# io_port_bank

Fig. 1: io_port_bank, sequential cells coloured by netlist name
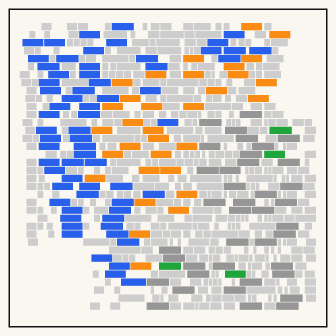

## config.mk

```make
export PLATFORM = sky130hd
export DESIGN_NAME = io_port_bank
export DESIGN_NICKNAME = d
export VERILOG_FILES = /design/src/rtl/io_pkg.sv /design/src/rtl/io_sync.sv /design/src/rtl/io_port_bank.sv
export SDC_FILE = /design/constraint.sdc
export NUM_CORES = 1
export LEC_CHECK = 0
export CORE_MARGIN = 3
export CORE_UTILIZATION = 45
export DETAILED_ROUTE_END_ITERATION = 7
export MAX_ROUTING_LAYER = met4
export PLACE_DENSITY = 0.73
export SETUP_SLACK_MARGIN = 0.5
export SYNTH_ARGS = -nofsm -noshare
export SYNTH_HDL_FRONTEND = slang
export SYNTH_SLANG_ARGS = --single-unit
```

## constraint.sdc

```tcl
create_clock -name clk -period 1.48 [get_ports clk]
set_clock_uncertainty 0.05 [all_clocks]
set_input_delay 0.444 -clock clk [delete_from_list [all_inputs] [get_ports clk]]
set_output_delay 0.444 -clock clk [all_outputs]
set_load 0.01 [all_outputs]
```

## src/rtl/io_pkg.sv

```systemverilog
// Shared definitions for the parametrised I/O port bank: default geometry,
// warm-up FSM states and the port slicing helper.
package io_pkg;

    localparam int IO_WIDTH       = 8;
    localparam int IO_NPORTS      = 4;
    localparam int IO_SYNC_STAGES = 2;

    typedef enum logic [0:0] {
        WARM = 1'b0,
        RUN  = 1'b1
    } io_state_e;

    // Low bit of port k inside a packed NPORTS*WIDTH bus.
    function automatic int port_lo(input int k, input int width);
        return k * width;
    endfunction

endpackage

```

## src/rtl/io_sync.sv

```systemverilog
// WIDTH-wide, STAGES-deep flop chain that brings an asynchronous pin group
// into the clk domain; every stage clears to zero on reset.
module io_sync
    import io_pkg::*;
#(
    parameter int WIDTH  = IO_WIDTH,
    parameter int STAGES = IO_SYNC_STAGES
) (
    input  logic             clk,
    input  logic             reset,
    input  logic [WIDTH-1:0] d,
    output logic [WIDTH-1:0] q
);

    logic [WIDTH-1:0] stage_r [STAGES];

    // Shift the pin value one stage further down the chain every clock.
    always_ff @(posedge clk) begin
        if (reset) begin
            for (int i = 0; i < STAGES; i++) begin
                stage_r[i] <= '0;
            end
        end else begin
            stage_r[0] <= d;
            for (int i = 1; i < STAGES; i++) begin
                stage_r[i] <= stage_r[i-1];
            end
        end
    end

    assign q = stage_r[STAGES-1];

endmodule

```

## src/rtl/io_port_bank.sv

```systemverilog
// NPORTS registered output ports with write strobes, and NPORTS synchronised
// input ports with sticky change flags gated by a post-reset warm-up FSM.
module io_port_bank
    import io_pkg::*;
#(
    parameter int  WIDTH       = IO_WIDTH,
    parameter int  NPORTS      = IO_NPORTS,
    parameter int  SYNC_STAGES = IO_SYNC_STAGES,
    localparam int SELW        = $clog2(NPORTS)
) (
    input  logic                    clk,
    input  logic                    reset,
    input  logic                    we,
    input  logic [SELW-1:0]         wsel,
    input  logic [WIDTH-1:0]        wdata,
    input  logic                    re,
    input  logic [SELW-1:0]         rsel,
    output logic [WIDTH-1:0]        rdata,
    input  logic [NPORTS*WIDTH-1:0] ext_in,
    output logic [NPORTS*WIDTH-1:0] ext_out,
    output logic [NPORTS-1:0]       out_stb,
    output logic [NPORTS-1:0]       chg,
    output logic                    irq
);

    localparam int CNTW = $clog2(SYNC_STAGES + 1);

    logic [WIDTH-1:0]        sync_s [NPORTS];
    logic [WIDTH-1:0]        prev_r [NPORTS];
    logic [NPORTS*WIDTH-1:0] ext_out_r;
    logic [NPORTS-1:0]       out_stb_r;
    logic [NPORTS-1:0]       chg_r;
    logic [NPORTS-1:0]       chg_n;
    logic [WIDTH-1:0]        rdata_s;
    io_state_e               state_r;
    io_state_e               state_n;
    logic [CNTW-1:0]         cnt_r;
    logic [CNTW-1:0]         cnt_n;

    for (genvar k = 0; k < NPORTS; k++) begin : g_sync
        io_sync #(
            .WIDTH  (WIDTH),
            .STAGES (SYNC_STAGES)
        ) u_sync (
            .clk   (clk),
            .reset (reset),
            .d     (ext_in[port_lo(k, WIDTH) +: WIDTH]),
            .q     (sync_s[k])
        );
    end

    // Output ports: load on a matching write, strobe only on the written cycle.
    always_ff @(posedge clk) begin
        if (reset) begin
            ext_out_r <= '0;
            out_stb_r <= '0;
        end else begin
            for (int k = 0; k < NPORTS; k++) begin
                if (we && (wsel == SELW'(k))) begin
                    ext_out_r[port_lo(k, WIDTH) +: WIDTH] <= wdata;
                    out_stb_r[k] <= 1'b1;
                end else begin
                    out_stb_r[k] <= 1'b0;
                end
            end
        end
    end

    // Warm-up state and counter register.
    always_ff @(posedge clk) begin
        if (reset) begin
            state_r <= WARM;
            cnt_r   <= '0;
        end else begin
            state_r <= state_n;
            cnt_r   <= cnt_n;
        end
    end

    // Stay in WARM until the synchroniser chain has flushed its reset zeros.
    always_comb begin
        state_n = state_r;
        cnt_n   = cnt_r;
        case (state_r)
            WARM: begin
                if (cnt_r == CNTW'(SYNC_STAGES)) begin
                    state_n = RUN;
                end else begin
                    cnt_n = cnt_r + CNTW'(1);
                end
            end
            RUN: begin
                state_n = RUN;
            end
            default: begin
                state_n = WARM;
                cnt_n   = '0;
            end
        endcase
    end

    // Change flags: a detected change outranks a same-edge read clear.
    always_comb begin
        chg_n = chg_r;
        for (int k = 0; k < NPORTS; k++) begin
            if ((state_r == RUN) && (sync_s[k] != prev_r[k])) begin
                chg_n[k] = 1'b1;
            end else if (re && (rsel == SELW'(k))) begin
                chg_n[k] = 1'b0;
            end else begin
                chg_n[k] = chg_r[k];
            end
        end
    end

    // Previous synchronised value and sticky change flag registers.
    always_ff @(posedge clk) begin
        if (reset) begin
            for (int k = 0; k < NPORTS; k++) begin
                prev_r[k] <= '0;
            end
            chg_r <= '0;
        end else begin
            for (int k = 0; k < NPORTS; k++) begin
                prev_r[k] <= sync_s[k];
            end
            chg_r <= chg_n;
        end
    end

    // Read mux; an out-of-range select reads as zero.
    always_comb begin
        rdata_s = '0;
        if (int'(rsel) < NPORTS) begin
            rdata_s = sync_s[rsel];
        end else begin
            rdata_s = '0;
        end
    end

    assign rdata   = rdata_s;
    assign ext_out = ext_out_r;
    assign out_stb = out_stb_r;
    assign chg     = chg_r;
    assign irq     = |chg_r;

endmodule

```

# regfile_write_arbiter

===== src/rtl/regfile_write_arbiter.sv =====
// Two-requester write arbiter for an 8 x 11-bit register bank: IDLE -> GRANT -> COMMIT.
// Define ARB_ROUND_ROBIN_EN for round-robin tie breaking; otherwise A has fixed priority.
module regfile_write_arbiter (
  input  logic        clk,
  input  logic        rst,
  input  logic        req_a,
  input  logic [2:0]  addr_a,
  input  logic [10:0] data_a,
  input  logic        req_b,
  input  logic [2:0]  addr_b,
  input  logic [10:0] data_b,
  output logic        gnt_a,
  output logic        gnt_b,
  output logic [7:0]  chosen,
  output logic        w_en,
  output logic [10:0] w_data,
  output logic        busy,
  output logic        err
);

  typedef enum logic [1:0] {IDLE, GRANT, COMMIT} state_t;

  state_t      state;
  logic [2:0]  addr_q;
  logic [10:0] data_q;
  logic        win_b;
  logic        pick_b;
  logic        winner_req;

`ifdef ARB_ROUND_ROBIN_EN
  logic last_b;

  // On a tie the requester that did not win last time goes first.
  always_comb begin
    pick_b = req_b;
    if (req_a && req_b) pick_b = ~last_b;
  end
`else
  always_comb begin
    pick_b = req_b & ~req_a;
  end
`endif

  assign winner_req = win_b ? req_b : req_a;

  always_ff @(posedge clk or negedge rst) begin
    if (!rst) begin
      state  <= IDLE;
      addr_q <= '0;
      data_q <= '0;
      win_b  <= 1'b0;
      gnt_a  <= 1'b0;
      gnt_b  <= 1'b0;
      chosen <= '0;
      w_en   <= 1'b0;
      w_data <= '0;
      busy   <= 1'b0;
      err    <= 1'b0;
`ifdef ARB_ROUND_ROBIN_EN
      last_b <= 1'b1;
`endif
    end else begin
      case (state)
        IDLE: begin
          if (req_a || req_b) begin
            state  <= GRANT;
            win_b  <= pick_b;
            addr_q <= pick_b ? addr_b : addr_a;
            data_q <= pick_b ? data_b : data_a;
            gnt_a  <= ~pick_b;
            gnt_b  <= pick_b;
            busy   <= 1'b1;
`ifdef ARB_ROUND_ROBIN_EN
            last_b <= pick_b;
`endif
          end
        end
        GRANT: begin
          state  <= COMMIT;
          gnt_a  <= 1'b0;
          gnt_b  <= 1'b0;
          w_en   <= 1'b1;
          chosen <= 8'd1 << addr_q;
          w_data <= data_q;
        end
        COMMIT: begin
          state  <= IDLE;
          w_en   <= 1'b0;
          chosen <= '0;
          w_data <= '0;
          busy   <= 1'b0;
          // The winner must have released its request by the end of COMMIT.
          if (winner_req) err <= 1'b1;
        end
        default: begin
          state  <= IDLE;
          gnt_a  <= 1'b0;
          gnt_b  <= 1'b0;
          w_en   <= 1'b0;
          chosen <= '0;
          w_data <= '0;
          busy   <= 1'b0;
        end
      endcase
    end
  end

endmodule


===== config.mk =====
export PLATFORM = sky130hd
export DESIGN_NAME = regfile_write_arbiter
export DESIGN_NICKNAME = d
export VERILOG_FILES = /design/src/rtl/regfile_write_arbiter.sv
export SDC_FILE = /design/constraint.sdc
export NUM_CORES = 1
export LEC_CHECK = 0
export ABC_AREA = 1
export CORE_MARGIN = 5
export CORE_UTILIZATION = 36
export DETAILED_ROUTE_END_ITERATION = 8
export SYNTH_ARGS = -nofsm -noshare
export SYNTH_HDL_FRONTEND = slang
export SYNTH_SLANG_ARGS = --single-unit

===== constraint.sdc =====
create_clock -name clk -period 3.2 [get_ports clk]
set_input_delay 0.64 -clock clk [delete_from_list [all_inputs] [get_ports clk]]
set_output_delay 0.64 -clock clk [all_outputs]
set_load 0.05 [all_outputs]

Fig. 2: io_port_bank, clock distribution
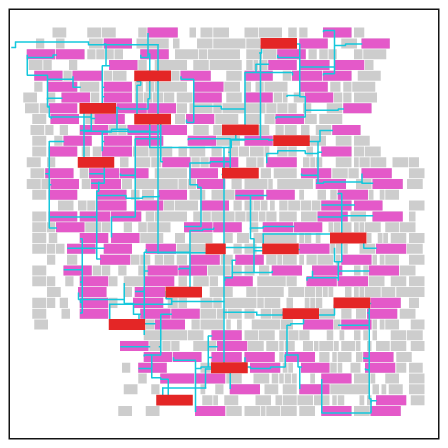
- red: clock drivers (count 17)
- magenta: flip-flops (count 139)
- cyan: clock wires (length 1440 um)
- routed clock nets: 18
Clock Latency Late Sink: 0.51 ns
Clock group: 4320 uW

About Fig. 1:
- green: out_stb (sequential cells 4)
- blue: g_sync.u_sync.stage_r (sequential cells 64)
- orange: prev_r (sequential cells 32)
- not coloured: 39
Seq/total area: 0.390
fraction of the core area covered by cells at the end of the flow: 0.742
area used by sequential logic in the layout: 2870 um^2
Seq. pwr: 4080 uW

==> results.txt, io_port_bank <==
Physical implementation status

The flow ran to the end, but the final reports show violations. The checks that failed: setup timing. The maximum clock frequency stands at 502 MHz.

The slew check shows that the tightest pin keeps a relative margin of 0.785. TritonCTS reports the number of clock sinks as 139. Overall power consumption after layout is estimated at 9600 uW. The post-layout worst setup margin stands at -0.511 ns. The power density over the cells stands at between 1000 and 1500 nW/um^2. Of all power groups, the one with the highest power is clock. The time the worst path needs with I/O delays and setup stands at 1.99 ns.

Per the detail_route log, the uppermost layer with routed signals is met4. The fill cell instance count of the final layout stands at approximately 640. The largest individual stage delay along the critical path comes from the cell sky130_fd_sc_hd__or4_4. STA lists the startpoint of the worst hold path as reset. The number of endpoints failing setup at the final stage stands at 13. The die is approximately 110 um wide. The timing report gives the worst reg2reg path a setup slack of 0.28 ns. The report shows a maximum critical-path fanout of 2. The share of total power dissipated in combinational logic is 0.125.
io_port_bank: worst max-delay path: cells and delay by family (launching register included):
| kind | cells | cell delay (ns) |
|---|---|---|
| AND/OR/NAND/NOR | 1 | 0.53 |
| buffers and inverters | 1 | 0.14 |
| flip-flops | 1 | 0.32 |
io_port_bank: stage by stage:
stage                     setup TNS, ns   util  hold slack, ns  setup slack [ns]
final                             -4.71  0.742           0.177            -0.511
after detailed placement         -22.73  0.620           0.370             -1.15
after floorplan                  -0.532      -           0.364           -0.0886
after CTS                         -5.00  0.721           0.157            -0.531
after global placement           -22.02  0.620           0.366             -1.16
after global routing              -5.32  0.742           0.164            -0.547
io_port_bank: layout by cell type (no fill, tap or decap), drive strengths merged, types with 3 or more instances in the layout:
cell type,synthesis,final
a21oi,16,16
nor2b,99,99
clkinvlp,0,3
dfxtp,139,139
mux2i,16,16
o21ai,6,6
buf,18,131
nand4,8,8
nor2,24,24
clkdlybuf4s50,0,41
bufinv,0,4
nand3b,4,4
xnor2,33,33
mux4,8,8
clkbuf,3,21
nand2,37,37
io_port_bank: metal layers:
metal	vias to the layer above	GRT usage
li1	1704	-
met1	1644	0.226
met2	107	0.316
met3	18	0.0618
met4	0	0.0839
met5	-	-
Fig. 3: regfile_write_arbiter, clock distribution
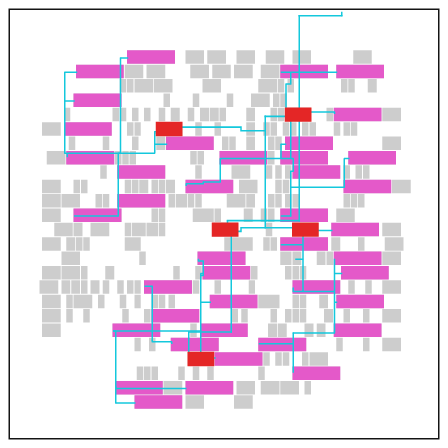
- red: clock drivers (count 5)
- magenta: flip-flops (count 41)
- cyan: clock wires (length 501 um)
- flops lie: widely spread
- routed clock nets: 6
Clock Latency Late Sink: 0.29 ns
Setup Skew: 0.00288 ns
Clock group: 322 uW

==> results.txt, regfile_write_arbiter <==
Physical implementation status

The flow ran to the end, and the final reports show no timing, DRC or antenna violations. The layout has 56 buffers outside the clock class. The filler cells instantiated in the layout total around 510. Per the finish-stage timing summary, setup violations number 0. The buffers inserted during post-CTS setup optimization stands at 0. The number of warnings the tools reported stands at 26. The initial utilization of the core area, before any placement, comes to 0.377.

The share of the clock period used by the worst path after layout stands at 0.657. Entering global routing, the biggest net connects around 42 pins. The net load switching power stands at 1000 uW. TritonCTS created 5 clock buffers. The routed wire length on met2 stands at about 2000 um.

The largest cell class by area is registers. The number of different library cells used by synthesis comes to 16. Adding up every negative setup slack in the final design gives 0 ns. The area fraction in compound gates stands at 0.0131. Using the TritonRoute via totals, the vias-per-cell ratio works out to roughly 4.6. The yosys synthesis chip area stands at approximately 1800 um^2. The placeable core area stands at 4820 um^2. For this run, combinational gates with multiple inputs come to between 150 and 200. The clock share of power stands at 0.147. The worst hold path belongs to the class primary input to asynchronous set/reset pin. The share of total power in combinational logic stands at 0.466. Among the non-sequential cells, simple AND/OR/NAND/NOR gates take the most area.

STA classifies the critical path startpoint as a flop. Hold repair after CTS inserted 0 buffers. Setup repair after global routing left no endpoint under its margin.

Per the detail_route report, the via count comes to 1588. After layout, the inverter instance count without clock inverters stands at 9. When the netlist entered floorplanning its net count stood at 259. Of all the cell area in the finished design, non-clock buffers hold 0.223. The pre-antenna-repair detailed-routing pass consisted of 4 iterations.

The final max-slew violation count recorded for this run is 0. The chip footprint stands at between 6000 and 7000 um^2. Total power normalized to cell area comes to between 800 and 900 nW/um^2. The count of inserted antenna diode cells stands at 0. The post-synthesis simple-gate area fraction stands at 0.370.

The met1 wire length stands at 1930 um.
-- regfile_write_arbiter: registers in the layout (all words and copies together) (netlist names), 2 cells and up --
register	count
w_data	11
chosen	8
data_q	11
addr_q	3
state	2
-- regfile_write_arbiter: cell usage after synthesis, drive strengths merged --
cell   instances  share of area
nand2        133           0.28
dfrtp         41           0.57
nand3         21          0.058
buf            9          0.032
inv            9          0.019
nor2           9          0.032
o21ai          4          0.013
nand4          1         0.0035
-- regfile_write_arbiter: stage by stage --
step / utilization / total power, uW / setup WS [ns]
finish: 0.514 / 2190 / 1.10
CTS: 0.514 / 2220 / 1.09
floorplan: - / 1570 / 1.83
detailed placement: 0.497 / 1890 / 1.01
global route: 0.514 / 2350 / 1.05
global placement: 0.497 / 1880 / 1.05
-- regfile_write_arbiter: worst paths after layout --
path / start / end / slack [ns] / depth (start not counted)
hold reg to reg: data_q[1] / w_data[1] / 0.48 / 2
max in group asynchronous: rst / w_data[7] / 2.15 / 1
min in group clk: data_q[1] / w_data[1] / 0.48 / 2
setup / recovery: gnt_a / gnt_a / 1.10 / 1
setup reg to reg: state[1] / data_q[6] / 1.56 / 4
hold / removal: rst / w_data[6] / 0.47 / 1

# shift_add_mul

Fig. 4: shift_add_mul, power grid
Pins as bars on the die edge. Tap cells in grey.
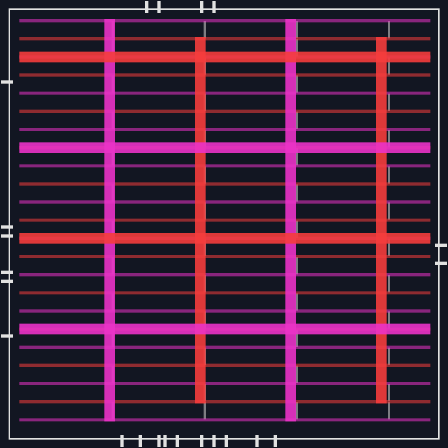

### src/rtl/shift_add_mul.sv
// shift_add_mul: iterative N-bit unsigned shift-and-add multiplier with a
// 2N-bit registered product and valid/ready handshakes on both sides.
// A ripple-carry adder (rca_add) forms one partial product per clock.
// Optional feature macro: SHORTCUT_ZERO_EN. When it is defined, a zero
// operand skips the CALC phase entirely.

// rca_add: N-bit ripple-carry adder built from a chain of full adders.
module rca_add #(
    parameter int N = 4
) (
    input  logic [N-1:0] a,
    input  logic [N-1:0] b,
    input  logic         cin,
    output logic [N-1:0] sum,
    output logic         cout
);

    logic [N:0] w_carry;

    assign w_carry[0] = cin;

    // One full adder per bit; carry ripples from bit 0 upward.
    genvar gi;
    generate
        for (gi = 0; gi < N; gi++) begin : g_fa
            assign sum[gi]       = a[gi] ^ b[gi] ^ w_carry[gi];
            assign w_carry[gi+1] = (a[gi] & b[gi]) | (w_carry[gi] & (a[gi] ^ b[gi]));
        end
    endgenerate

    assign cout = w_carry[N];

endmodule

module shift_add_mul #(
    parameter int N = 4
) (
    input  logic           clk,
    input  logic           rst,
    input  logic           in_valid,
    output logic           in_ready,
    input  logic [N-1:0]   a,
    input  logic [N-1:0]   b,
    output logic           out_valid,
    input  logic           out_ready,
    output logic [2*N-1:0] product
);

    localparam int CW = $clog2(N + 1);

    typedef enum logic [1:0] {
        S_IDLE = 2'd0,
        S_CALC = 2'd1,
        S_DONE = 2'd2
    } state_t;

    state_t           r_state;
    logic [N-1:0]     r_mcand;
    // Accumulator {hi, lo}. The carry position above hi is zero after every
    // right shift (the shifted-in bit is always 0), so it is not stored.
    logic [2*N-1:0]   r_acc;
    logic [CW-1:0]    r_cnt;
    logic             r_out_valid;
    logic [2*N-1:0]   r_product;

    logic [N-1:0]     w_hi;
    logic [N-1:0]     w_lo;
    logic [N-1:0]     w_add_b;
    logic [N-1:0]     w_sum;
    logic             w_cout;
    logic [2*N-1:0]   w_acc_next;
    logic             w_accept;
    logic             w_last;

    assign w_hi = r_acc[2*N-1:N];
    assign w_lo = r_acc[N-1:0];

    // The multiplier LSB gates the multiplicand into the adder.
    assign w_add_b = w_lo[0] ? r_mcand : '0;

    rca_add #(
        .N(N)
    ) u_add (
        .a    (w_hi),
        .b    (w_add_b),
        .cin  (1'b0),
        .sum  (w_sum),
        .cout (w_cout)
    );

    // {carry, cout, sum, lo} >> 1: cout lands in the hi MSB, sum[0] moves
    // into the lo MSB and the consumed multiplier bit falls off the bottom.
    assign w_acc_next = {w_cout, w_sum, w_lo[N-1:1]};

    assign w_last   = (r_cnt == CW'(N - 1));
    assign in_ready = (r_state == S_IDLE) && !rst;
    assign w_accept = in_valid && in_ready;

    assign out_valid = r_out_valid;
    assign product   = r_product;

    // Control FSM and datapath registers: accept, iterate N steps, hold result.
    always_ff @(posedge clk) begin
        if (rst) begin
            r_state     <= S_IDLE;
            r_mcand     <= '0;
            r_acc       <= '0;
            r_cnt       <= '0;
            r_out_valid <= 1'b0;
            r_product   <= '0;
        end else begin
            case (r_state)
                S_IDLE: begin
                    if (w_accept) begin
                        r_mcand <= a;
                        r_acc   <= {{N{1'b0}}, b};
                        r_cnt   <= '0;
`ifdef SHORTCUT_ZERO_EN
                        // A zero operand makes the product zero; skip the steps.
                        if ((a == '0) || (b == '0)) begin
                            r_product   <= '0;
                            r_out_valid <= 1'b1;
                            r_state     <= S_DONE;
                        end else begin
                            r_state <= S_CALC;
                        end
`else
                        r_state <= S_CALC;
`endif
                    end
                end

                S_CALC: begin
                    r_acc <= w_acc_next;
                    r_cnt <= r_cnt + CW'(1);
                    if (w_last) begin
                        // The Nth step's result is the final product.
                        r_product   <= w_acc_next;
                        r_out_valid <= 1'b1;
                        r_state     <= S_DONE;
                    end
                end

                S_DONE: begin
                    if (out_ready) begin
                        r_out_valid <= 1'b0;
                        r_state     <= S_IDLE;
                    end
                end

                default: begin
                    r_out_valid <= 1'b0;
                    r_state     <= S_IDLE;
                end
            endcase
        end
    end

endmodule
### config.mk
export PLATFORM = sky130hd
export DESIGN_NAME = shift_add_mul
export DESIGN_NICKNAME = d
export VERILOG_FILES = /design/src/rtl/shift_add_mul.sv
export SDC_FILE = /design/constraint.sdc
export NUM_CORES = 1
export LEC_CHECK = 0
export CAP_MARGIN = 25
export CORE_UTILIZATION = 31
export CTS_BUF_LIST = sky130_fd_sc_hd__clkbuf_4 sky130_fd_sc_hd__clkbuf_8 sky130_fd_sc_hd__clkbuf_16
export DETAILED_ROUTE_END_ITERATION = 10
export SETUP_SLACK_MARGIN = 0.02
export SLEW_MARGIN = 20
export SYNTH_ARGS = -nofsm -noshare
export SYNTH_HDL_FRONTEND = slang
export SYNTH_SLANG_ARGS = --single-unit
### constraint.sdc
create_clock -name clk -period 2.15 [get_ports clk]
set_input_delay 0.215 -clock clk [delete_from_list [all_inputs] [get_ports clk]]
set_output_delay 0.215 -clock clk [all_outputs]
set_load 0.03 [all_outputs]
# fir_mac_engine

<file path="src/rtl/fir_mac_engine.sv">
// fir_mac_engine -- multi-channel, time-multiplexed FIR multiply-accumulate engine.
//
// Each accepted sample is shifted into its channel's delay line, then the
// engine walks taps k = 0..n-1, reading coefficient c[ch][k] from the s2
// port of the FIR coefficient memory (read latency 1) and accumulating
// c[ch][k] * x[ch][k]. The sum is arithmetically right-shifted by the
// latched shift amount and presented on the output stream.
//
// Build option: define FIR_SATURATE_EN to clamp the shifted sum to the
// signed DATA_W range instead of wrapping it. Timing is the same either way.
//
// Ports
//   clk_clk, reset_reset       : clock, synchronous active-high reset
//   in_valid/in_ready          : input handshake
//   in_data, in_channel        : input sample and its channel tag
//   cfg_taps, cfg_shift        : tap count and output shift, sampled on accept
//   out_valid/out_ready        : output handshake
//   out_data, out_channel      : filtered sample and its channel tag
//   mem_*                      : s2 coefficient-memory port (read only)
//   busy                       : high whenever the engine is not idle
//   err_channel                : sticky out-of-range channel flag
module fir_mac_engine #(
  parameter  int DATA_W    = 16,
  parameter  int COEF_W    = 16,
  parameter  int TAPS      = 16,
  parameter  int CHANNELS  = 2,
  parameter  int ACC_W     = 40,
  parameter  int ADDR_W    = 15,
  parameter  int COEF_BASE = 0,
  localparam int CH_W      = (CHANNELS > 1) ? $clog2(CHANNELS) : 1,
  localparam int TW        = $clog2(TAPS + 1),
  localparam int SW        = $clog2(ACC_W)
) (
  input  logic              clk_clk,
  input  logic              reset_reset,
  input  logic              in_valid,
  output logic              in_ready,
  input  logic [DATA_W-1:0] in_data,
  input  logic [CH_W-1:0]   in_channel,
  input  logic [TW-1:0]     cfg_taps,
  input  logic [SW-1:0]     cfg_shift,
  output logic              out_valid,
  input  logic              out_ready,
  output logic [DATA_W-1:0] out_data,
  output logic [CH_W-1:0]   out_channel,
  output logic [ADDR_W-1:0] mem_address,
  output logic              mem_chipselect,
  output logic              mem_clken,
  output logic              mem_write,
  output logic [3:0]        mem_byteenable,
  input  logic [31:0]       mem_readdata,
  output logic              busy,
  output logic              err_channel
);

  localparam int KW = (TAPS > 1) ? $clog2(TAPS) : 1;
  localparam int PW = DATA_W + COEF_W;

  localparam logic [CH_W:0]       P_NCH     = (CH_W + 1)'(CHANNELS);
  localparam logic [TW-1:0]       P_TAPS_T  = TW'(TAPS);
  localparam logic [ADDR_W-1:0]   P_TAPS_A  = ADDR_W'(TAPS);
  localparam logic [ADDR_W-1:0]   P_BASE    = ADDR_W'(COEF_BASE);
  localparam logic signed [ACC_W-1:0] P_SAT_HI = {{(ACC_W-DATA_W+1){1'b0}}, {(DATA_W-1){1'b1}}};
  localparam logic signed [ACC_W-1:0] P_SAT_LO = {{(ACC_W-DATA_W+1){1'b1}}, {(DATA_W-1){1'b0}}};

  typedef enum logic [1:0] {S_IDLE = 2'd0, S_RUN = 2'd1, S_LAST = 2'd2, S_OUT = 2'd3} state_t;

  state_t                    r_state, w_next;
  logic                      r_in_ready, r_busy, r_out_valid, r_err, r_cs, r_dvld;
  logic [DATA_W-1:0]         r_out_data;
  logic [CH_W-1:0]           r_out_ch, r_ch;
  logic [ADDR_W-1:0]         r_addr, w_base;
  logic [TW-1:0]             r_n;
  logic [SW-1:0]             r_shift;
  logic [KW-1:0]             r_issue_k, r_dk;
  logic signed [ACC_W-1:0]   r_acc, w_acc_add;
  logic signed [DATA_W-1:0]  r_dline [CHANNELS][TAPS];
  logic signed [COEF_W-1:0]  w_coef;
  logic signed [DATA_W-1:0]  w_x;
  logic signed [PW-1:0]      w_prod;
  logic                      w_accept, w_ch_ok, w_start, w_last_issue;
  logic                      w_unused;

  // Upper read-data bits carry no coefficient information.
  assign w_unused = ^mem_readdata[31:COEF_W];

  // Zero requests one tap; requests beyond the delay-line depth are capped.
  function automatic logic [TW-1:0] f_clamp_taps(input logic [TW-1:0] t);
    if (t == '0) begin
      return TW'(1);
    end else if (t > P_TAPS_T) begin
      return P_TAPS_T;
    end else begin
      return t;
    end
  endfunction

  // Scale the accumulator down to the output width (wrap or clamp).
  function automatic logic [DATA_W-1:0] f_scale(input logic signed [ACC_W-1:0] a,
                                                input logic [SW-1:0] sh);
    logic signed [ACC_W-1:0] v;
    v = a >>> sh;
`ifdef FIR_SATURATE_EN
    if (v > P_SAT_HI) begin
      return P_SAT_HI[DATA_W-1:0];
    end else if (v < P_SAT_LO) begin
      return P_SAT_LO[DATA_W-1:0];
    end else begin
      return v[DATA_W-1:0];
    end
`else
    return v[DATA_W-1:0];
`endif
  endfunction

  assign w_accept     = (r_state == S_IDLE) & in_valid & r_in_ready;
  assign w_ch_ok      = ({1'b0, in_channel} < P_NCH);
  assign w_start      = w_accept & w_ch_ok;
  assign w_last_issue = (r_state == S_RUN) & (TW'(r_issue_k) == (r_n - TW'(1)));

  // Next-state logic.
  always_comb begin
    w_next = r_state;
    case (r_state)
      S_IDLE:  if (w_start) w_next = S_RUN; else w_next = S_IDLE;
      S_RUN:   if (w_last_issue) w_next = S_LAST; else w_next = S_RUN;
      S_LAST:  w_next = S_OUT;
      S_OUT:   if (out_ready) w_next = S_IDLE; else w_next = S_OUT;
      default: w_next = S_IDLE;
    endcase
  end

  // Datapath combinational terms: base address, product, accumulator update.
  // r_dvld marks a cycle in which readdata belongs to the read issued one
  // cycle earlier for tap r_dk.
  always_comb begin
    w_base = P_BASE + ADDR_W'(in_channel) * P_TAPS_A;
    w_coef = $signed(mem_readdata[COEF_W-1:0]);
    w_x    = r_dline[r_ch][r_dk];
    w_prod = w_coef * w_x;
    if (r_dvld) begin
      w_acc_add = r_acc + {{(ACC_W-PW){w_prod[PW-1]}}, w_prod};
    end else begin
      w_acc_add = r_acc;
    end
  end

  // State register.
  always_ff @(posedge clk_clk) begin
    if (reset_reset) r_state <= S_IDLE;
    else             r_state <= w_next;
  end

  // Registered control, memory port, accumulator and output stream.
  always_ff @(posedge clk_clk) begin
    if (reset_reset) begin
      r_in_ready  <= 1'b0;
      r_busy      <= 1'b0;
      r_out_valid <= 1'b0;
      r_out_data  <= '0;
      r_out_ch    <= '0;
      r_err       <= 1'b0;
      r_cs        <= 1'b0;
      r_addr      <= '0;
      r_issue_k   <= '0;
      r_dvld      <= 1'b0;
      r_dk        <= '0;
      r_n         <= TW'(1);
      r_shift     <= '0;
      r_ch        <= '0;
      r_acc       <= '0;
    end else begin
      r_in_ready <= (w_next == S_IDLE);
      r_busy     <= (w_next != S_IDLE);
      r_dvld     <= (r_state == S_RUN);
      r_dk       <= r_issue_k;
      if (w_accept & ~w_ch_ok) r_err <= 1'b1;
      case (r_state)
        S_IDLE: begin
          if (w_start) begin
            r_ch      <= in_channel;
            r_n       <= f_clamp_taps(cfg_taps);
            r_shift   <= cfg_shift;
            r_acc     <= '0;
            r_addr    <= w_base;
            r_issue_k <= '0;
            r_cs      <= 1'b1;
          end
        end
        S_RUN: begin
          r_acc <= w_acc_add;
          if (w_last_issue) begin
            r_cs <= 1'b0;
          end else begin
            r_addr    <= r_addr + ADDR_W'(1);
            r_issue_k <= r_issue_k + KW'(1);
          end
        end
        S_LAST: begin
          r_acc       <= w_acc_add;
          r_out_valid <= 1'b1;
          r_out_data  <= f_scale(w_acc_add, r_shift);
          r_out_ch    <= r_ch;
        end
        S_OUT: begin
          if (out_ready) r_out_valid <= 1'b0;
        end
        default: begin
          r_out_valid <= 1'b0;
        end
      endcase
    end
  end

  // Per-channel delay lines; only an accepted in-range sample shifts one.
  always_ff @(posedge clk_clk) begin
    if (reset_reset) begin
      for (int c = 0; c < CHANNELS; c++) begin
        for (int k = 0; k < TAPS; k++) begin
          r_dline[c][k] <= '0;
        end
      end
    end else if (w_start) begin
      for (int k = TAPS - 1; k > 0; k--) begin
        r_dline[in_channel][k] <= r_dline[in_channel][k-1];
      end
      r_dline[in_channel][0] <= in_data;
    end
  end

  assign in_ready       = r_in_ready;
  assign busy           = r_busy;
  assign out_valid      = r_out_valid;
  assign out_data       = r_out_data;
  assign out_channel    = r_out_ch;
  assign err_channel    = r_err;
  assign mem_address    = r_addr;
  assign mem_chipselect = r_cs;
  assign mem_clken      = r_cs;
  assign mem_write      = 1'b0;
  assign mem_byteenable = 4'hF;

endmodule

</file>
<file path="config.mk">
export PLATFORM = sky130hd
export DESIGN_NAME = fir_mac_engine
export DESIGN_NICKNAME = d
export VERILOG_FILES = /design/src/rtl/fir_mac_engine.sv
export SDC_FILE = /design/constraint.sdc
export NUM_CORES = 2
export LEC_CHECK = 0
export ABC_CLOCK_PERIOD_IN_PS = 30400
export CAP_MARGIN = 0
export CORE_UTILIZATION = 61
export DETAILED_ROUTE_END_ITERATION = 10
export GPL_TIMING_DRIVEN = 0
export PLACE_DENSITY = 0.81
export SYNTH_ARGS = -nofsm -noshare
export SYNTH_HDL_FRONTEND = slang
export SYNTH_SLANG_ARGS = --single-unit
</file>
<file path="constraint.sdc">
create_clock -name clk_clk -period 30.4 [get_ports clk_clk]
set_input_delay 6.08 -clock clk_clk [delete_from_list [all_inputs] [get_ports clk_clk]]
set_output_delay 6.08 -clock clk_clk [all_outputs]
set_load 0.005 [all_outputs]
</file>
Fig. 5: fir_mac_engine, clock distribution
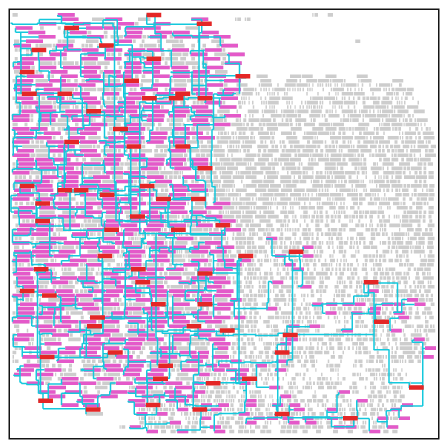
- red: clock drivers (count 66)
- magenta: flip-flops (count 612)
- cyan: clock wires (length 7650 um)
- routed clock nets: 67
Clock Latency Late Sink: 0.63 ns
Setup Skew: 0.0303 ns

==> results.txt, fir_mac_engine <==
Physical implementation status

The run finished, with violations left. The checks that failed: capacitance limit, slew limit. According to the CTS report, the clock sink count is 612. The initial antenna violation count came to 3. The area share of the leading cell type in the synthesized netlist stands at 0.363. The slowest stage of the critical path is the sky130_fd_sc_hd__fa_1 cell. The detailed-route via count stands at slightly above 30000. In this build the clock could be raised as far as 61.3 MHz. The via count of the first global-routing pass stands at 31100. The pre-antenna-repair detailed-routing pass consisted of 7 iterations. Ranked by flip-flop count, first place goes to r_dline. The total overflow reported by the global router stands at 0. From left edge to right edge, the die measures 266 um.

Of the available clock period, the critical path in the final layout requires 0.536. The synthesis log from Yosys contains 0 warnings. By instance count, the leading cell after synthesis is sky130_fd_sc_hd__edfxtp_1. Counting pins that exceed their max-slew limit in the final report gives 5.

The timing report attributes the biggest portion of critical-path delay to AND-OR/OR-AND gates. In this run the maximum-capacitance check reported violations numbering 1. In this run, the number of DRC markers left after iteration 0 of detailed routing was 3307. Measured against the total synthesized area, the mux share comes to 0.110.

The instance count after placement with tap cells included stands at ~4700. The number of endpoints with negative hold slack in the final report stands at 0. The chip footprint stands at 70500 um^2. The post-layout worst setup margin stands at 14.09 ns. The worst hold margin stands at 0.476 ns.
## fir_mac_engine: layer usage
metal  part of all wire  track usage  up-vias
met3              0.084       0.0523      317
met4              0.038        0.124        2
li1                   -            -    13400
met5           0.000063            0        -
met2               0.51        0.563     1707
met1               0.37        0.397    15500
## fir_mac_engine: layout make-up
type / instances / area (um^2) / share of cell area
antenna: 2 / 5.00 / 0.000107
buffer: 219 / 860 / 0.0183
clock buffer: 88 / 1780 / 0.0379
multi-input combinational: 2485 / 22900 / 0.489
sequential: 612 / 17400 / 0.371
tap: 931 / 1160 / 0.0248
timing repair buffer: 99 / 1160 / 0.0248
clock inverter: 32 / 385 / 0.00822
inverter: 331 / 1240 / 0.0265
## fir_mac_engine: final timing paths
| check | slack (ns) | cells past startpoint | from | to |
|---|---|---|---|---|
| hold / removal | 0.48 | 1 | out_data[2] | out_data[2] |
| setup reg to reg | 16.01 | 43 | flop | out_data[8] |
| hold reg to reg | 0.48 | 1 | out_data[2] | out_data[2] |
| setup / recovery | 14.09 | 33 | mem_readdata[15] | out_data[13] |
Fig. 6: shift_add_mul, clock distribution
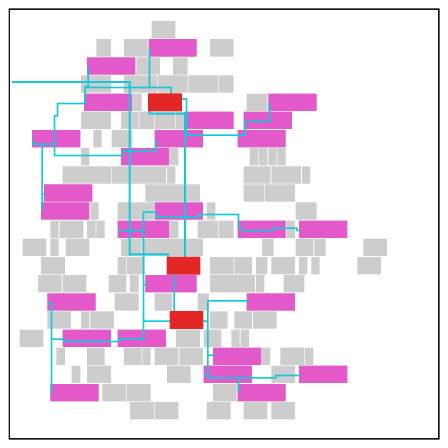
- cyan: clock wires (length 312 um)
- magenta: flip-flops (count 26)
- red: clock drivers (count 3)
- routed clock nets: 4
Setup Skew: 0.00698 ns
Clock Latency Late Sink: 0.27 ns

Notes on Fig. 4 above:
- red: VDD
- magenta: VSS
- signal pins: 22
- met5 straps: 4
- tap cells: 48
- rows: 22
standard cell core area: 3690 um^2
Horiz. Die Dim: 64.2 um

==> results.txt, shift_add_mul <==
Physical implementation status

The flow ran to the end, but the final reports show violations. The checks that failed: setup timing. For the worst min-delay path, the startpoint reported by OpenROAD is product[2]. According to the cell report, flip-flops and latches in the layout number 26. Looking at the hold checks, the worst path lands on product[2].

Looking at the clock tree report, the root buffer type is sky130_fd_sc_hd__clkbuf_8. For reference, the clock transition at the flip-flops on the worst setup and hold paths is about 0.09 ns. TritonCTS built the clock tree. The report lists the number of standard-cell rows as 22.

The slack of the worst reg-to-reg path stands at -0.006 ns. Across all layers, the routed design uses about 860 vias. The violation tally recorded at the end of detailed-routing iteration 0 is 6. The area of the mapped netlist stands at around 1200 um^2. Ranked by instance count, the synthesized netlist is headed by sky130_fd_sc_hd__dfxtp_1, sky130_fd_sc_hd__nor2_1, sky130_fd_sc_hd__mux2i_1. Setup violations remaining at the end of the flow were counted as 1. For the worst reg-to-reg path, the startpoint reported by OpenROAD is r_acc[0].

The critical path in the final layout is reported with a setup slack of -0.00650 ns. The share of the clock period used by the worst path after layout stands at 1.00. Counting along the longest clock path gives a buffer depth of 2.

Per the OpenROAD timing report, the critical path contains 8 cells. The worst setup slack before clock tree synthesis stands at -0.0850 ns. The number of endpoints with negative hold slack in the final report stands at 0.

After detailed routing, the number of vias per cell comes to 4.63. The worst setup path is captured at a flop. OpenSTA lists the critical path endpoint as product[6].

The clock sink count stands at 26.
shift_add_mul: routing by layer:
layer / GRT usage / wire (um)
met5: 0 / 0
met4: 0.0806 / 48
met3: 0.0179 / 67
met2: 0.211 / 1070
met1: 0.147 / 1030
shift_add_mul: worst register-to-register path, stage by stage (launching register included):
cell and delay [ns]:
sky130_fd_sc_hd__dfxtp_2 0.34, sky130_fd_sc_hd__and2_4 0.14, sky130_fd_sc_hd__ha_4 0.12, sky130_fd_sc_hd__inv_2 0.03, sky130_fd_sc_hd__fa_2 0.32, sky130_fd_sc_hd__fa_2 0.34, sky130_fd_sc_hd__fa_1 0.48, sky130_fd_sc_hd__buf_4 0.16
sky130_fd_sc_hd__a211oi_2 0.15
shift_add_mul: cells by family (layout without fill, tap and decap cells):
family	after synthesis	in the layout	synth area share
compound gates	19	19	0.141
fa+ha+maj	6	6	0.0815
buf+inv	15	37	0.0836
flops	26	26	0.435
mux	14	14	0.118
simple gates	35	35	0.141
shift_add_mul: state kept, by name, indices dropped and copies added, names as in the netlist:
signal     count
r_acc          8
product        8
r_state        2
r_cnt          3
out_valid      1
r_mcand        4

==> screenshots <==
Cell classes on the final placement.
image #1
Bar = 100 um.
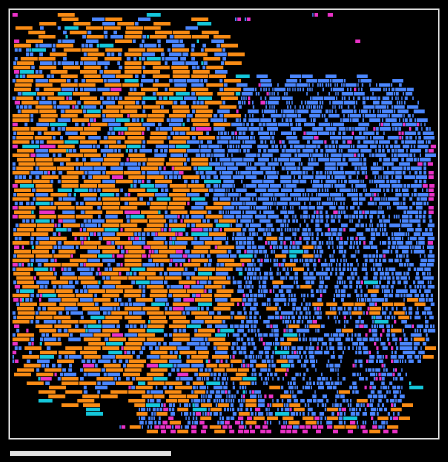
image #2
Bar = 20 um.
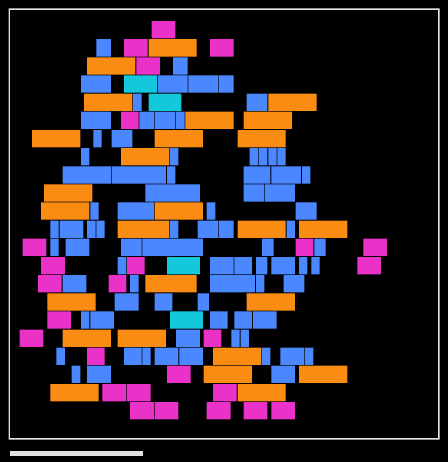
shift_add_mul -> image #2
fir_mac_engine -> image #1


# rr_gnt_xfer

### src/rtl/rr_pkg.sv
// ---------------------------------------------------------------------------
// rr_pkg
// Shared definitions for the round-robin grant consumer:
//   - NREQ            : number of requestors behind the arbiter
//   - xfer_state_e    : burst FSM states (IDLE, XFER, DONE)
//   - onehot_to_idx() : binary index of a one-hot grant vector
//   - is_onehot()     : legality check for a grant vector
// ---------------------------------------------------------------------------
package rr_pkg;

  localparam int NREQ = 4;

  typedef enum logic [1:0] {
    IDLE = 2'd0,
    XFER = 2'd1,
    DONE = 2'd2
  } xfer_state_e;

  // Only meaningful for a one-hot input; returns 0 for an all-zero vector.
  function automatic logic [1:0] onehot_to_idx(input logic [NREQ-1:0] oh);
    logic [1:0] idx;
    idx = '0;
    for (int i = 0; i < NREQ; i++) begin
      if (oh[i]) idx = 2'(i);
    end
    return idx;
  endfunction

  // Exactly one bit set: non-zero and clearing the lowest set bit leaves zero.
  function automatic logic is_onehot(input logic [NREQ-1:0] v);
    return (v != '0) && ((v & (v - 4'd1)) == '0);
  endfunction

endpackage

### src/rtl/rr_gnt_stats.sv
// ---------------------------------------------------------------------------
// rr_gnt_stats
// Per-requestor grant counters. One 16-bit saturating counter per requestor,
// bumped on every burst capture for that requestor; read back
// combinationally through a select.
// Ports:
//   clk, rst_n : clock, synchronous active-low reset
//   inc        : capture pulse (one cycle per accepted grant)
//   inc_idx    : requestor index being captured
//   sel        : requestor whose counter is presented on cnt
//   cnt        : selected counter value
// ---------------------------------------------------------------------------
module rr_gnt_stats
  import rr_pkg::*;
(
  input  logic        clk,
  input  logic        rst_n,
  input  logic        inc,
  input  logic [1:0]  inc_idx,
  input  logic [1:0]  sel,
  output logic [15:0] cnt
);

  logic [15:0] cnt_q [NREQ];

  always_ff @(posedge clk) begin
    if (!rst_n) begin
      for (int i = 0; i < NREQ; i++) cnt_q[i] <= '0;
    end else if (inc && (cnt_q[inc_idx] != 16'hFFFF)) begin
      cnt_q[inc_idx] <= cnt_q[inc_idx] + 16'd1;
    end
  end

  assign cnt = cnt_q[sel];

endmodule

### src/rtl/rr_gnt_xfer.sv
// ---------------------------------------------------------------------------
// rr_gnt_xfer
// Consumes the registered one-hot grant of a 4-requestor round-robin arbiter,
// latches the winner as owner and streams BURST beats of its payload onto a
// single valid/ready channel, then pulses ack[owner] for one cycle.
//
// Handshake: a beat transfers on a rising clk edge where out_valid and
// out_ready are both 1. While out_valid=1 and out_ready=0, out_valid,
// out_data, out_last and out_src are held unchanged.
//
// Ports:
//   clk, rst_n        : clock, synchronous active-low reset
//   en                : accept enable for new grants (ignored mid-burst)
//   gnt[3:0]          : one-hot grant from the arbiter
//   req_data[4*DW-1:0]: requestor payloads, requestor i at [i*DW +: DW]
//   out_valid/out_data/out_ready : output beat channel
//   out_src[1:0]      : current owner index (held until the next capture)
//   out_last          : final beat of the burst
//   ack[3:0]          : one-cycle burst-complete pulse to the owner
//   busy              : burst in flight (XFER or DONE)
//   err               : sticky flag, multi-hot grant seen while accepting
//   stat_sel/stat_cnt : grant-count read port
//
// Optional feature macro: RR_GNT_STATS_EN builds the per-requestor grant
// counters; without it stat_cnt reads 0.
// ---------------------------------------------------------------------------
module rr_gnt_xfer
  import rr_pkg::*;
#(
  parameter int DW    = 8,
  parameter int BURST = 4
) (
  input  logic               clk,
  input  logic               rst_n,
  input  logic               en,
  input  logic [NREQ-1:0]    gnt,
  input  logic [NREQ*DW-1:0] req_data,
  output logic               out_valid,
  output logic [DW-1:0]      out_data,
  input  logic               out_ready,
  output logic [1:0]         out_src,
  output logic               out_last,
  output logic [NREQ-1:0]    ack,
  output logic               busy,
  output logic               err,
  input  logic [1:0]         stat_sel,
  output logic [15:0]        stat_cnt
);

  localparam logic [7:0] LAST_BEAT = 8'(BURST - 1);

  // FSM state, kept as a named signal so checkers can bind to it.
  xfer_state_e state;
  logic [7:0]  beat;

  logic [1:0]    cap_idx;
  logic [DW-1:0] cap_data;
  logic [DW-1:0] owner_data;
  logic          capture;

  assign cap_idx    = onehot_to_idx(gnt);
  assign cap_data   = req_data[cap_idx*DW +: DW];
  assign owner_data = req_data[out_src*DW +: DW];
  assign capture    = (state == IDLE) && en && is_onehot(gnt);

  always_ff @(posedge clk) begin
    if (!rst_n) begin
      state     <= IDLE;
      beat      <= '0;
      out_valid <= 1'b0;
      out_data  <= '0;
      out_src   <= '0;
      out_last  <= 1'b0;
      ack       <= '0;
      busy      <= 1'b0;
      err       <= 1'b0;
    end else begin
      case (state)
        IDLE: begin
          ack <= '0;
          if (capture) begin
            out_src   <= cap_idx;
            out_data  <= cap_data;
            beat      <= '0;
            out_valid <= 1'b1;
            busy      <= 1'b1;
            // A single-beat burst is already on its last beat.
            out_last  <= (LAST_BEAT == 8'd0);
            state     <= XFER;
          end else if (en && (gnt != '0)) begin
            err <= 1'b1;
          end
        end
        XFER: begin
          if (out_ready) begin
            out_data <= owner_data;
            if (beat == LAST_BEAT) begin
              out_valid <= 1'b0;
              out_last  <= 1'b0;
              ack       <= 4'b0001 << out_src;
              state     <= DONE;
            end else begin
              beat     <= beat + 8'd1;
              out_last <= ((beat + 8'd1) == LAST_BEAT);
            end
          end
        end
        DONE: begin
          ack   <= '0;
          busy  <= 1'b0;
          state <= IDLE;
        end
        default: state <= IDLE;
      endcase
    end
  end

`ifdef RR_GNT_STATS_EN
  rr_gnt_stats u_stats (
    .clk     (clk),
    .rst_n   (rst_n),
    .inc     (capture),
    .inc_idx (cap_idx),
    .sel     (stat_sel),
    .cnt     (stat_cnt)
  );
`else
  logic unused_stat;
  assign unused_stat = ^stat_sel;
  assign stat_cnt    = '0;
`endif

endmodule

### config.mk
export PLATFORM = sky130hd
export DESIGN_NAME = rr_gnt_xfer
export DESIGN_NICKNAME = d
export VERILOG_FILES = /design/src/rtl/rr_pkg.sv /design/src/rtl/rr_gnt_stats.sv /design/src/rtl/rr_gnt_xfer.sv
export SDC_FILE = /design/constraint.sdc
export NUM_CORES = 1
export LEC_CHECK = 0
export ABC_AREA = 1
export ABC_CLOCK_PERIOD_IN_PS = 1700
export CORE_MARGIN = 1.5
export CORE_UTILIZATION = 44
export DETAILED_ROUTE_END_ITERATION = 6
export GPL_TIMING_DRIVEN = 0
export PLACE_DENSITY = 0.81
export SYNTH_ARGS = -nofsm -noshare
export SYNTH_HDL_FRONTEND = slang
export SYNTH_HIERARCHICAL = 1
export SYNTH_SLANG_ARGS = --single-unit
### constraint.sdc
create_clock -name clk -period 1.7 [get_ports clk]
set_input_delay 0.255 -clock clk [delete_from_list [all_inputs] [get_ports clk]]
set_output_delay 0.255 -clock clk [all_outputs]
set_load 0.01 [all_outputs]
# seg7_scan_capture

**config.mk**
```make
export PLATFORM = sky130hd
export DESIGN_NAME = seg7_scan_capture
export DESIGN_NICKNAME = d
export VERILOG_FILES = /design/src/rtl/seg7_scan_capture.sv
export SDC_FILE = /design/constraint.sdc
export NUM_CORES = 1
export LEC_CHECK = 0
export ABC_CLOCK_PERIOD_IN_PS = 2500
export CORE_ASPECT_RATIO = 0.5
export CORE_MARGIN = 5
export CORE_UTILIZATION = 49
export DETAILED_ROUTE_END_ITERATION = 8
export GPL_TIMING_DRIVEN = 1
export MAX_ROUTING_LAYER = met4
export PLACE_DENSITY = 0.74
export RECOVER_POWER = 25
export SLEW_MARGIN = 30
export SYNTH_ARGS = -nofsm -noshare
export SYNTH_HDL_FRONTEND = slang
export SYNTH_SLANG_ARGS = --single-unit
```
**constraint.sdc**
```tcl
create_clock -name clk -period 2.5 [get_ports clk]
set_clock_uncertainty 0.2 [all_clocks]
set_input_delay 0.375 -clock clk [delete_from_list [all_inputs] [get_ports clk]]
set_output_delay 0.375 -clock clk [all_outputs]
set_load 0.02 [all_outputs]
```
**src/rtl/seg7_scan_capture.sv**
```systemverilog
// ---------------------------------------------------------------------------
// seg7_scan_capture
//
// Receiving end of an active-low multiplexed 7-segment display bus. It
// watches the segment bus and the digit anodes. Each digit is accepted once
// its {anode, segment} pattern has been stable for STABLE_CYCLES consecutive
// samples. When every digit has been captured, the whole frame is published
// and frame_valid is pulsed for one cycle.
//
// Ports:
//   clk         system clock, rising edge
//   rst_n       asynchronous active-low reset
//   seg_in      segment bus, active-low; [6:0] = a..g (bit6 = a), [7] = DP
//   an_in       digit anodes, active-low; legal when exactly one bit is 0
//   hex_out     recovered digits, digit i in [4i+3:4i]
//   dp_out      recovered decimal points, 1 = lit
//   blank_out   1 = digit was all-off
//   err_out     1 = digit pattern not a hex glyph and not blank
//   frame_valid one-cycle pulse when the outputs above take a new frame
//   frame_err   OR of err_out for the frame, valid with frame_valid
// ---------------------------------------------------------------------------
module seg7_scan_capture #(
    parameter int NUM_DIGITS    = 4,
    parameter int STABLE_CYCLES = 4
) (
    input  logic                    clk,
    input  logic                    rst_n,
    input  logic [7:0]              seg_in,
    input  logic [NUM_DIGITS-1:0]   an_in,
    output logic [4*NUM_DIGITS-1:0] hex_out,
    output logic [NUM_DIGITS-1:0]   dp_out,
    output logic [NUM_DIGITS-1:0]   blank_out,
    output logic [NUM_DIGITS-1:0]   err_out,
    output logic                    frame_valid,
    output logic                    frame_err
);

    localparam logic [7:0] STABLE_M1 = 8'(STABLE_CYCLES - 1);

    typedef enum logic [1:0] {SEEK, COUNT, HELD} state_t;

    state_t                  state_reg;
    logic [7:0]              count_reg;
    logic [NUM_DIGITS+7:0]   sample_reg;
    logic [NUM_DIGITS-1:0]   mask_reg;
    logic [4*NUM_DIGITS-1:0] store_hex_reg;
    logic [NUM_DIGITS-1:0]   store_dp_reg;
    logic [NUM_DIGITS-1:0]   store_blank_reg;
    logic [NUM_DIGITS-1:0]   store_err_reg;

    logic [NUM_DIGITS+7:0]   cur_sample;
    logic [NUM_DIGITS-1:0]   an_low;
    logic                    one_hot;
    logic                    match;
    logic                    capture;
    logic                    mask_full;
    logic [3:0]              dec_hex;
    logic                    dec_blank;
    logic                    dec_err;

    assign cur_sample = {an_in, seg_in};
    assign an_low     = ~an_in;
    // Exactly one anode driven low: non-zero and a power of two.
    assign one_hot    = (an_low != '0) &&
                        ((an_low & (an_low - NUM_DIGITS'(1))) == '0);
    assign match      = (cur_sample == sample_reg);
    // The counter becomes STABLE_CYCLES on this edge, so this edge captures.
    assign capture    = (state_reg == COUNT) && one_hot && match &&
                        (count_reg == STABLE_M1);
    assign mask_full  = &mask_reg;

    // Glyph decode of the active-low a..g pattern.
    always_comb begin
        dec_hex   = 4'h0;
        dec_blank = 1'b0;
        dec_err   = 1'b0;
        case (seg_in[6:0])
            7'b0000001: dec_hex = 4'h0;
            7'b1001111: dec_hex = 4'h1;
            7'b0010010: dec_hex = 4'h2;
            7'b0000110: dec_hex = 4'h3;
            7'b1001100: dec_hex = 4'h4;
            7'b0100100: dec_hex = 4'h5;
            7'b0100000: dec_hex = 4'h6;
            7'b0001111: dec_hex = 4'h7;
            7'b0000000: dec_hex = 4'h8;
            7'b0000100: dec_hex = 4'h9;
            7'b0001000: dec_hex = 4'hA;
            7'b1100000: dec_hex = 4'hB;
            7'b0110001: dec_hex = 4'hC;
            7'b1000010: dec_hex = 4'hD;
            7'b0110000: dec_hex = 4'hE;
            7'b0111000: dec_hex = 4'hF;
            7'b1111111: dec_blank = 1'b1;
            default:    dec_err = 1'b1;
        endcase
    end

    // Stability FSM and sample history.
    always_ff @(posedge clk or negedge rst_n) begin
        if (!rst_n) begin
            state_reg  <= SEEK;
            count_reg  <= 8'd0;
            sample_reg <= '0;
        end else begin
            sample_reg <= cur_sample;
            case (state_reg)
                SEEK: begin
                    if (one_hot) begin
                        count_reg <= 8'd1;
                        state_reg <= COUNT;
                    end else begin
                        count_reg <= 8'd0;
                    end
                end
                COUNT: begin
                    if (!one_hot) begin
                        count_reg <= 8'd0;
                        state_reg <= SEEK;
                    end else if (!match) begin
                        count_reg <= 8'd1;
                    end else begin
                        count_reg <= count_reg + 8'd1;
                        if (count_reg == STABLE_M1) begin
                            state_reg <= HELD;
                        end
                    end
                end
                HELD: begin
                    if (!one_hot) begin
                        count_reg <= 8'd0;
                        state_reg <= SEEK;
                    end else if (!match) begin
                        count_reg <= 8'd1;
                        state_reg <= COUNT;
                    end
                end
                default: begin
                    count_reg <= 8'd0;
                    state_reg <= SEEK;
                end
            endcase
        end
    end

    // Per-digit store, capture mask and frame publication. The mask clear on
    // the publish cycle only drops bits collected before it; a capture on
    // that same edge still lands in the new mask.
    always_ff @(posedge clk or negedge rst_n) begin
        if (!rst_n) begin
            mask_reg        <= '0;
            store_hex_reg   <= '0;
            store_dp_reg    <= '0;
            store_blank_reg <= '0;
            store_err_reg   <= '0;
            hex_out         <= '0;
            dp_out          <= '0;
            blank_out       <= '0;
            err_out         <= '0;
            frame_valid     <= 1'b0;
            frame_err       <= 1'b0;
        end else begin
            for (int i = 0; i < NUM_DIGITS; i++) begin
                if (capture && an_low[i]) begin
                    store_hex_reg[4*i +: 4] <= dec_hex;
                    store_dp_reg[i]         <= ~seg_in[7];
                    store_blank_reg[i]      <= dec_blank;
                    store_err_reg[i]        <= dec_err;
                end
            end
            mask_reg <= (mask_full ? '0 : mask_reg) |
                        (capture ? an_low : '0);
            frame_valid <= mask_full;
            frame_err   <= mask_full && (|store_err_reg);
            if (mask_full) begin
                hex_out   <= store_hex_reg;
                dp_out    <= store_dp_reg;
                blank_out <= store_blank_reg;
                err_out   <= store_err_reg;
            end
        end
    end

endmodule

```
# stopwatch_core

--- src/rtl/stopwatch_core.sv ---
// mm:ss.cc BCD stopwatch engine with split-time recording and live/recall view.
// Define RECORD_RING_EN to make the split store a ring that overwrites the oldest entry once full.
module stopwatch_core #(
    parameter int CLK_HZ   = 50000000,
    parameter int TICK_HZ  = 100,
    parameter int NUM_REGS = 8
) (
    input  logic        clk,
    input  logic        rst,
    input  logic        start_stop,
    input  logic        pause_resume,
    input  logic        record_recall,
    input  logic        recall_mode,
    input  logic [3:0]  reg_address,
    output logic        reg_exceed,
    output logic        started_LED,
    output logic        paused_LED,
    output logic [23:0] result
);

    localparam int              DIV       = CLK_HZ / TICK_HZ;
    localparam int              PW        = $clog2(DIV);
    localparam logic [PW-1:0]   PRESC_MAX = PW'(DIV - 1);
    localparam logic [4:0]      SLOTS     = 5'(NUM_REGS);

    typedef enum logic [1:0] {
        S_IDLE    = 2'd0,
        S_RUNNING = 2'd1,
        S_PAUSED  = 2'd2
    } state_t;

    state_t        state_reg, state_next;
    logic [PW-1:0] presc_reg, presc_next;
    logic [23:0]   time_reg, time_next;
    logic [4:0]    wr_ptr_reg, wr_ptr_next;
    logic [4:0]    count_reg, count_next;
    logic          exceed_reg, exceed_next;
    logic          view_reg, view_next;
    logic [23:0]   result_reg, result_next;
    logic          started_reg, paused_reg;

    logic                      tick;
    logic                      rec_ok;
    logic                      rec_write;
    logic [4:0]                ptr_inc;
    logic [4:0]                rd_idx;
    logic [23:0]               rd_data;
    logic [NUM_REGS-1:0][23:0] slot_flat;

    // Advance the BCD time by one centisecond; 59:59.99 rolls to 00:00.00.
    function automatic logic [23:0] time_inc(input logic [23:0] t);
        logic [23:0] n;
        n = t;
        if (t[3:0] != 4'd9) n[3:0] = t[3:0] + 4'd1;
        else begin
            n[3:0] = 4'd0;
            if (t[7:4] != 4'd9) n[7:4] = t[7:4] + 4'd1;
            else begin
                n[7:4] = 4'd0;
                if (t[11:8] != 4'd9) n[11:8] = t[11:8] + 4'd1;
                else begin
                    n[11:8] = 4'd0;
                    if (t[15:12] != 4'd5) n[15:12] = t[15:12] + 4'd1;
                    else begin
                        n[15:12] = 4'd0;
                        if (t[19:16] != 4'd9) n[19:16] = t[19:16] + 4'd1;
                        else begin
                            n[19:16] = 4'd0;
                            if (t[23:20] != 4'd5) n[23:20] = t[23:20] + 4'd1;
                            else n[23:20] = 4'd0;
                        end
                    end
                end
            end
        end
        return n;
    endfunction

    always_comb begin
        state_next = state_reg;
        case (state_reg)
            S_IDLE: begin
                if (start_stop) state_next = S_RUNNING;
            end
            S_RUNNING: begin
                if (start_stop)        state_next = S_IDLE;
                else if (pause_resume) state_next = S_PAUSED;
            end
            S_PAUSED: begin
                if (start_stop)        state_next = S_IDLE;
                else if (pause_resume) state_next = S_RUNNING;
            end
            default: state_next = S_IDLE;
        endcase
    end

    always_ff @(posedge clk) begin
        if (rst) state_reg <= S_IDLE;
        else     state_reg <= state_next;
    end

    assign tick   = (state_reg == S_RUNNING) && (presc_reg == PRESC_MAX);
    assign rec_ok = record_recall && !view_reg && (state_reg != S_IDLE);

`ifdef RECORD_RING_EN
    assign ptr_inc = (wr_ptr_reg == SLOTS - 5'd1) ? 5'd0 : wr_ptr_reg + 5'd1;
`else
    assign ptr_inc = wr_ptr_reg + 5'd1;
`endif

    always_comb begin
        presc_next  = presc_reg;
        time_next   = time_reg;
        wr_ptr_next = wr_ptr_reg;
        count_next  = count_reg;
        exceed_next = exceed_reg;
        rec_write   = 1'b0;
        view_next   = view_reg ^ recall_mode;

        if (state_reg == S_RUNNING) presc_next = tick ? '0 : presc_reg + PW'(1);
        if (tick) time_next = time_inc(time_reg);

        // The split captures time_reg, i.e. the value before any same-cycle tick.
        if (rec_ok) begin
            if (count_reg < SLOTS) begin
                rec_write   = 1'b1;
                wr_ptr_next = ptr_inc;
                count_next  = count_reg + 5'd1;
            end else begin
                exceed_next = 1'b1;
`ifdef RECORD_RING_EN
                rec_write   = 1'b1;
                wr_ptr_next = ptr_inc;
`endif
            end
        end

        if ((state_reg == S_IDLE) && start_stop) begin
            presc_next  = '0;
            time_next   = '0;
            wr_ptr_next = '0;
            count_next  = '0;
            exceed_next = 1'b0;
        end
    end

    always_ff @(posedge clk) begin
        if (rst) begin
            presc_reg  <= '0;
            time_reg   <= '0;
            wr_ptr_reg <= '0;
            count_reg  <= '0;
            exceed_reg <= 1'b0;
            view_reg   <= 1'b0;
        end else begin
            presc_reg  <= presc_next;
            time_reg   <= time_next;
            wr_ptr_reg <= wr_ptr_next;
            count_reg  <= count_next;
            exceed_reg <= exceed_next;
            view_reg   <= view_next;
        end
    end

    genvar gi;
    generate
        for (gi = 0; gi < NUM_REGS; gi++) begin : g_slot
            logic [23:0] slot_reg;
            always_ff @(posedge clk) begin
                if (rst)                                      slot_reg <= '0;
                else if (rec_write && (wr_ptr_reg == 5'(gi))) slot_reg <= time_reg;
            end
            assign slot_flat[gi] = slot_reg;
        end
    endgenerate

`ifdef RECORD_RING_EN
    // Once full, wr_ptr points at the oldest split, so logical index 0 starts there.
    logic [4:0] rd_base;
    assign rd_base = (count_reg == SLOTS) ? wr_ptr_reg + {1'b0, reg_address} : {1'b0, reg_address};
    assign rd_idx  = (rd_base >= SLOTS) ? rd_base - SLOTS : rd_base;
`else
    assign rd_idx = {1'b0, reg_address};
`endif

    always_comb begin
        rd_data = '0;
        for (int i = 0; i < NUM_REGS; i++) begin
            if (rd_idx == 5'(i)) rd_data = slot_flat[i];
        end
    end

    always_comb begin
        result_next = time_reg;
        if (view_reg) result_next = ({1'b0, reg_address} < count_reg) ? rd_data : '0;
    end

    always_ff @(posedge clk) begin
        if (rst) begin
            result_reg  <= '0;
            started_reg <= 1'b0;
            paused_reg  <= 1'b0;
        end else begin
            result_reg  <= result_next;
            started_reg <= (state_reg != S_IDLE);
            paused_reg  <= (state_reg == S_PAUSED);
        end
    end

    assign result      = result_reg;
    assign started_LED = started_reg;
    assign paused_LED  = paused_reg;
    assign reg_exceed  = exceed_reg;

endmodule

--- config.mk ---
export PLATFORM = sky130hd
export DESIGN_NAME = stopwatch_core
export DESIGN_NICKNAME = d
export VERILOG_FILES = /design/src/rtl/stopwatch_core.sv
export SDC_FILE = /design/constraint.sdc
export NUM_CORES = 1
export LEC_CHECK = 0
export CELL_PAD_IN_SITES_DETAIL_PLACEMENT = 1
export CELL_PAD_IN_SITES_GLOBAL_PLACEMENT = 1
export CORE_MARGIN = 5
export CORE_UTILIZATION = 50
export DETAILED_ROUTE_END_ITERATION = 8
export PLACE_DENSITY = 0.88
export SLEW_MARGIN = 0
export SYNTH_ARGS = -nofsm -noshare
export SYNTH_HDL_FRONTEND = slang
export SYNTH_SLANG_ARGS = --single-unit
export TNS_END_PERCENT = 20
--- constraint.sdc ---
create_clock -name clk -period 4.4 [get_ports clk]
set_clock_uncertainty 0.1 [all_clocks]
set_input_delay 0.44 -clock clk [delete_from_list [all_inputs] [get_ports clk]]
set_output_delay 0.44 -clock clk [all_outputs]
set_load 0.1 [all_outputs]
# pipeline_ctrl

File: config.mk
export PLATFORM = sky130hd
export DESIGN_NAME = pipeline_ctrl
export DESIGN_NICKNAME = d
export VERILOG_FILES = /design/src/rtl/pipe_ctrl_pkg.sv /design/src/rtl/pipeline_ctrl_hazard_detect.sv /design/src/rtl/pipeline_ctrl.sv
export SDC_FILE = /design/constraint.sdc
export NUM_CORES = 1
export LEC_CHECK = 0
export CAP_MARGIN = 40
export CORE_UTILIZATION = 35
export CTS_CLUSTER_SIZE = 28
export DETAILED_ROUTE_END_ITERATION = 7
export SYNTH_ARGS = -nofsm -noshare
export SYNTH_HDL_FRONTEND = slang
export SYNTH_HIERARCHICAL = 1
export SYNTH_SLANG_ARGS = --single-unit
File: constraint.sdc
create_clock -name clk -period 6.8 [get_ports clk]
set_input_delay 1.7 -clock clk [delete_from_list [all_inputs] [get_ports clk]]
set_output_delay 1.7 -clock clk [all_outputs]
set_load 0.02 [all_outputs]
File: src/rtl/pipe_ctrl_pkg.sv
// Shared definitions for the pipeline stall/flush sequencer.
package pipe_ctrl_pkg;

  localparam int REG_ADDR_W       = 4;
  localparam int MAX_WAIT_DEFAULT = 15;
  // Wide enough for the largest legal MAX_WAIT (255).
  localparam int WAIT_CNT_W       = 8;

  typedef enum logic [1:0] {
    RUN      = 2'b00,
    MEM_WAIT = 2'b01,
    HALT     = 2'b10
  } pipe_state_e;

endpackage

File: src/rtl/pipeline_ctrl_hazard_detect.sv
// Load-use hazard compare between the ID-stage sources and the EX-stage load.
module hazard_detect
  import pipe_ctrl_pkg::*;
(
  input  logic [REG_ADDR_W-1:0] id_rn_addr,
  input  logic [REG_ADDR_W-1:0] id_rm_addr,
  input  logic                  id_rn_used,
  input  logic                  id_rm_used,
  input  logic                  ex_mem_read,
  input  logic                  ex_reg_write,
  input  logic [REG_ADDR_W-1:0] ex_dest_addr,
  output logic                  load_use
);

  logic rn_match;
  logic rm_match;

  // A source only matters when the ID instruction really reads it.
  always_comb begin
    rn_match = id_rn_used && (id_rn_addr == ex_dest_addr);
    rm_match = id_rm_used && (id_rm_addr == ex_dest_addr);
    load_use = ex_mem_read && ex_reg_write && (rn_match || rm_match);
  end

endmodule

File: src/rtl/pipeline_ctrl.sv
// Stall/flush sequencer for the 5-stage pipeline: load-use bubbles, branch
// squash, data-memory wait freeze with timeout, and a stall-cycle counter.
//
//   state    | meaning
//   ---------+----------------------------------------------------------
//   RUN      | normal flow; hazard bubble / branch squash applied here
//   MEM_WAIT | whole pipe frozen until dmem_ready or MAX_WAIT reached
//   HALT     | memory timed out; pipe frozen until reset
module pipeline_ctrl
  import pipe_ctrl_pkg::*;
#(
  parameter int MAX_WAIT = MAX_WAIT_DEFAULT,
  parameter int CNT_W    = 16
) (
  input  logic                  clk,
  input  logic                  reset,
  input  logic [REG_ADDR_W-1:0] id_rn_addr,
  input  logic [REG_ADDR_W-1:0] id_rm_addr,
  input  logic                  id_rn_used,
  input  logic                  id_rm_used,
  input  logic                  ex_mem_read,
  input  logic                  ex_reg_write,
  input  logic [REG_ADDR_W-1:0] ex_dest_addr,
  input  logic                  branch_taken,
  input  logic                  dmem_req,
  input  logic                  dmem_ready,
  output logic                  pc_enable,
  output logic                  if_id_enable,
  output logic                  if_id_flush,
  output logic                  id_ex_enable,
  output logic                  id_ex_bubble,
  output logic                  ex_mem_enable,
  output logic                  mem_wb_enable,
  output logic                  mem_wb_bubble,
  output logic                  mem_timeout,
  output logic [CNT_W-1:0]      stall_cycles
);

  pipe_state_e           state_q, state_d;
  logic [WAIT_CNT_W-1:0] wait_cnt_q, wait_cnt_d;
  logic [CNT_W-1:0]      stall_cycles_q, stall_cycles_d;
  logic                  mem_timeout_q, mem_timeout_d;
  logic                  load_use;
  logic                  freeze;

  hazard_detect u_hazard_detect (
    .id_rn_addr   (id_rn_addr),
    .id_rm_addr   (id_rm_addr),
    .id_rn_used   (id_rn_used),
    .id_rm_used   (id_rm_used),
    .ex_mem_read  (ex_mem_read),
    .ex_reg_write (ex_reg_write),
    .ex_dest_addr (ex_dest_addr),
    .load_use     (load_use)
  );

  // Next state and Mealy pipeline controls; reset overrides everything.
  always_comb begin
    state_d       = state_q;
    wait_cnt_d    = wait_cnt_q;
    mem_timeout_d = mem_timeout_q;
    freeze        = 1'b0;
    pc_enable     = 1'b1;
    if_id_enable  = 1'b1;
    if_id_flush   = 1'b0;
    id_ex_enable  = 1'b1;
    id_ex_bubble  = 1'b0;
    ex_mem_enable = 1'b1;
    mem_wb_enable = 1'b1;
    mem_wb_bubble = 1'b0;

    case (state_q)
      RUN: begin
        if (dmem_req && !dmem_ready) begin
          freeze     = 1'b1;
          wait_cnt_d = WAIT_CNT_W'(1);
          state_d    = MEM_WAIT;
        end else if (branch_taken) begin
          // The dependent instruction of any coincident hazard is squashed.
          if_id_flush  = 1'b1;
          id_ex_bubble = 1'b1;
        end else if (load_use) begin
          pc_enable    = 1'b0;
          if_id_enable = 1'b0;
          id_ex_bubble = 1'b1;
        end
      end
      MEM_WAIT: begin
        if (dmem_ready) begin
          state_d    = RUN;
          wait_cnt_d = '0;
        end else begin
          freeze = 1'b1;
          if (wait_cnt_q == WAIT_CNT_W'(MAX_WAIT)) begin
            state_d       = HALT;
            mem_timeout_d = 1'b1;
          end else begin
            wait_cnt_d = wait_cnt_q + WAIT_CNT_W'(1);
          end
        end
      end
      HALT: begin
        freeze = 1'b1;
      end
      default: begin
        state_d = RUN;
      end
    endcase

    if (freeze) begin
      pc_enable     = 1'b0;
      if_id_enable  = 1'b0;
      id_ex_enable  = 1'b0;
      ex_mem_enable = 1'b0;
      mem_wb_bubble = 1'b1;
    end

    if (!reset) begin
      pc_enable     = 1'b0;
      if_id_enable  = 1'b0;
      if_id_flush   = 1'b1;
      id_ex_enable  = 1'b0;
      id_ex_bubble  = 1'b1;
      ex_mem_enable = 1'b0;
      mem_wb_enable = 1'b0;
      mem_wb_bubble = 1'b1;
    end
  end

  // Count stalled cycles, holding at all-ones instead of wrapping.
  always_comb begin
    stall_cycles_d = stall_cycles_q;
    if (!pc_enable && (stall_cycles_q != '1)) begin
      stall_cycles_d = stall_cycles_q + CNT_W'(1);
    end
  end

  // State, wait counter, stall counter and sticky timeout registers.
  always_ff @(posedge clk or negedge reset) begin
    if (!reset) begin
      state_q        <= RUN;
      wait_cnt_q     <= '0;
      stall_cycles_q <= '0;
      mem_timeout_q  <= 1'b0;
    end else begin
      state_q        <= state_d;
      wait_cnt_q     <= wait_cnt_d;
      stall_cycles_q <= stall_cycles_d;
      mem_timeout_q  <= mem_timeout_d;
    end
  end

  assign mem_timeout  = mem_timeout_q;
  assign stall_cycles = stall_cycles_q;

endmodule

Fig. 7: pipeline_ctrl, clock distribution
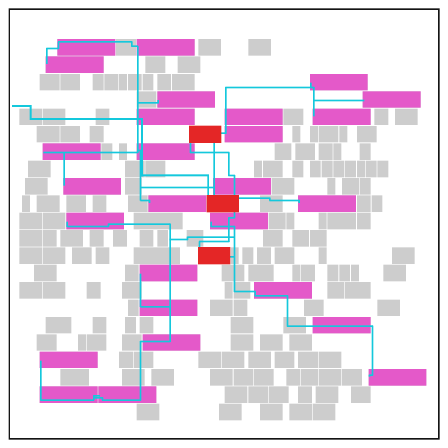
- magenta: flip-flops (count 27)
- red: clock drivers (count 3)
- cyan: clock wires (length 360 um)
- routed clock nets: 4
portion of total power attributed to the clock network: 0.199
Setup Skew: 0.00156 ns

Fig. 8: pipeline_ctrl, cell classes on the final placement
Bar = 20 um.
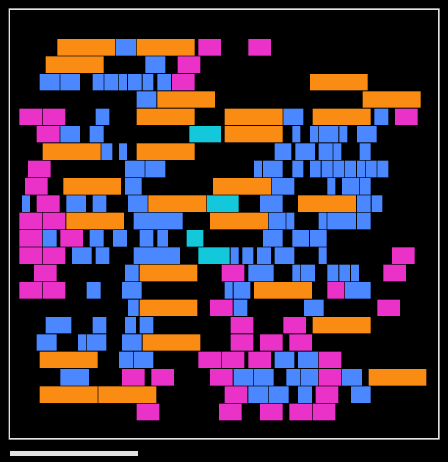
- cyan: clock drivers and dummy loads (cells 4; share of their area 2.5%)
- magenta: remaining buffers and delay cells (cells 46; share of their area 23%)
- blue: combinational and other logic (cells 111; share of their area 40%)
- orange: sequential cells (cells 27; share of their area 34%)
Cell Rows: 23
fraction of the core area covered by cells at the end of the flow: 0.502
standard cell core area: 4030 um^2

==> results.txt, pipeline_ctrl <==
Physical implementation status

The number of gates resized after CTS stands at 0. In the setup report, the worst path falls into the class primary input to output pin. The average detailed-routed wire length per instance stands at 13.7 um.

Among the stages of the critical path, the cell type that occurs most often is sky130_fd_sc_hd__clkdlybuf4s50_1. Once detailed placement completed, the half-perimeter wirelength came to roughly 2500 um. Sorting the synthesized cells by area gives the leading types as sky130_fd_sc_hd__dfrtp_1, sky130_fd_sc_hd__xnor2_1, sky130_fd_sc_hd__xor2_1. The worst setup path is launched from a primary input. The starting density of the core stands at 0.368. The number of endpoints with negative hold slack in the final report stands at 0. The most frequently used library cell after synthesis is sky130_fd_sc_hd__dfrtp_1. The total overflow reported by the global router stands at 0.

The power density over the cells stands at 235 nW/um^2. The switching component of the power was reported as roughly 160 uW. Post-CTS timing repair inserted 0 buffers for setup. The global placer's final weighted congestion stands at 0.785. Entering global routing, the biggest net connects 30 pins. The number of cells in Yosys stat stands at 142.

The met2 track utilization from global routing stands at 0.284. The detailed-route wire length stands at 3270 um. The flow ran to the end, and the final reports show no timing, DRC or antenna violations.

The count of antenna-violating nets left after detailed routing stands at 0. The area share of the leading cell type in the synthesized netlist stands at 0.456. Leaving out filler cells and counting taps, the final layout contains roughly 240. Sorting the Yosys area breakdown by cell type puts at the top sky130_fd_sc_hd__dfrtp_1. Of all flip-flops after synthesis, the portion carrying an async set or reset was 1.00.

The count of maximum capacitance violations stands at 0. The post-route total power stands at between 400 and 500 uW. The root buffer cell chosen for the clock tree is sky130_fd_sc_hd__clkbuf_8. Of all the cell area in the finished design, the clock network holds 0.0241. The transition time at the pin with the least slew margin stands at 0.502 ns. Non-clock buffers in the final layout number between 40 and 50. Combinational power for this build is 163 uW. Per the OpenROAD floorplan log, the width of the die is 67.1 um. The clock network power reported by the tool is 94.9 uW.
pipeline_ctrl: path summary, 6_finish.rpt:
check	start	end	slack, ns	depth (start not counted)
max	ex_dest_addr[0]	if_id_enable	0.83	8
min	mem_timeout	mem_timeout	0.48	1
max reg2reg	stall_cycles[0]	stall_cycles[13]	4.75	6
min reg2reg	mem_timeout	mem_timeout	0.48	1
max in group asynchronous	reset	stall_cycles[14]	4.66	2
min in group asynchronous	reset	wait_cnt_q[1]	1.88	2
pipeline_ctrl: cell families (layout without fill, tap and decap cells):
| logic type | after synthesis | in the layout | synth area share |
|---|---|---|---|
| AND-OR/OR-AND | 13 | 13 | 0.0811 |
| XOR/XNOR | 28 | 28 | 0.166 |
| adder cells (fa/ha/maj) | 2 | 2 | 0.0169 |
| buffers and inverters | 6 | 52 | 0.0228 |
| flip-flops | 27 | 27 | 0.456 |
| multiplexers | 2 | 2 | 0.0152 |
| AND/OR/NAND/NOR | 64 | 64 | 0.242 |
pipeline_ctrl: routing by layer:
layer	routed length, um	vias to the layer above	part of all wire
met4	8	0	0.0024
li1	-	596	-
met5	0	-	0
met1	1550	579	0.47
met3	118	2	0.036
met2	1600	22	0.49
Fig. 9: rr_gnt_xfer, sequential cells coloured by netlist name
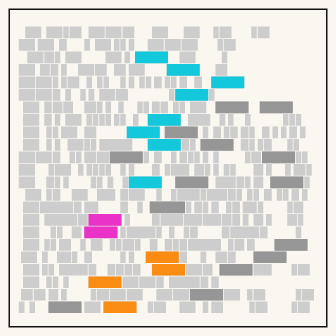
- magenta: out_src (sequential cells 2)
- orange: ack (sequential cells 4; where south)
- cyan: out_data (sequential cells 8)
area used by sequential logic in the layout: 562 um^2
Seq/total area: 0.210

==> results.txt, rr_gnt_xfer <==
Physical implementation status

The detailed router placed 2004 vias in this run. met2 track demand over resource after global routing is 0.355. The number of gates resized after CTS stands at 0. Per the cell usage report, the commonest logic cells after layout are sky130_fd_sc_hd__nand2_1, sky130_fd_sc_hd__clkdlybuf4s50_1, sky130_fd_sc_hd__nor2_1. The flow ran to the end, and the final reports show no timing, DRC or antenna violations. Per the timing report, the most critical flop-to-flop path originates at beat[1]. The distinct cell type count of the synthesized netlist stands at 30. The clock sink count stands at 28. The count of H-tree levels built during CTS stands at 1. The share of the Yosys chip area taken by registers is 0.294. The total negative slack for setup checks stands at 0 ns. The average detailed-routed wire length per instance stands at 11.1 um. The floorplan row count stands at 23.

In this run the cell area measured after placement is around 2600 um^2. The fraction of final layout cells with drive strength greater than 1 stands at 0.132. The commonest register cell is sky130_fd_sc_hd__dfxtp_1. The critical path contains buffers and inverters numbering 0 combined.
-- rr_gnt_xfer: kinds of logic after synthesis --
group,share of synthesized area
xor gates and xnor gates,0.00460
adders and majority gates,0.0131
AOI/OAI and AO/OA,0.125
DFF,0.294
buffers and inverters,0.156
and+or+nand+nor,0.405
other,0.00197
-- rr_gnt_xfer: power by group --
| group | internal [uW] | switching, uW |
|---|---|---|
| Combinational | 811 | 1050 |
| Clock | 159 | 192 |
| Sequential | 815 | 119 |
| Total | 1780 | 1360 |
-- rr_gnt_xfer: sequential cells by signal, summed over array words and instances, names as in the netlist --
name       count
out_src        2
out_data       8
beat           8
err            1
busy           1
ack            4
state          2
out_valid      1
out_last       1
-- rr_gnt_xfer: tightest hold or removal path, stage by stage (launching register included) --
cell and delay, ns:
sky130_fd_sc_hd__dfxtp_1 0.32, sky130_fd_sc_hd__nand2_1 0.06, sky130_fd_sc_hd__a21oi_1 0.05
-- rr_gnt_xfer: worst min-delay path by stage --
stage	from	to	slack, ns	cells after the start
after floorplan	rst_n	out_src[0]	0.39	2
final	out_last	out_last	0.47	2
after detailed placement	out_last	out_last	0.46	2
after global placement	out_last	out_last	0.46	2
after CTS	out_last	out_last	0.47	2
after global routing	out_last	out_last	0.50	2
Fig. 10: stopwatch_core, power grid
Pins as bars on the die edge. Tap cells in grey.
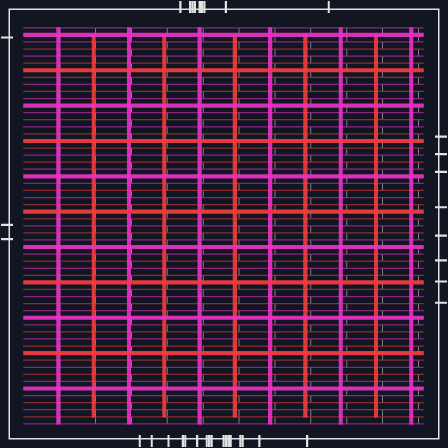
- red: VDD
- magenta: VSS
- met5 straps: 11
- signal pins: 37
- met4 straps: 11
- met1 rails: 57
- rows: 56
Horiz. Die Dim: 165 um
standard cell core area: 23500 um^2
Max IR drop VDD: 341 uV
Die H: 165 um

==> results.txt, stopwatch_core <==
Physical implementation status

TritonCTS built the clock tree. Counting I/O delays and the setup requirement, the final critical path takes 2.82 ns. The flow ran to the end, and the final reports show no timing, DRC or antenna violations. The worst setup path is captured at a flop. Routed signal wires occupy layers up through met5. The count of H-tree levels built during CTS stands at 1.

The share of the clock period used by the worst path after layout stands at 0.642. The area share of the leading cell type in the synthesized netlist stands at 0.461. The total overflow reported by the global router stands at 0. For the pin with the worst max-slew slack, the measured transition is between 0.9 and 1 ns. The post-route total power stands at 5100 uW.

After clock tree synthesis, the setup repair step added 0 buffers. Of the synthesized area, sequential elements account for 0.461. The distinct cell type count of the synthesized netlist stands at 61. The maximum number of pins on one net before global-route repair stands at 93. 37 I/O pins were placed.
==> stopwatch_core: per-stage QoR <==
| step | hold slack, ns | instance area [um^2] | setup WS (ns) |
|---|---|---|---|
| after floorplan | 0.332 | 12000 | 2.37 |
| after global placement | 0.340 | 12400 | 1.51 |
| after detailed placement | 0.348 | 12400 | 1.42 |
| after CTS | 0.171 | 13400 | 1.55 |
| after global routing | 0.185 | 13400 | 1.29 |
| final | 0.170 | 13400 | 1.58 |
==> stopwatch_core: power groups by stage <==
stage          combinational [uW]  clock (uW)  sequential [uW]
2_1_floorplan                 119           0             2560
3_3_place_gp                  184           0             2560
3_5_place_dp                  189           0             2560
4_1_cts                       191        2440             2500
5_1_grt                       205        2550             2500
6_report                      194        2400             2500
==> stopwatch_core: area by class of cell <==
cell class,count,area share
Tap cell,319,0.0298
Inverter,18,0.00505
Timing Repair Buffer,63,0.0418
Sequential cell,275,0.412
Clock inverter,7,0.00309
Clock buffer,46,0.0680
Multi-Input combinational cell,978,0.441
Fig. 11: seg7_scan_capture, power grid
Pins as bars on the die edge. Tap cells in grey.
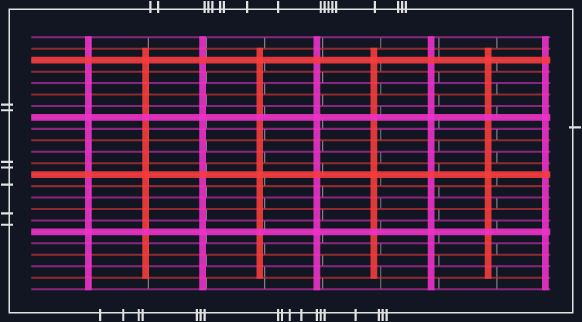
- magenta: VSS
- red: VDD
- signal pins: 44
- tap cells: 96
- met5 straps: 4
- met1 rails: 23
- met4 straps: 9
Die H: 71.8 um
standard cell core area: 7380 um^2
Horiz. Die Dim: 134 um

Fig. 12: seg7_scan_capture, sequential cells coloured by netlist name
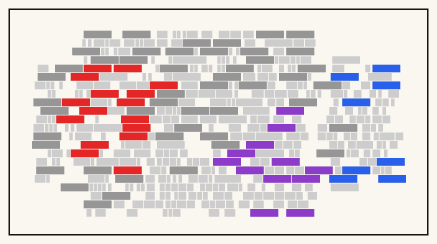
- purple: sample_reg (sequential cells 12)
- red: store_hex_reg (sequential cells 16)
- blue: count_reg (sequential cells 8)
- not coloured: 48
area used by sequential logic in the layout: 2100 um^2
Seq/total area: 0.425

==> results.txt, seg7_scan_capture <==
Physical implementation status

The net count of the finished layout stands at 437. The synthesis report gives the async set-or-reset register share as 1.00. The script logs the ratio of routed vias to standard cells as approximately 5.5.

The layout has 85 buffers outside the clock class. CTS built an H-tree with a depth of 3. The worst setup path is captured at a flop. The post-layout worst setup margin stands at -0.0692 ns.

The post-synth tally of flip-flops with integrated enable stands at 0. By count the netlist is led by sky130_fd_sc_hd__dfrtp_1, sky130_fd_sc_hd__nand2_1, sky130_fd_sc_hd__mux2_2. The checks that failed: setup timing. The power density over the cells stands at 591 nW/um^2. During I/O placement, the number of pins put on the boundary was 44. The share of the synthesized netlist area taken by xor and xnor gates stands at 0.0375. The adder-cell area share of the yosys netlist stands at 0.00335. The count of sequential standard cells stands at 84.

The number of endpoints failing setup at the final stage stands at 24. Post-CTS repair ended up resizing 24 cells. The yosys synthesis chip area stands at 3740 um^2. The arrival time of data at the critical path endpoint stands at about 2.6 ns. The port buffer count stands at 43. The number of endpoints with negative hold slack in the final report stands at 0.

The run finished, with violations left.
-- seg7_scan_capture: worst max path at each step --
stage	from	to	slack (ns)
finish	count_reg[0]	store_hex_reg[12]	-0.07
detailed placement	seg_in[7]	store_hex_reg[2]	-0.26
global placement	seg_in[7]	store_hex_reg[11]	-0.15
CTS	count_reg[0]	store_hex_reg[14]	-0.08
global route	count_reg[0]	store_hex_reg[12]	-0.18
floorplan	count_reg[0]	store_blank_reg[2]	-0.02
-- seg7_scan_capture: where the power goes --
| part | leakage (uW) | total [uW] | internal (uW) | switching [uW] |
|---|---|---|---|---|
| clock | 0.000149 | 1360 | 790 | 572 |
| sequential | 0.00112 | 1380 | 1370 | 8.27 |
| combinational | 0.00109 | 185 | 76.1 | 109 |
| total | 0.00236 | 2930 | 2240 | 688 |
-- seg7_scan_capture: logic make-up (layout without fill, tap and decap cells) --
group	count (synthesis)	in the layout
compound gates	42	42
xor+xnor	16	16
flops	84	84
buf+inv	24	106
simple gates	150	150
mux	28	28
fa+ha+maj	1	1
-- seg7_scan_capture: metal layers --
metal | global-route usage | routed length, um
met2 | 0.338 | 4370
met5 | - | 0
met3 | 0.0519 | 340
met4 | 0.0718 | 155
met1 | 0.242 | 3810

## Gallery

Congestion heat map.
panel A
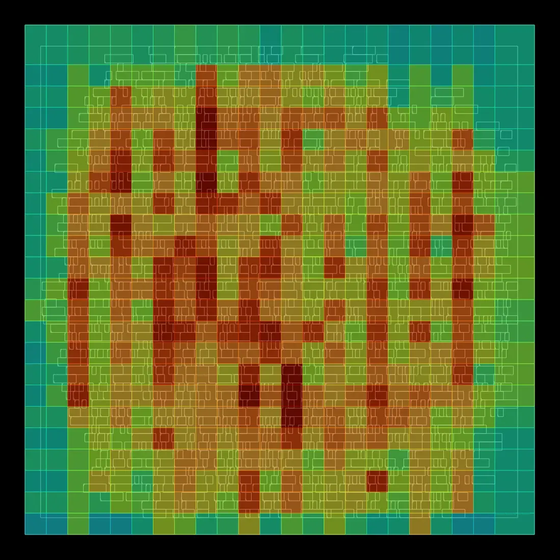
panel B
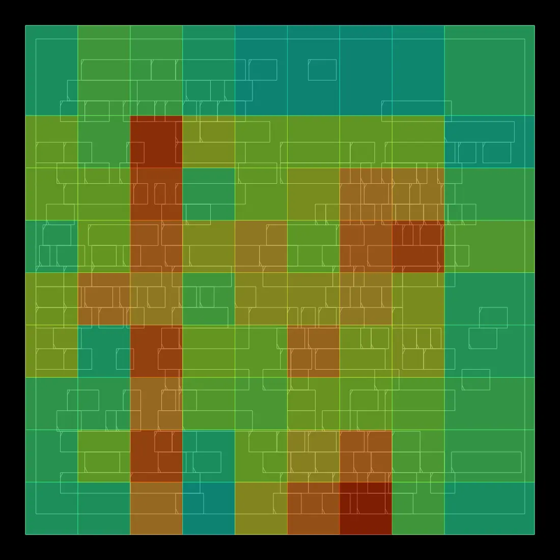
panel C
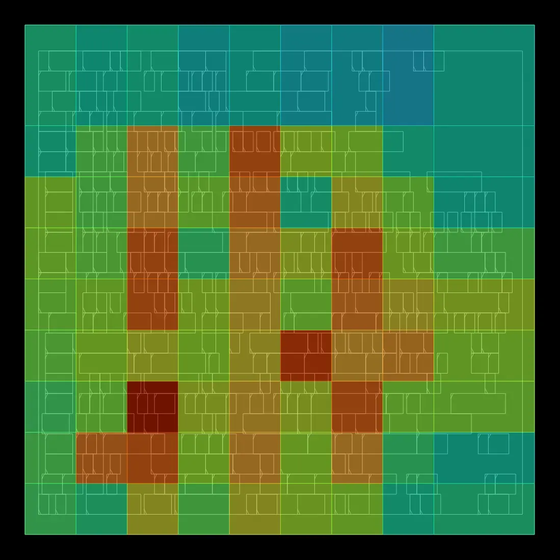
panel D
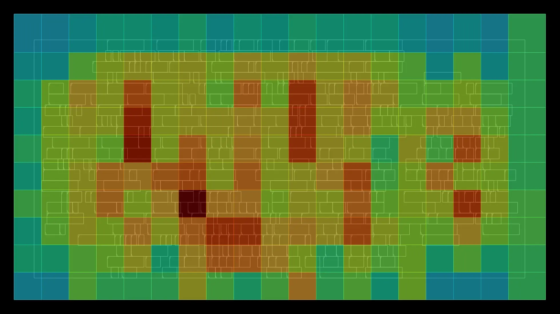
| picture | from |
|---|---|
| panel D | seg7_scan_capture |
| panel A | stopwatch_core |
| panel C | rr_gnt_xfer |
| panel B | pipeline_ctrl |
Of these, lowest track usage: panel B
Of these, least wire per cell: panel C



==> gallery <==
Power grid.
Pins as bars on the die edge. Tap cells in grey.
(a)
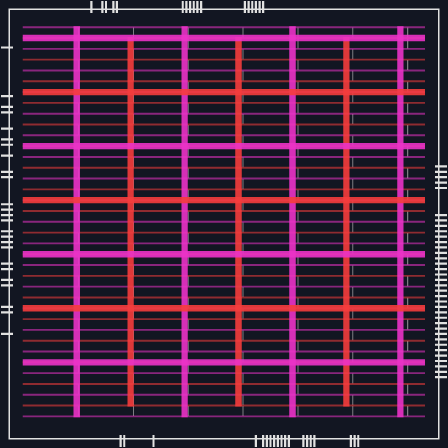
(b)
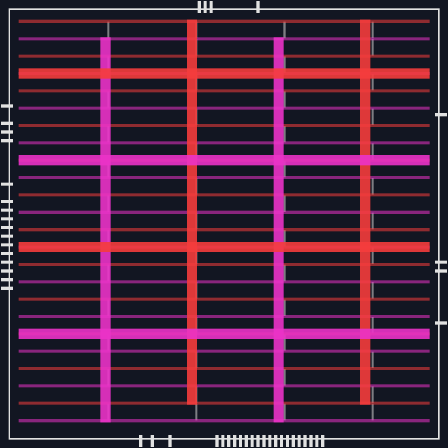
(c)
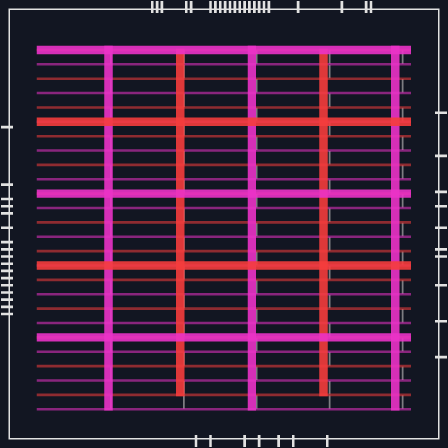
(d)
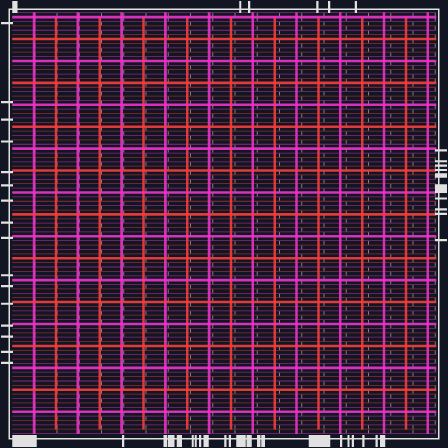
(e)
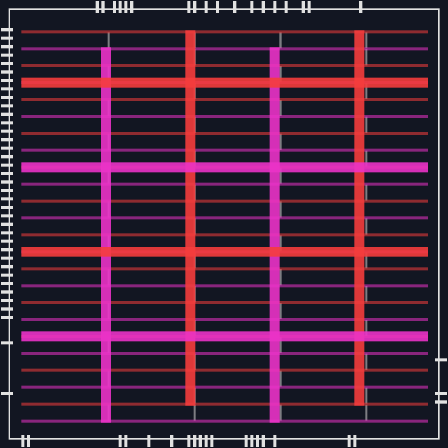
(a) -> io_port_bank
(e) -> rr_gnt_xfer
(c) -> regfile_write_arbiter
(d) -> fir_mac_engine
(b) -> pipeline_ctrl
The one with the largest die is (d).
The one with the fewest pins is (b).


==> screenshots <==
Cell classes on the final placement.
Plate I
Bar = 20 um.
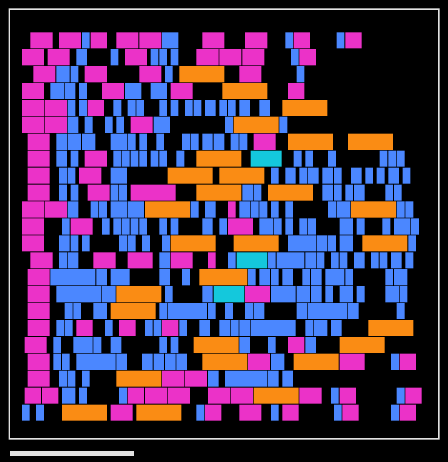
Plate II
Bar = 50 um.
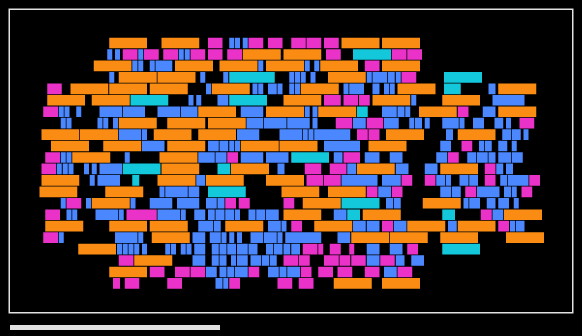
Plate III
Bar = 20 um.
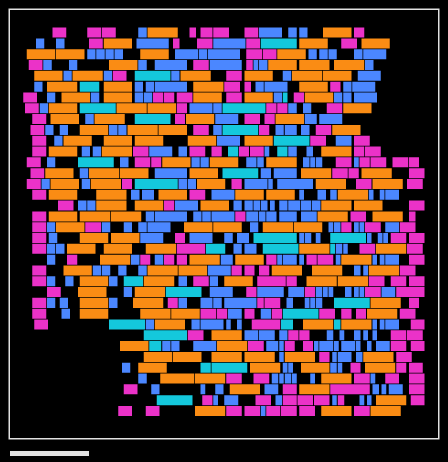
Plate IV
Bar = 50 um.
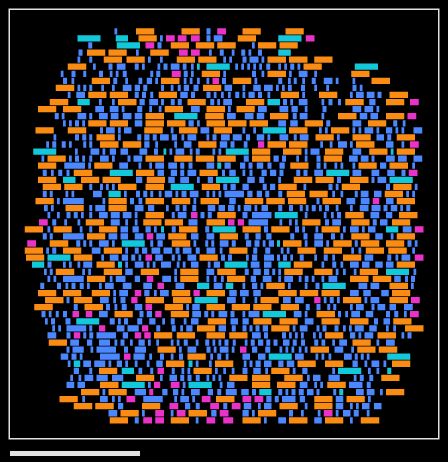
Plate V
Bar = 20 um.
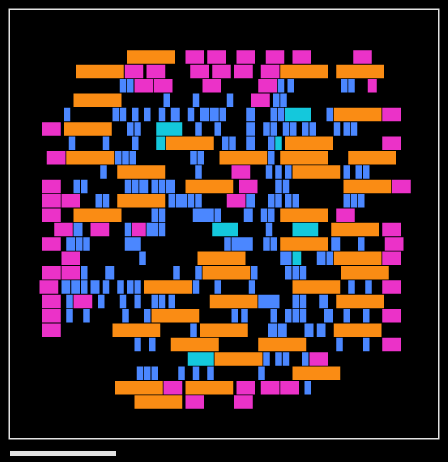
Plate III is io_port_bank.
Plate IV is stopwatch_core.
Plate I is rr_gnt_xfer.
Plate II is seg7_scan_capture.
Plate V is regfile_write_arbiter.
- smallest die: Plate I
- fewest sequential cells: Plate I

Power figures rest on the tool's default switching activity, not on a simulated workload.
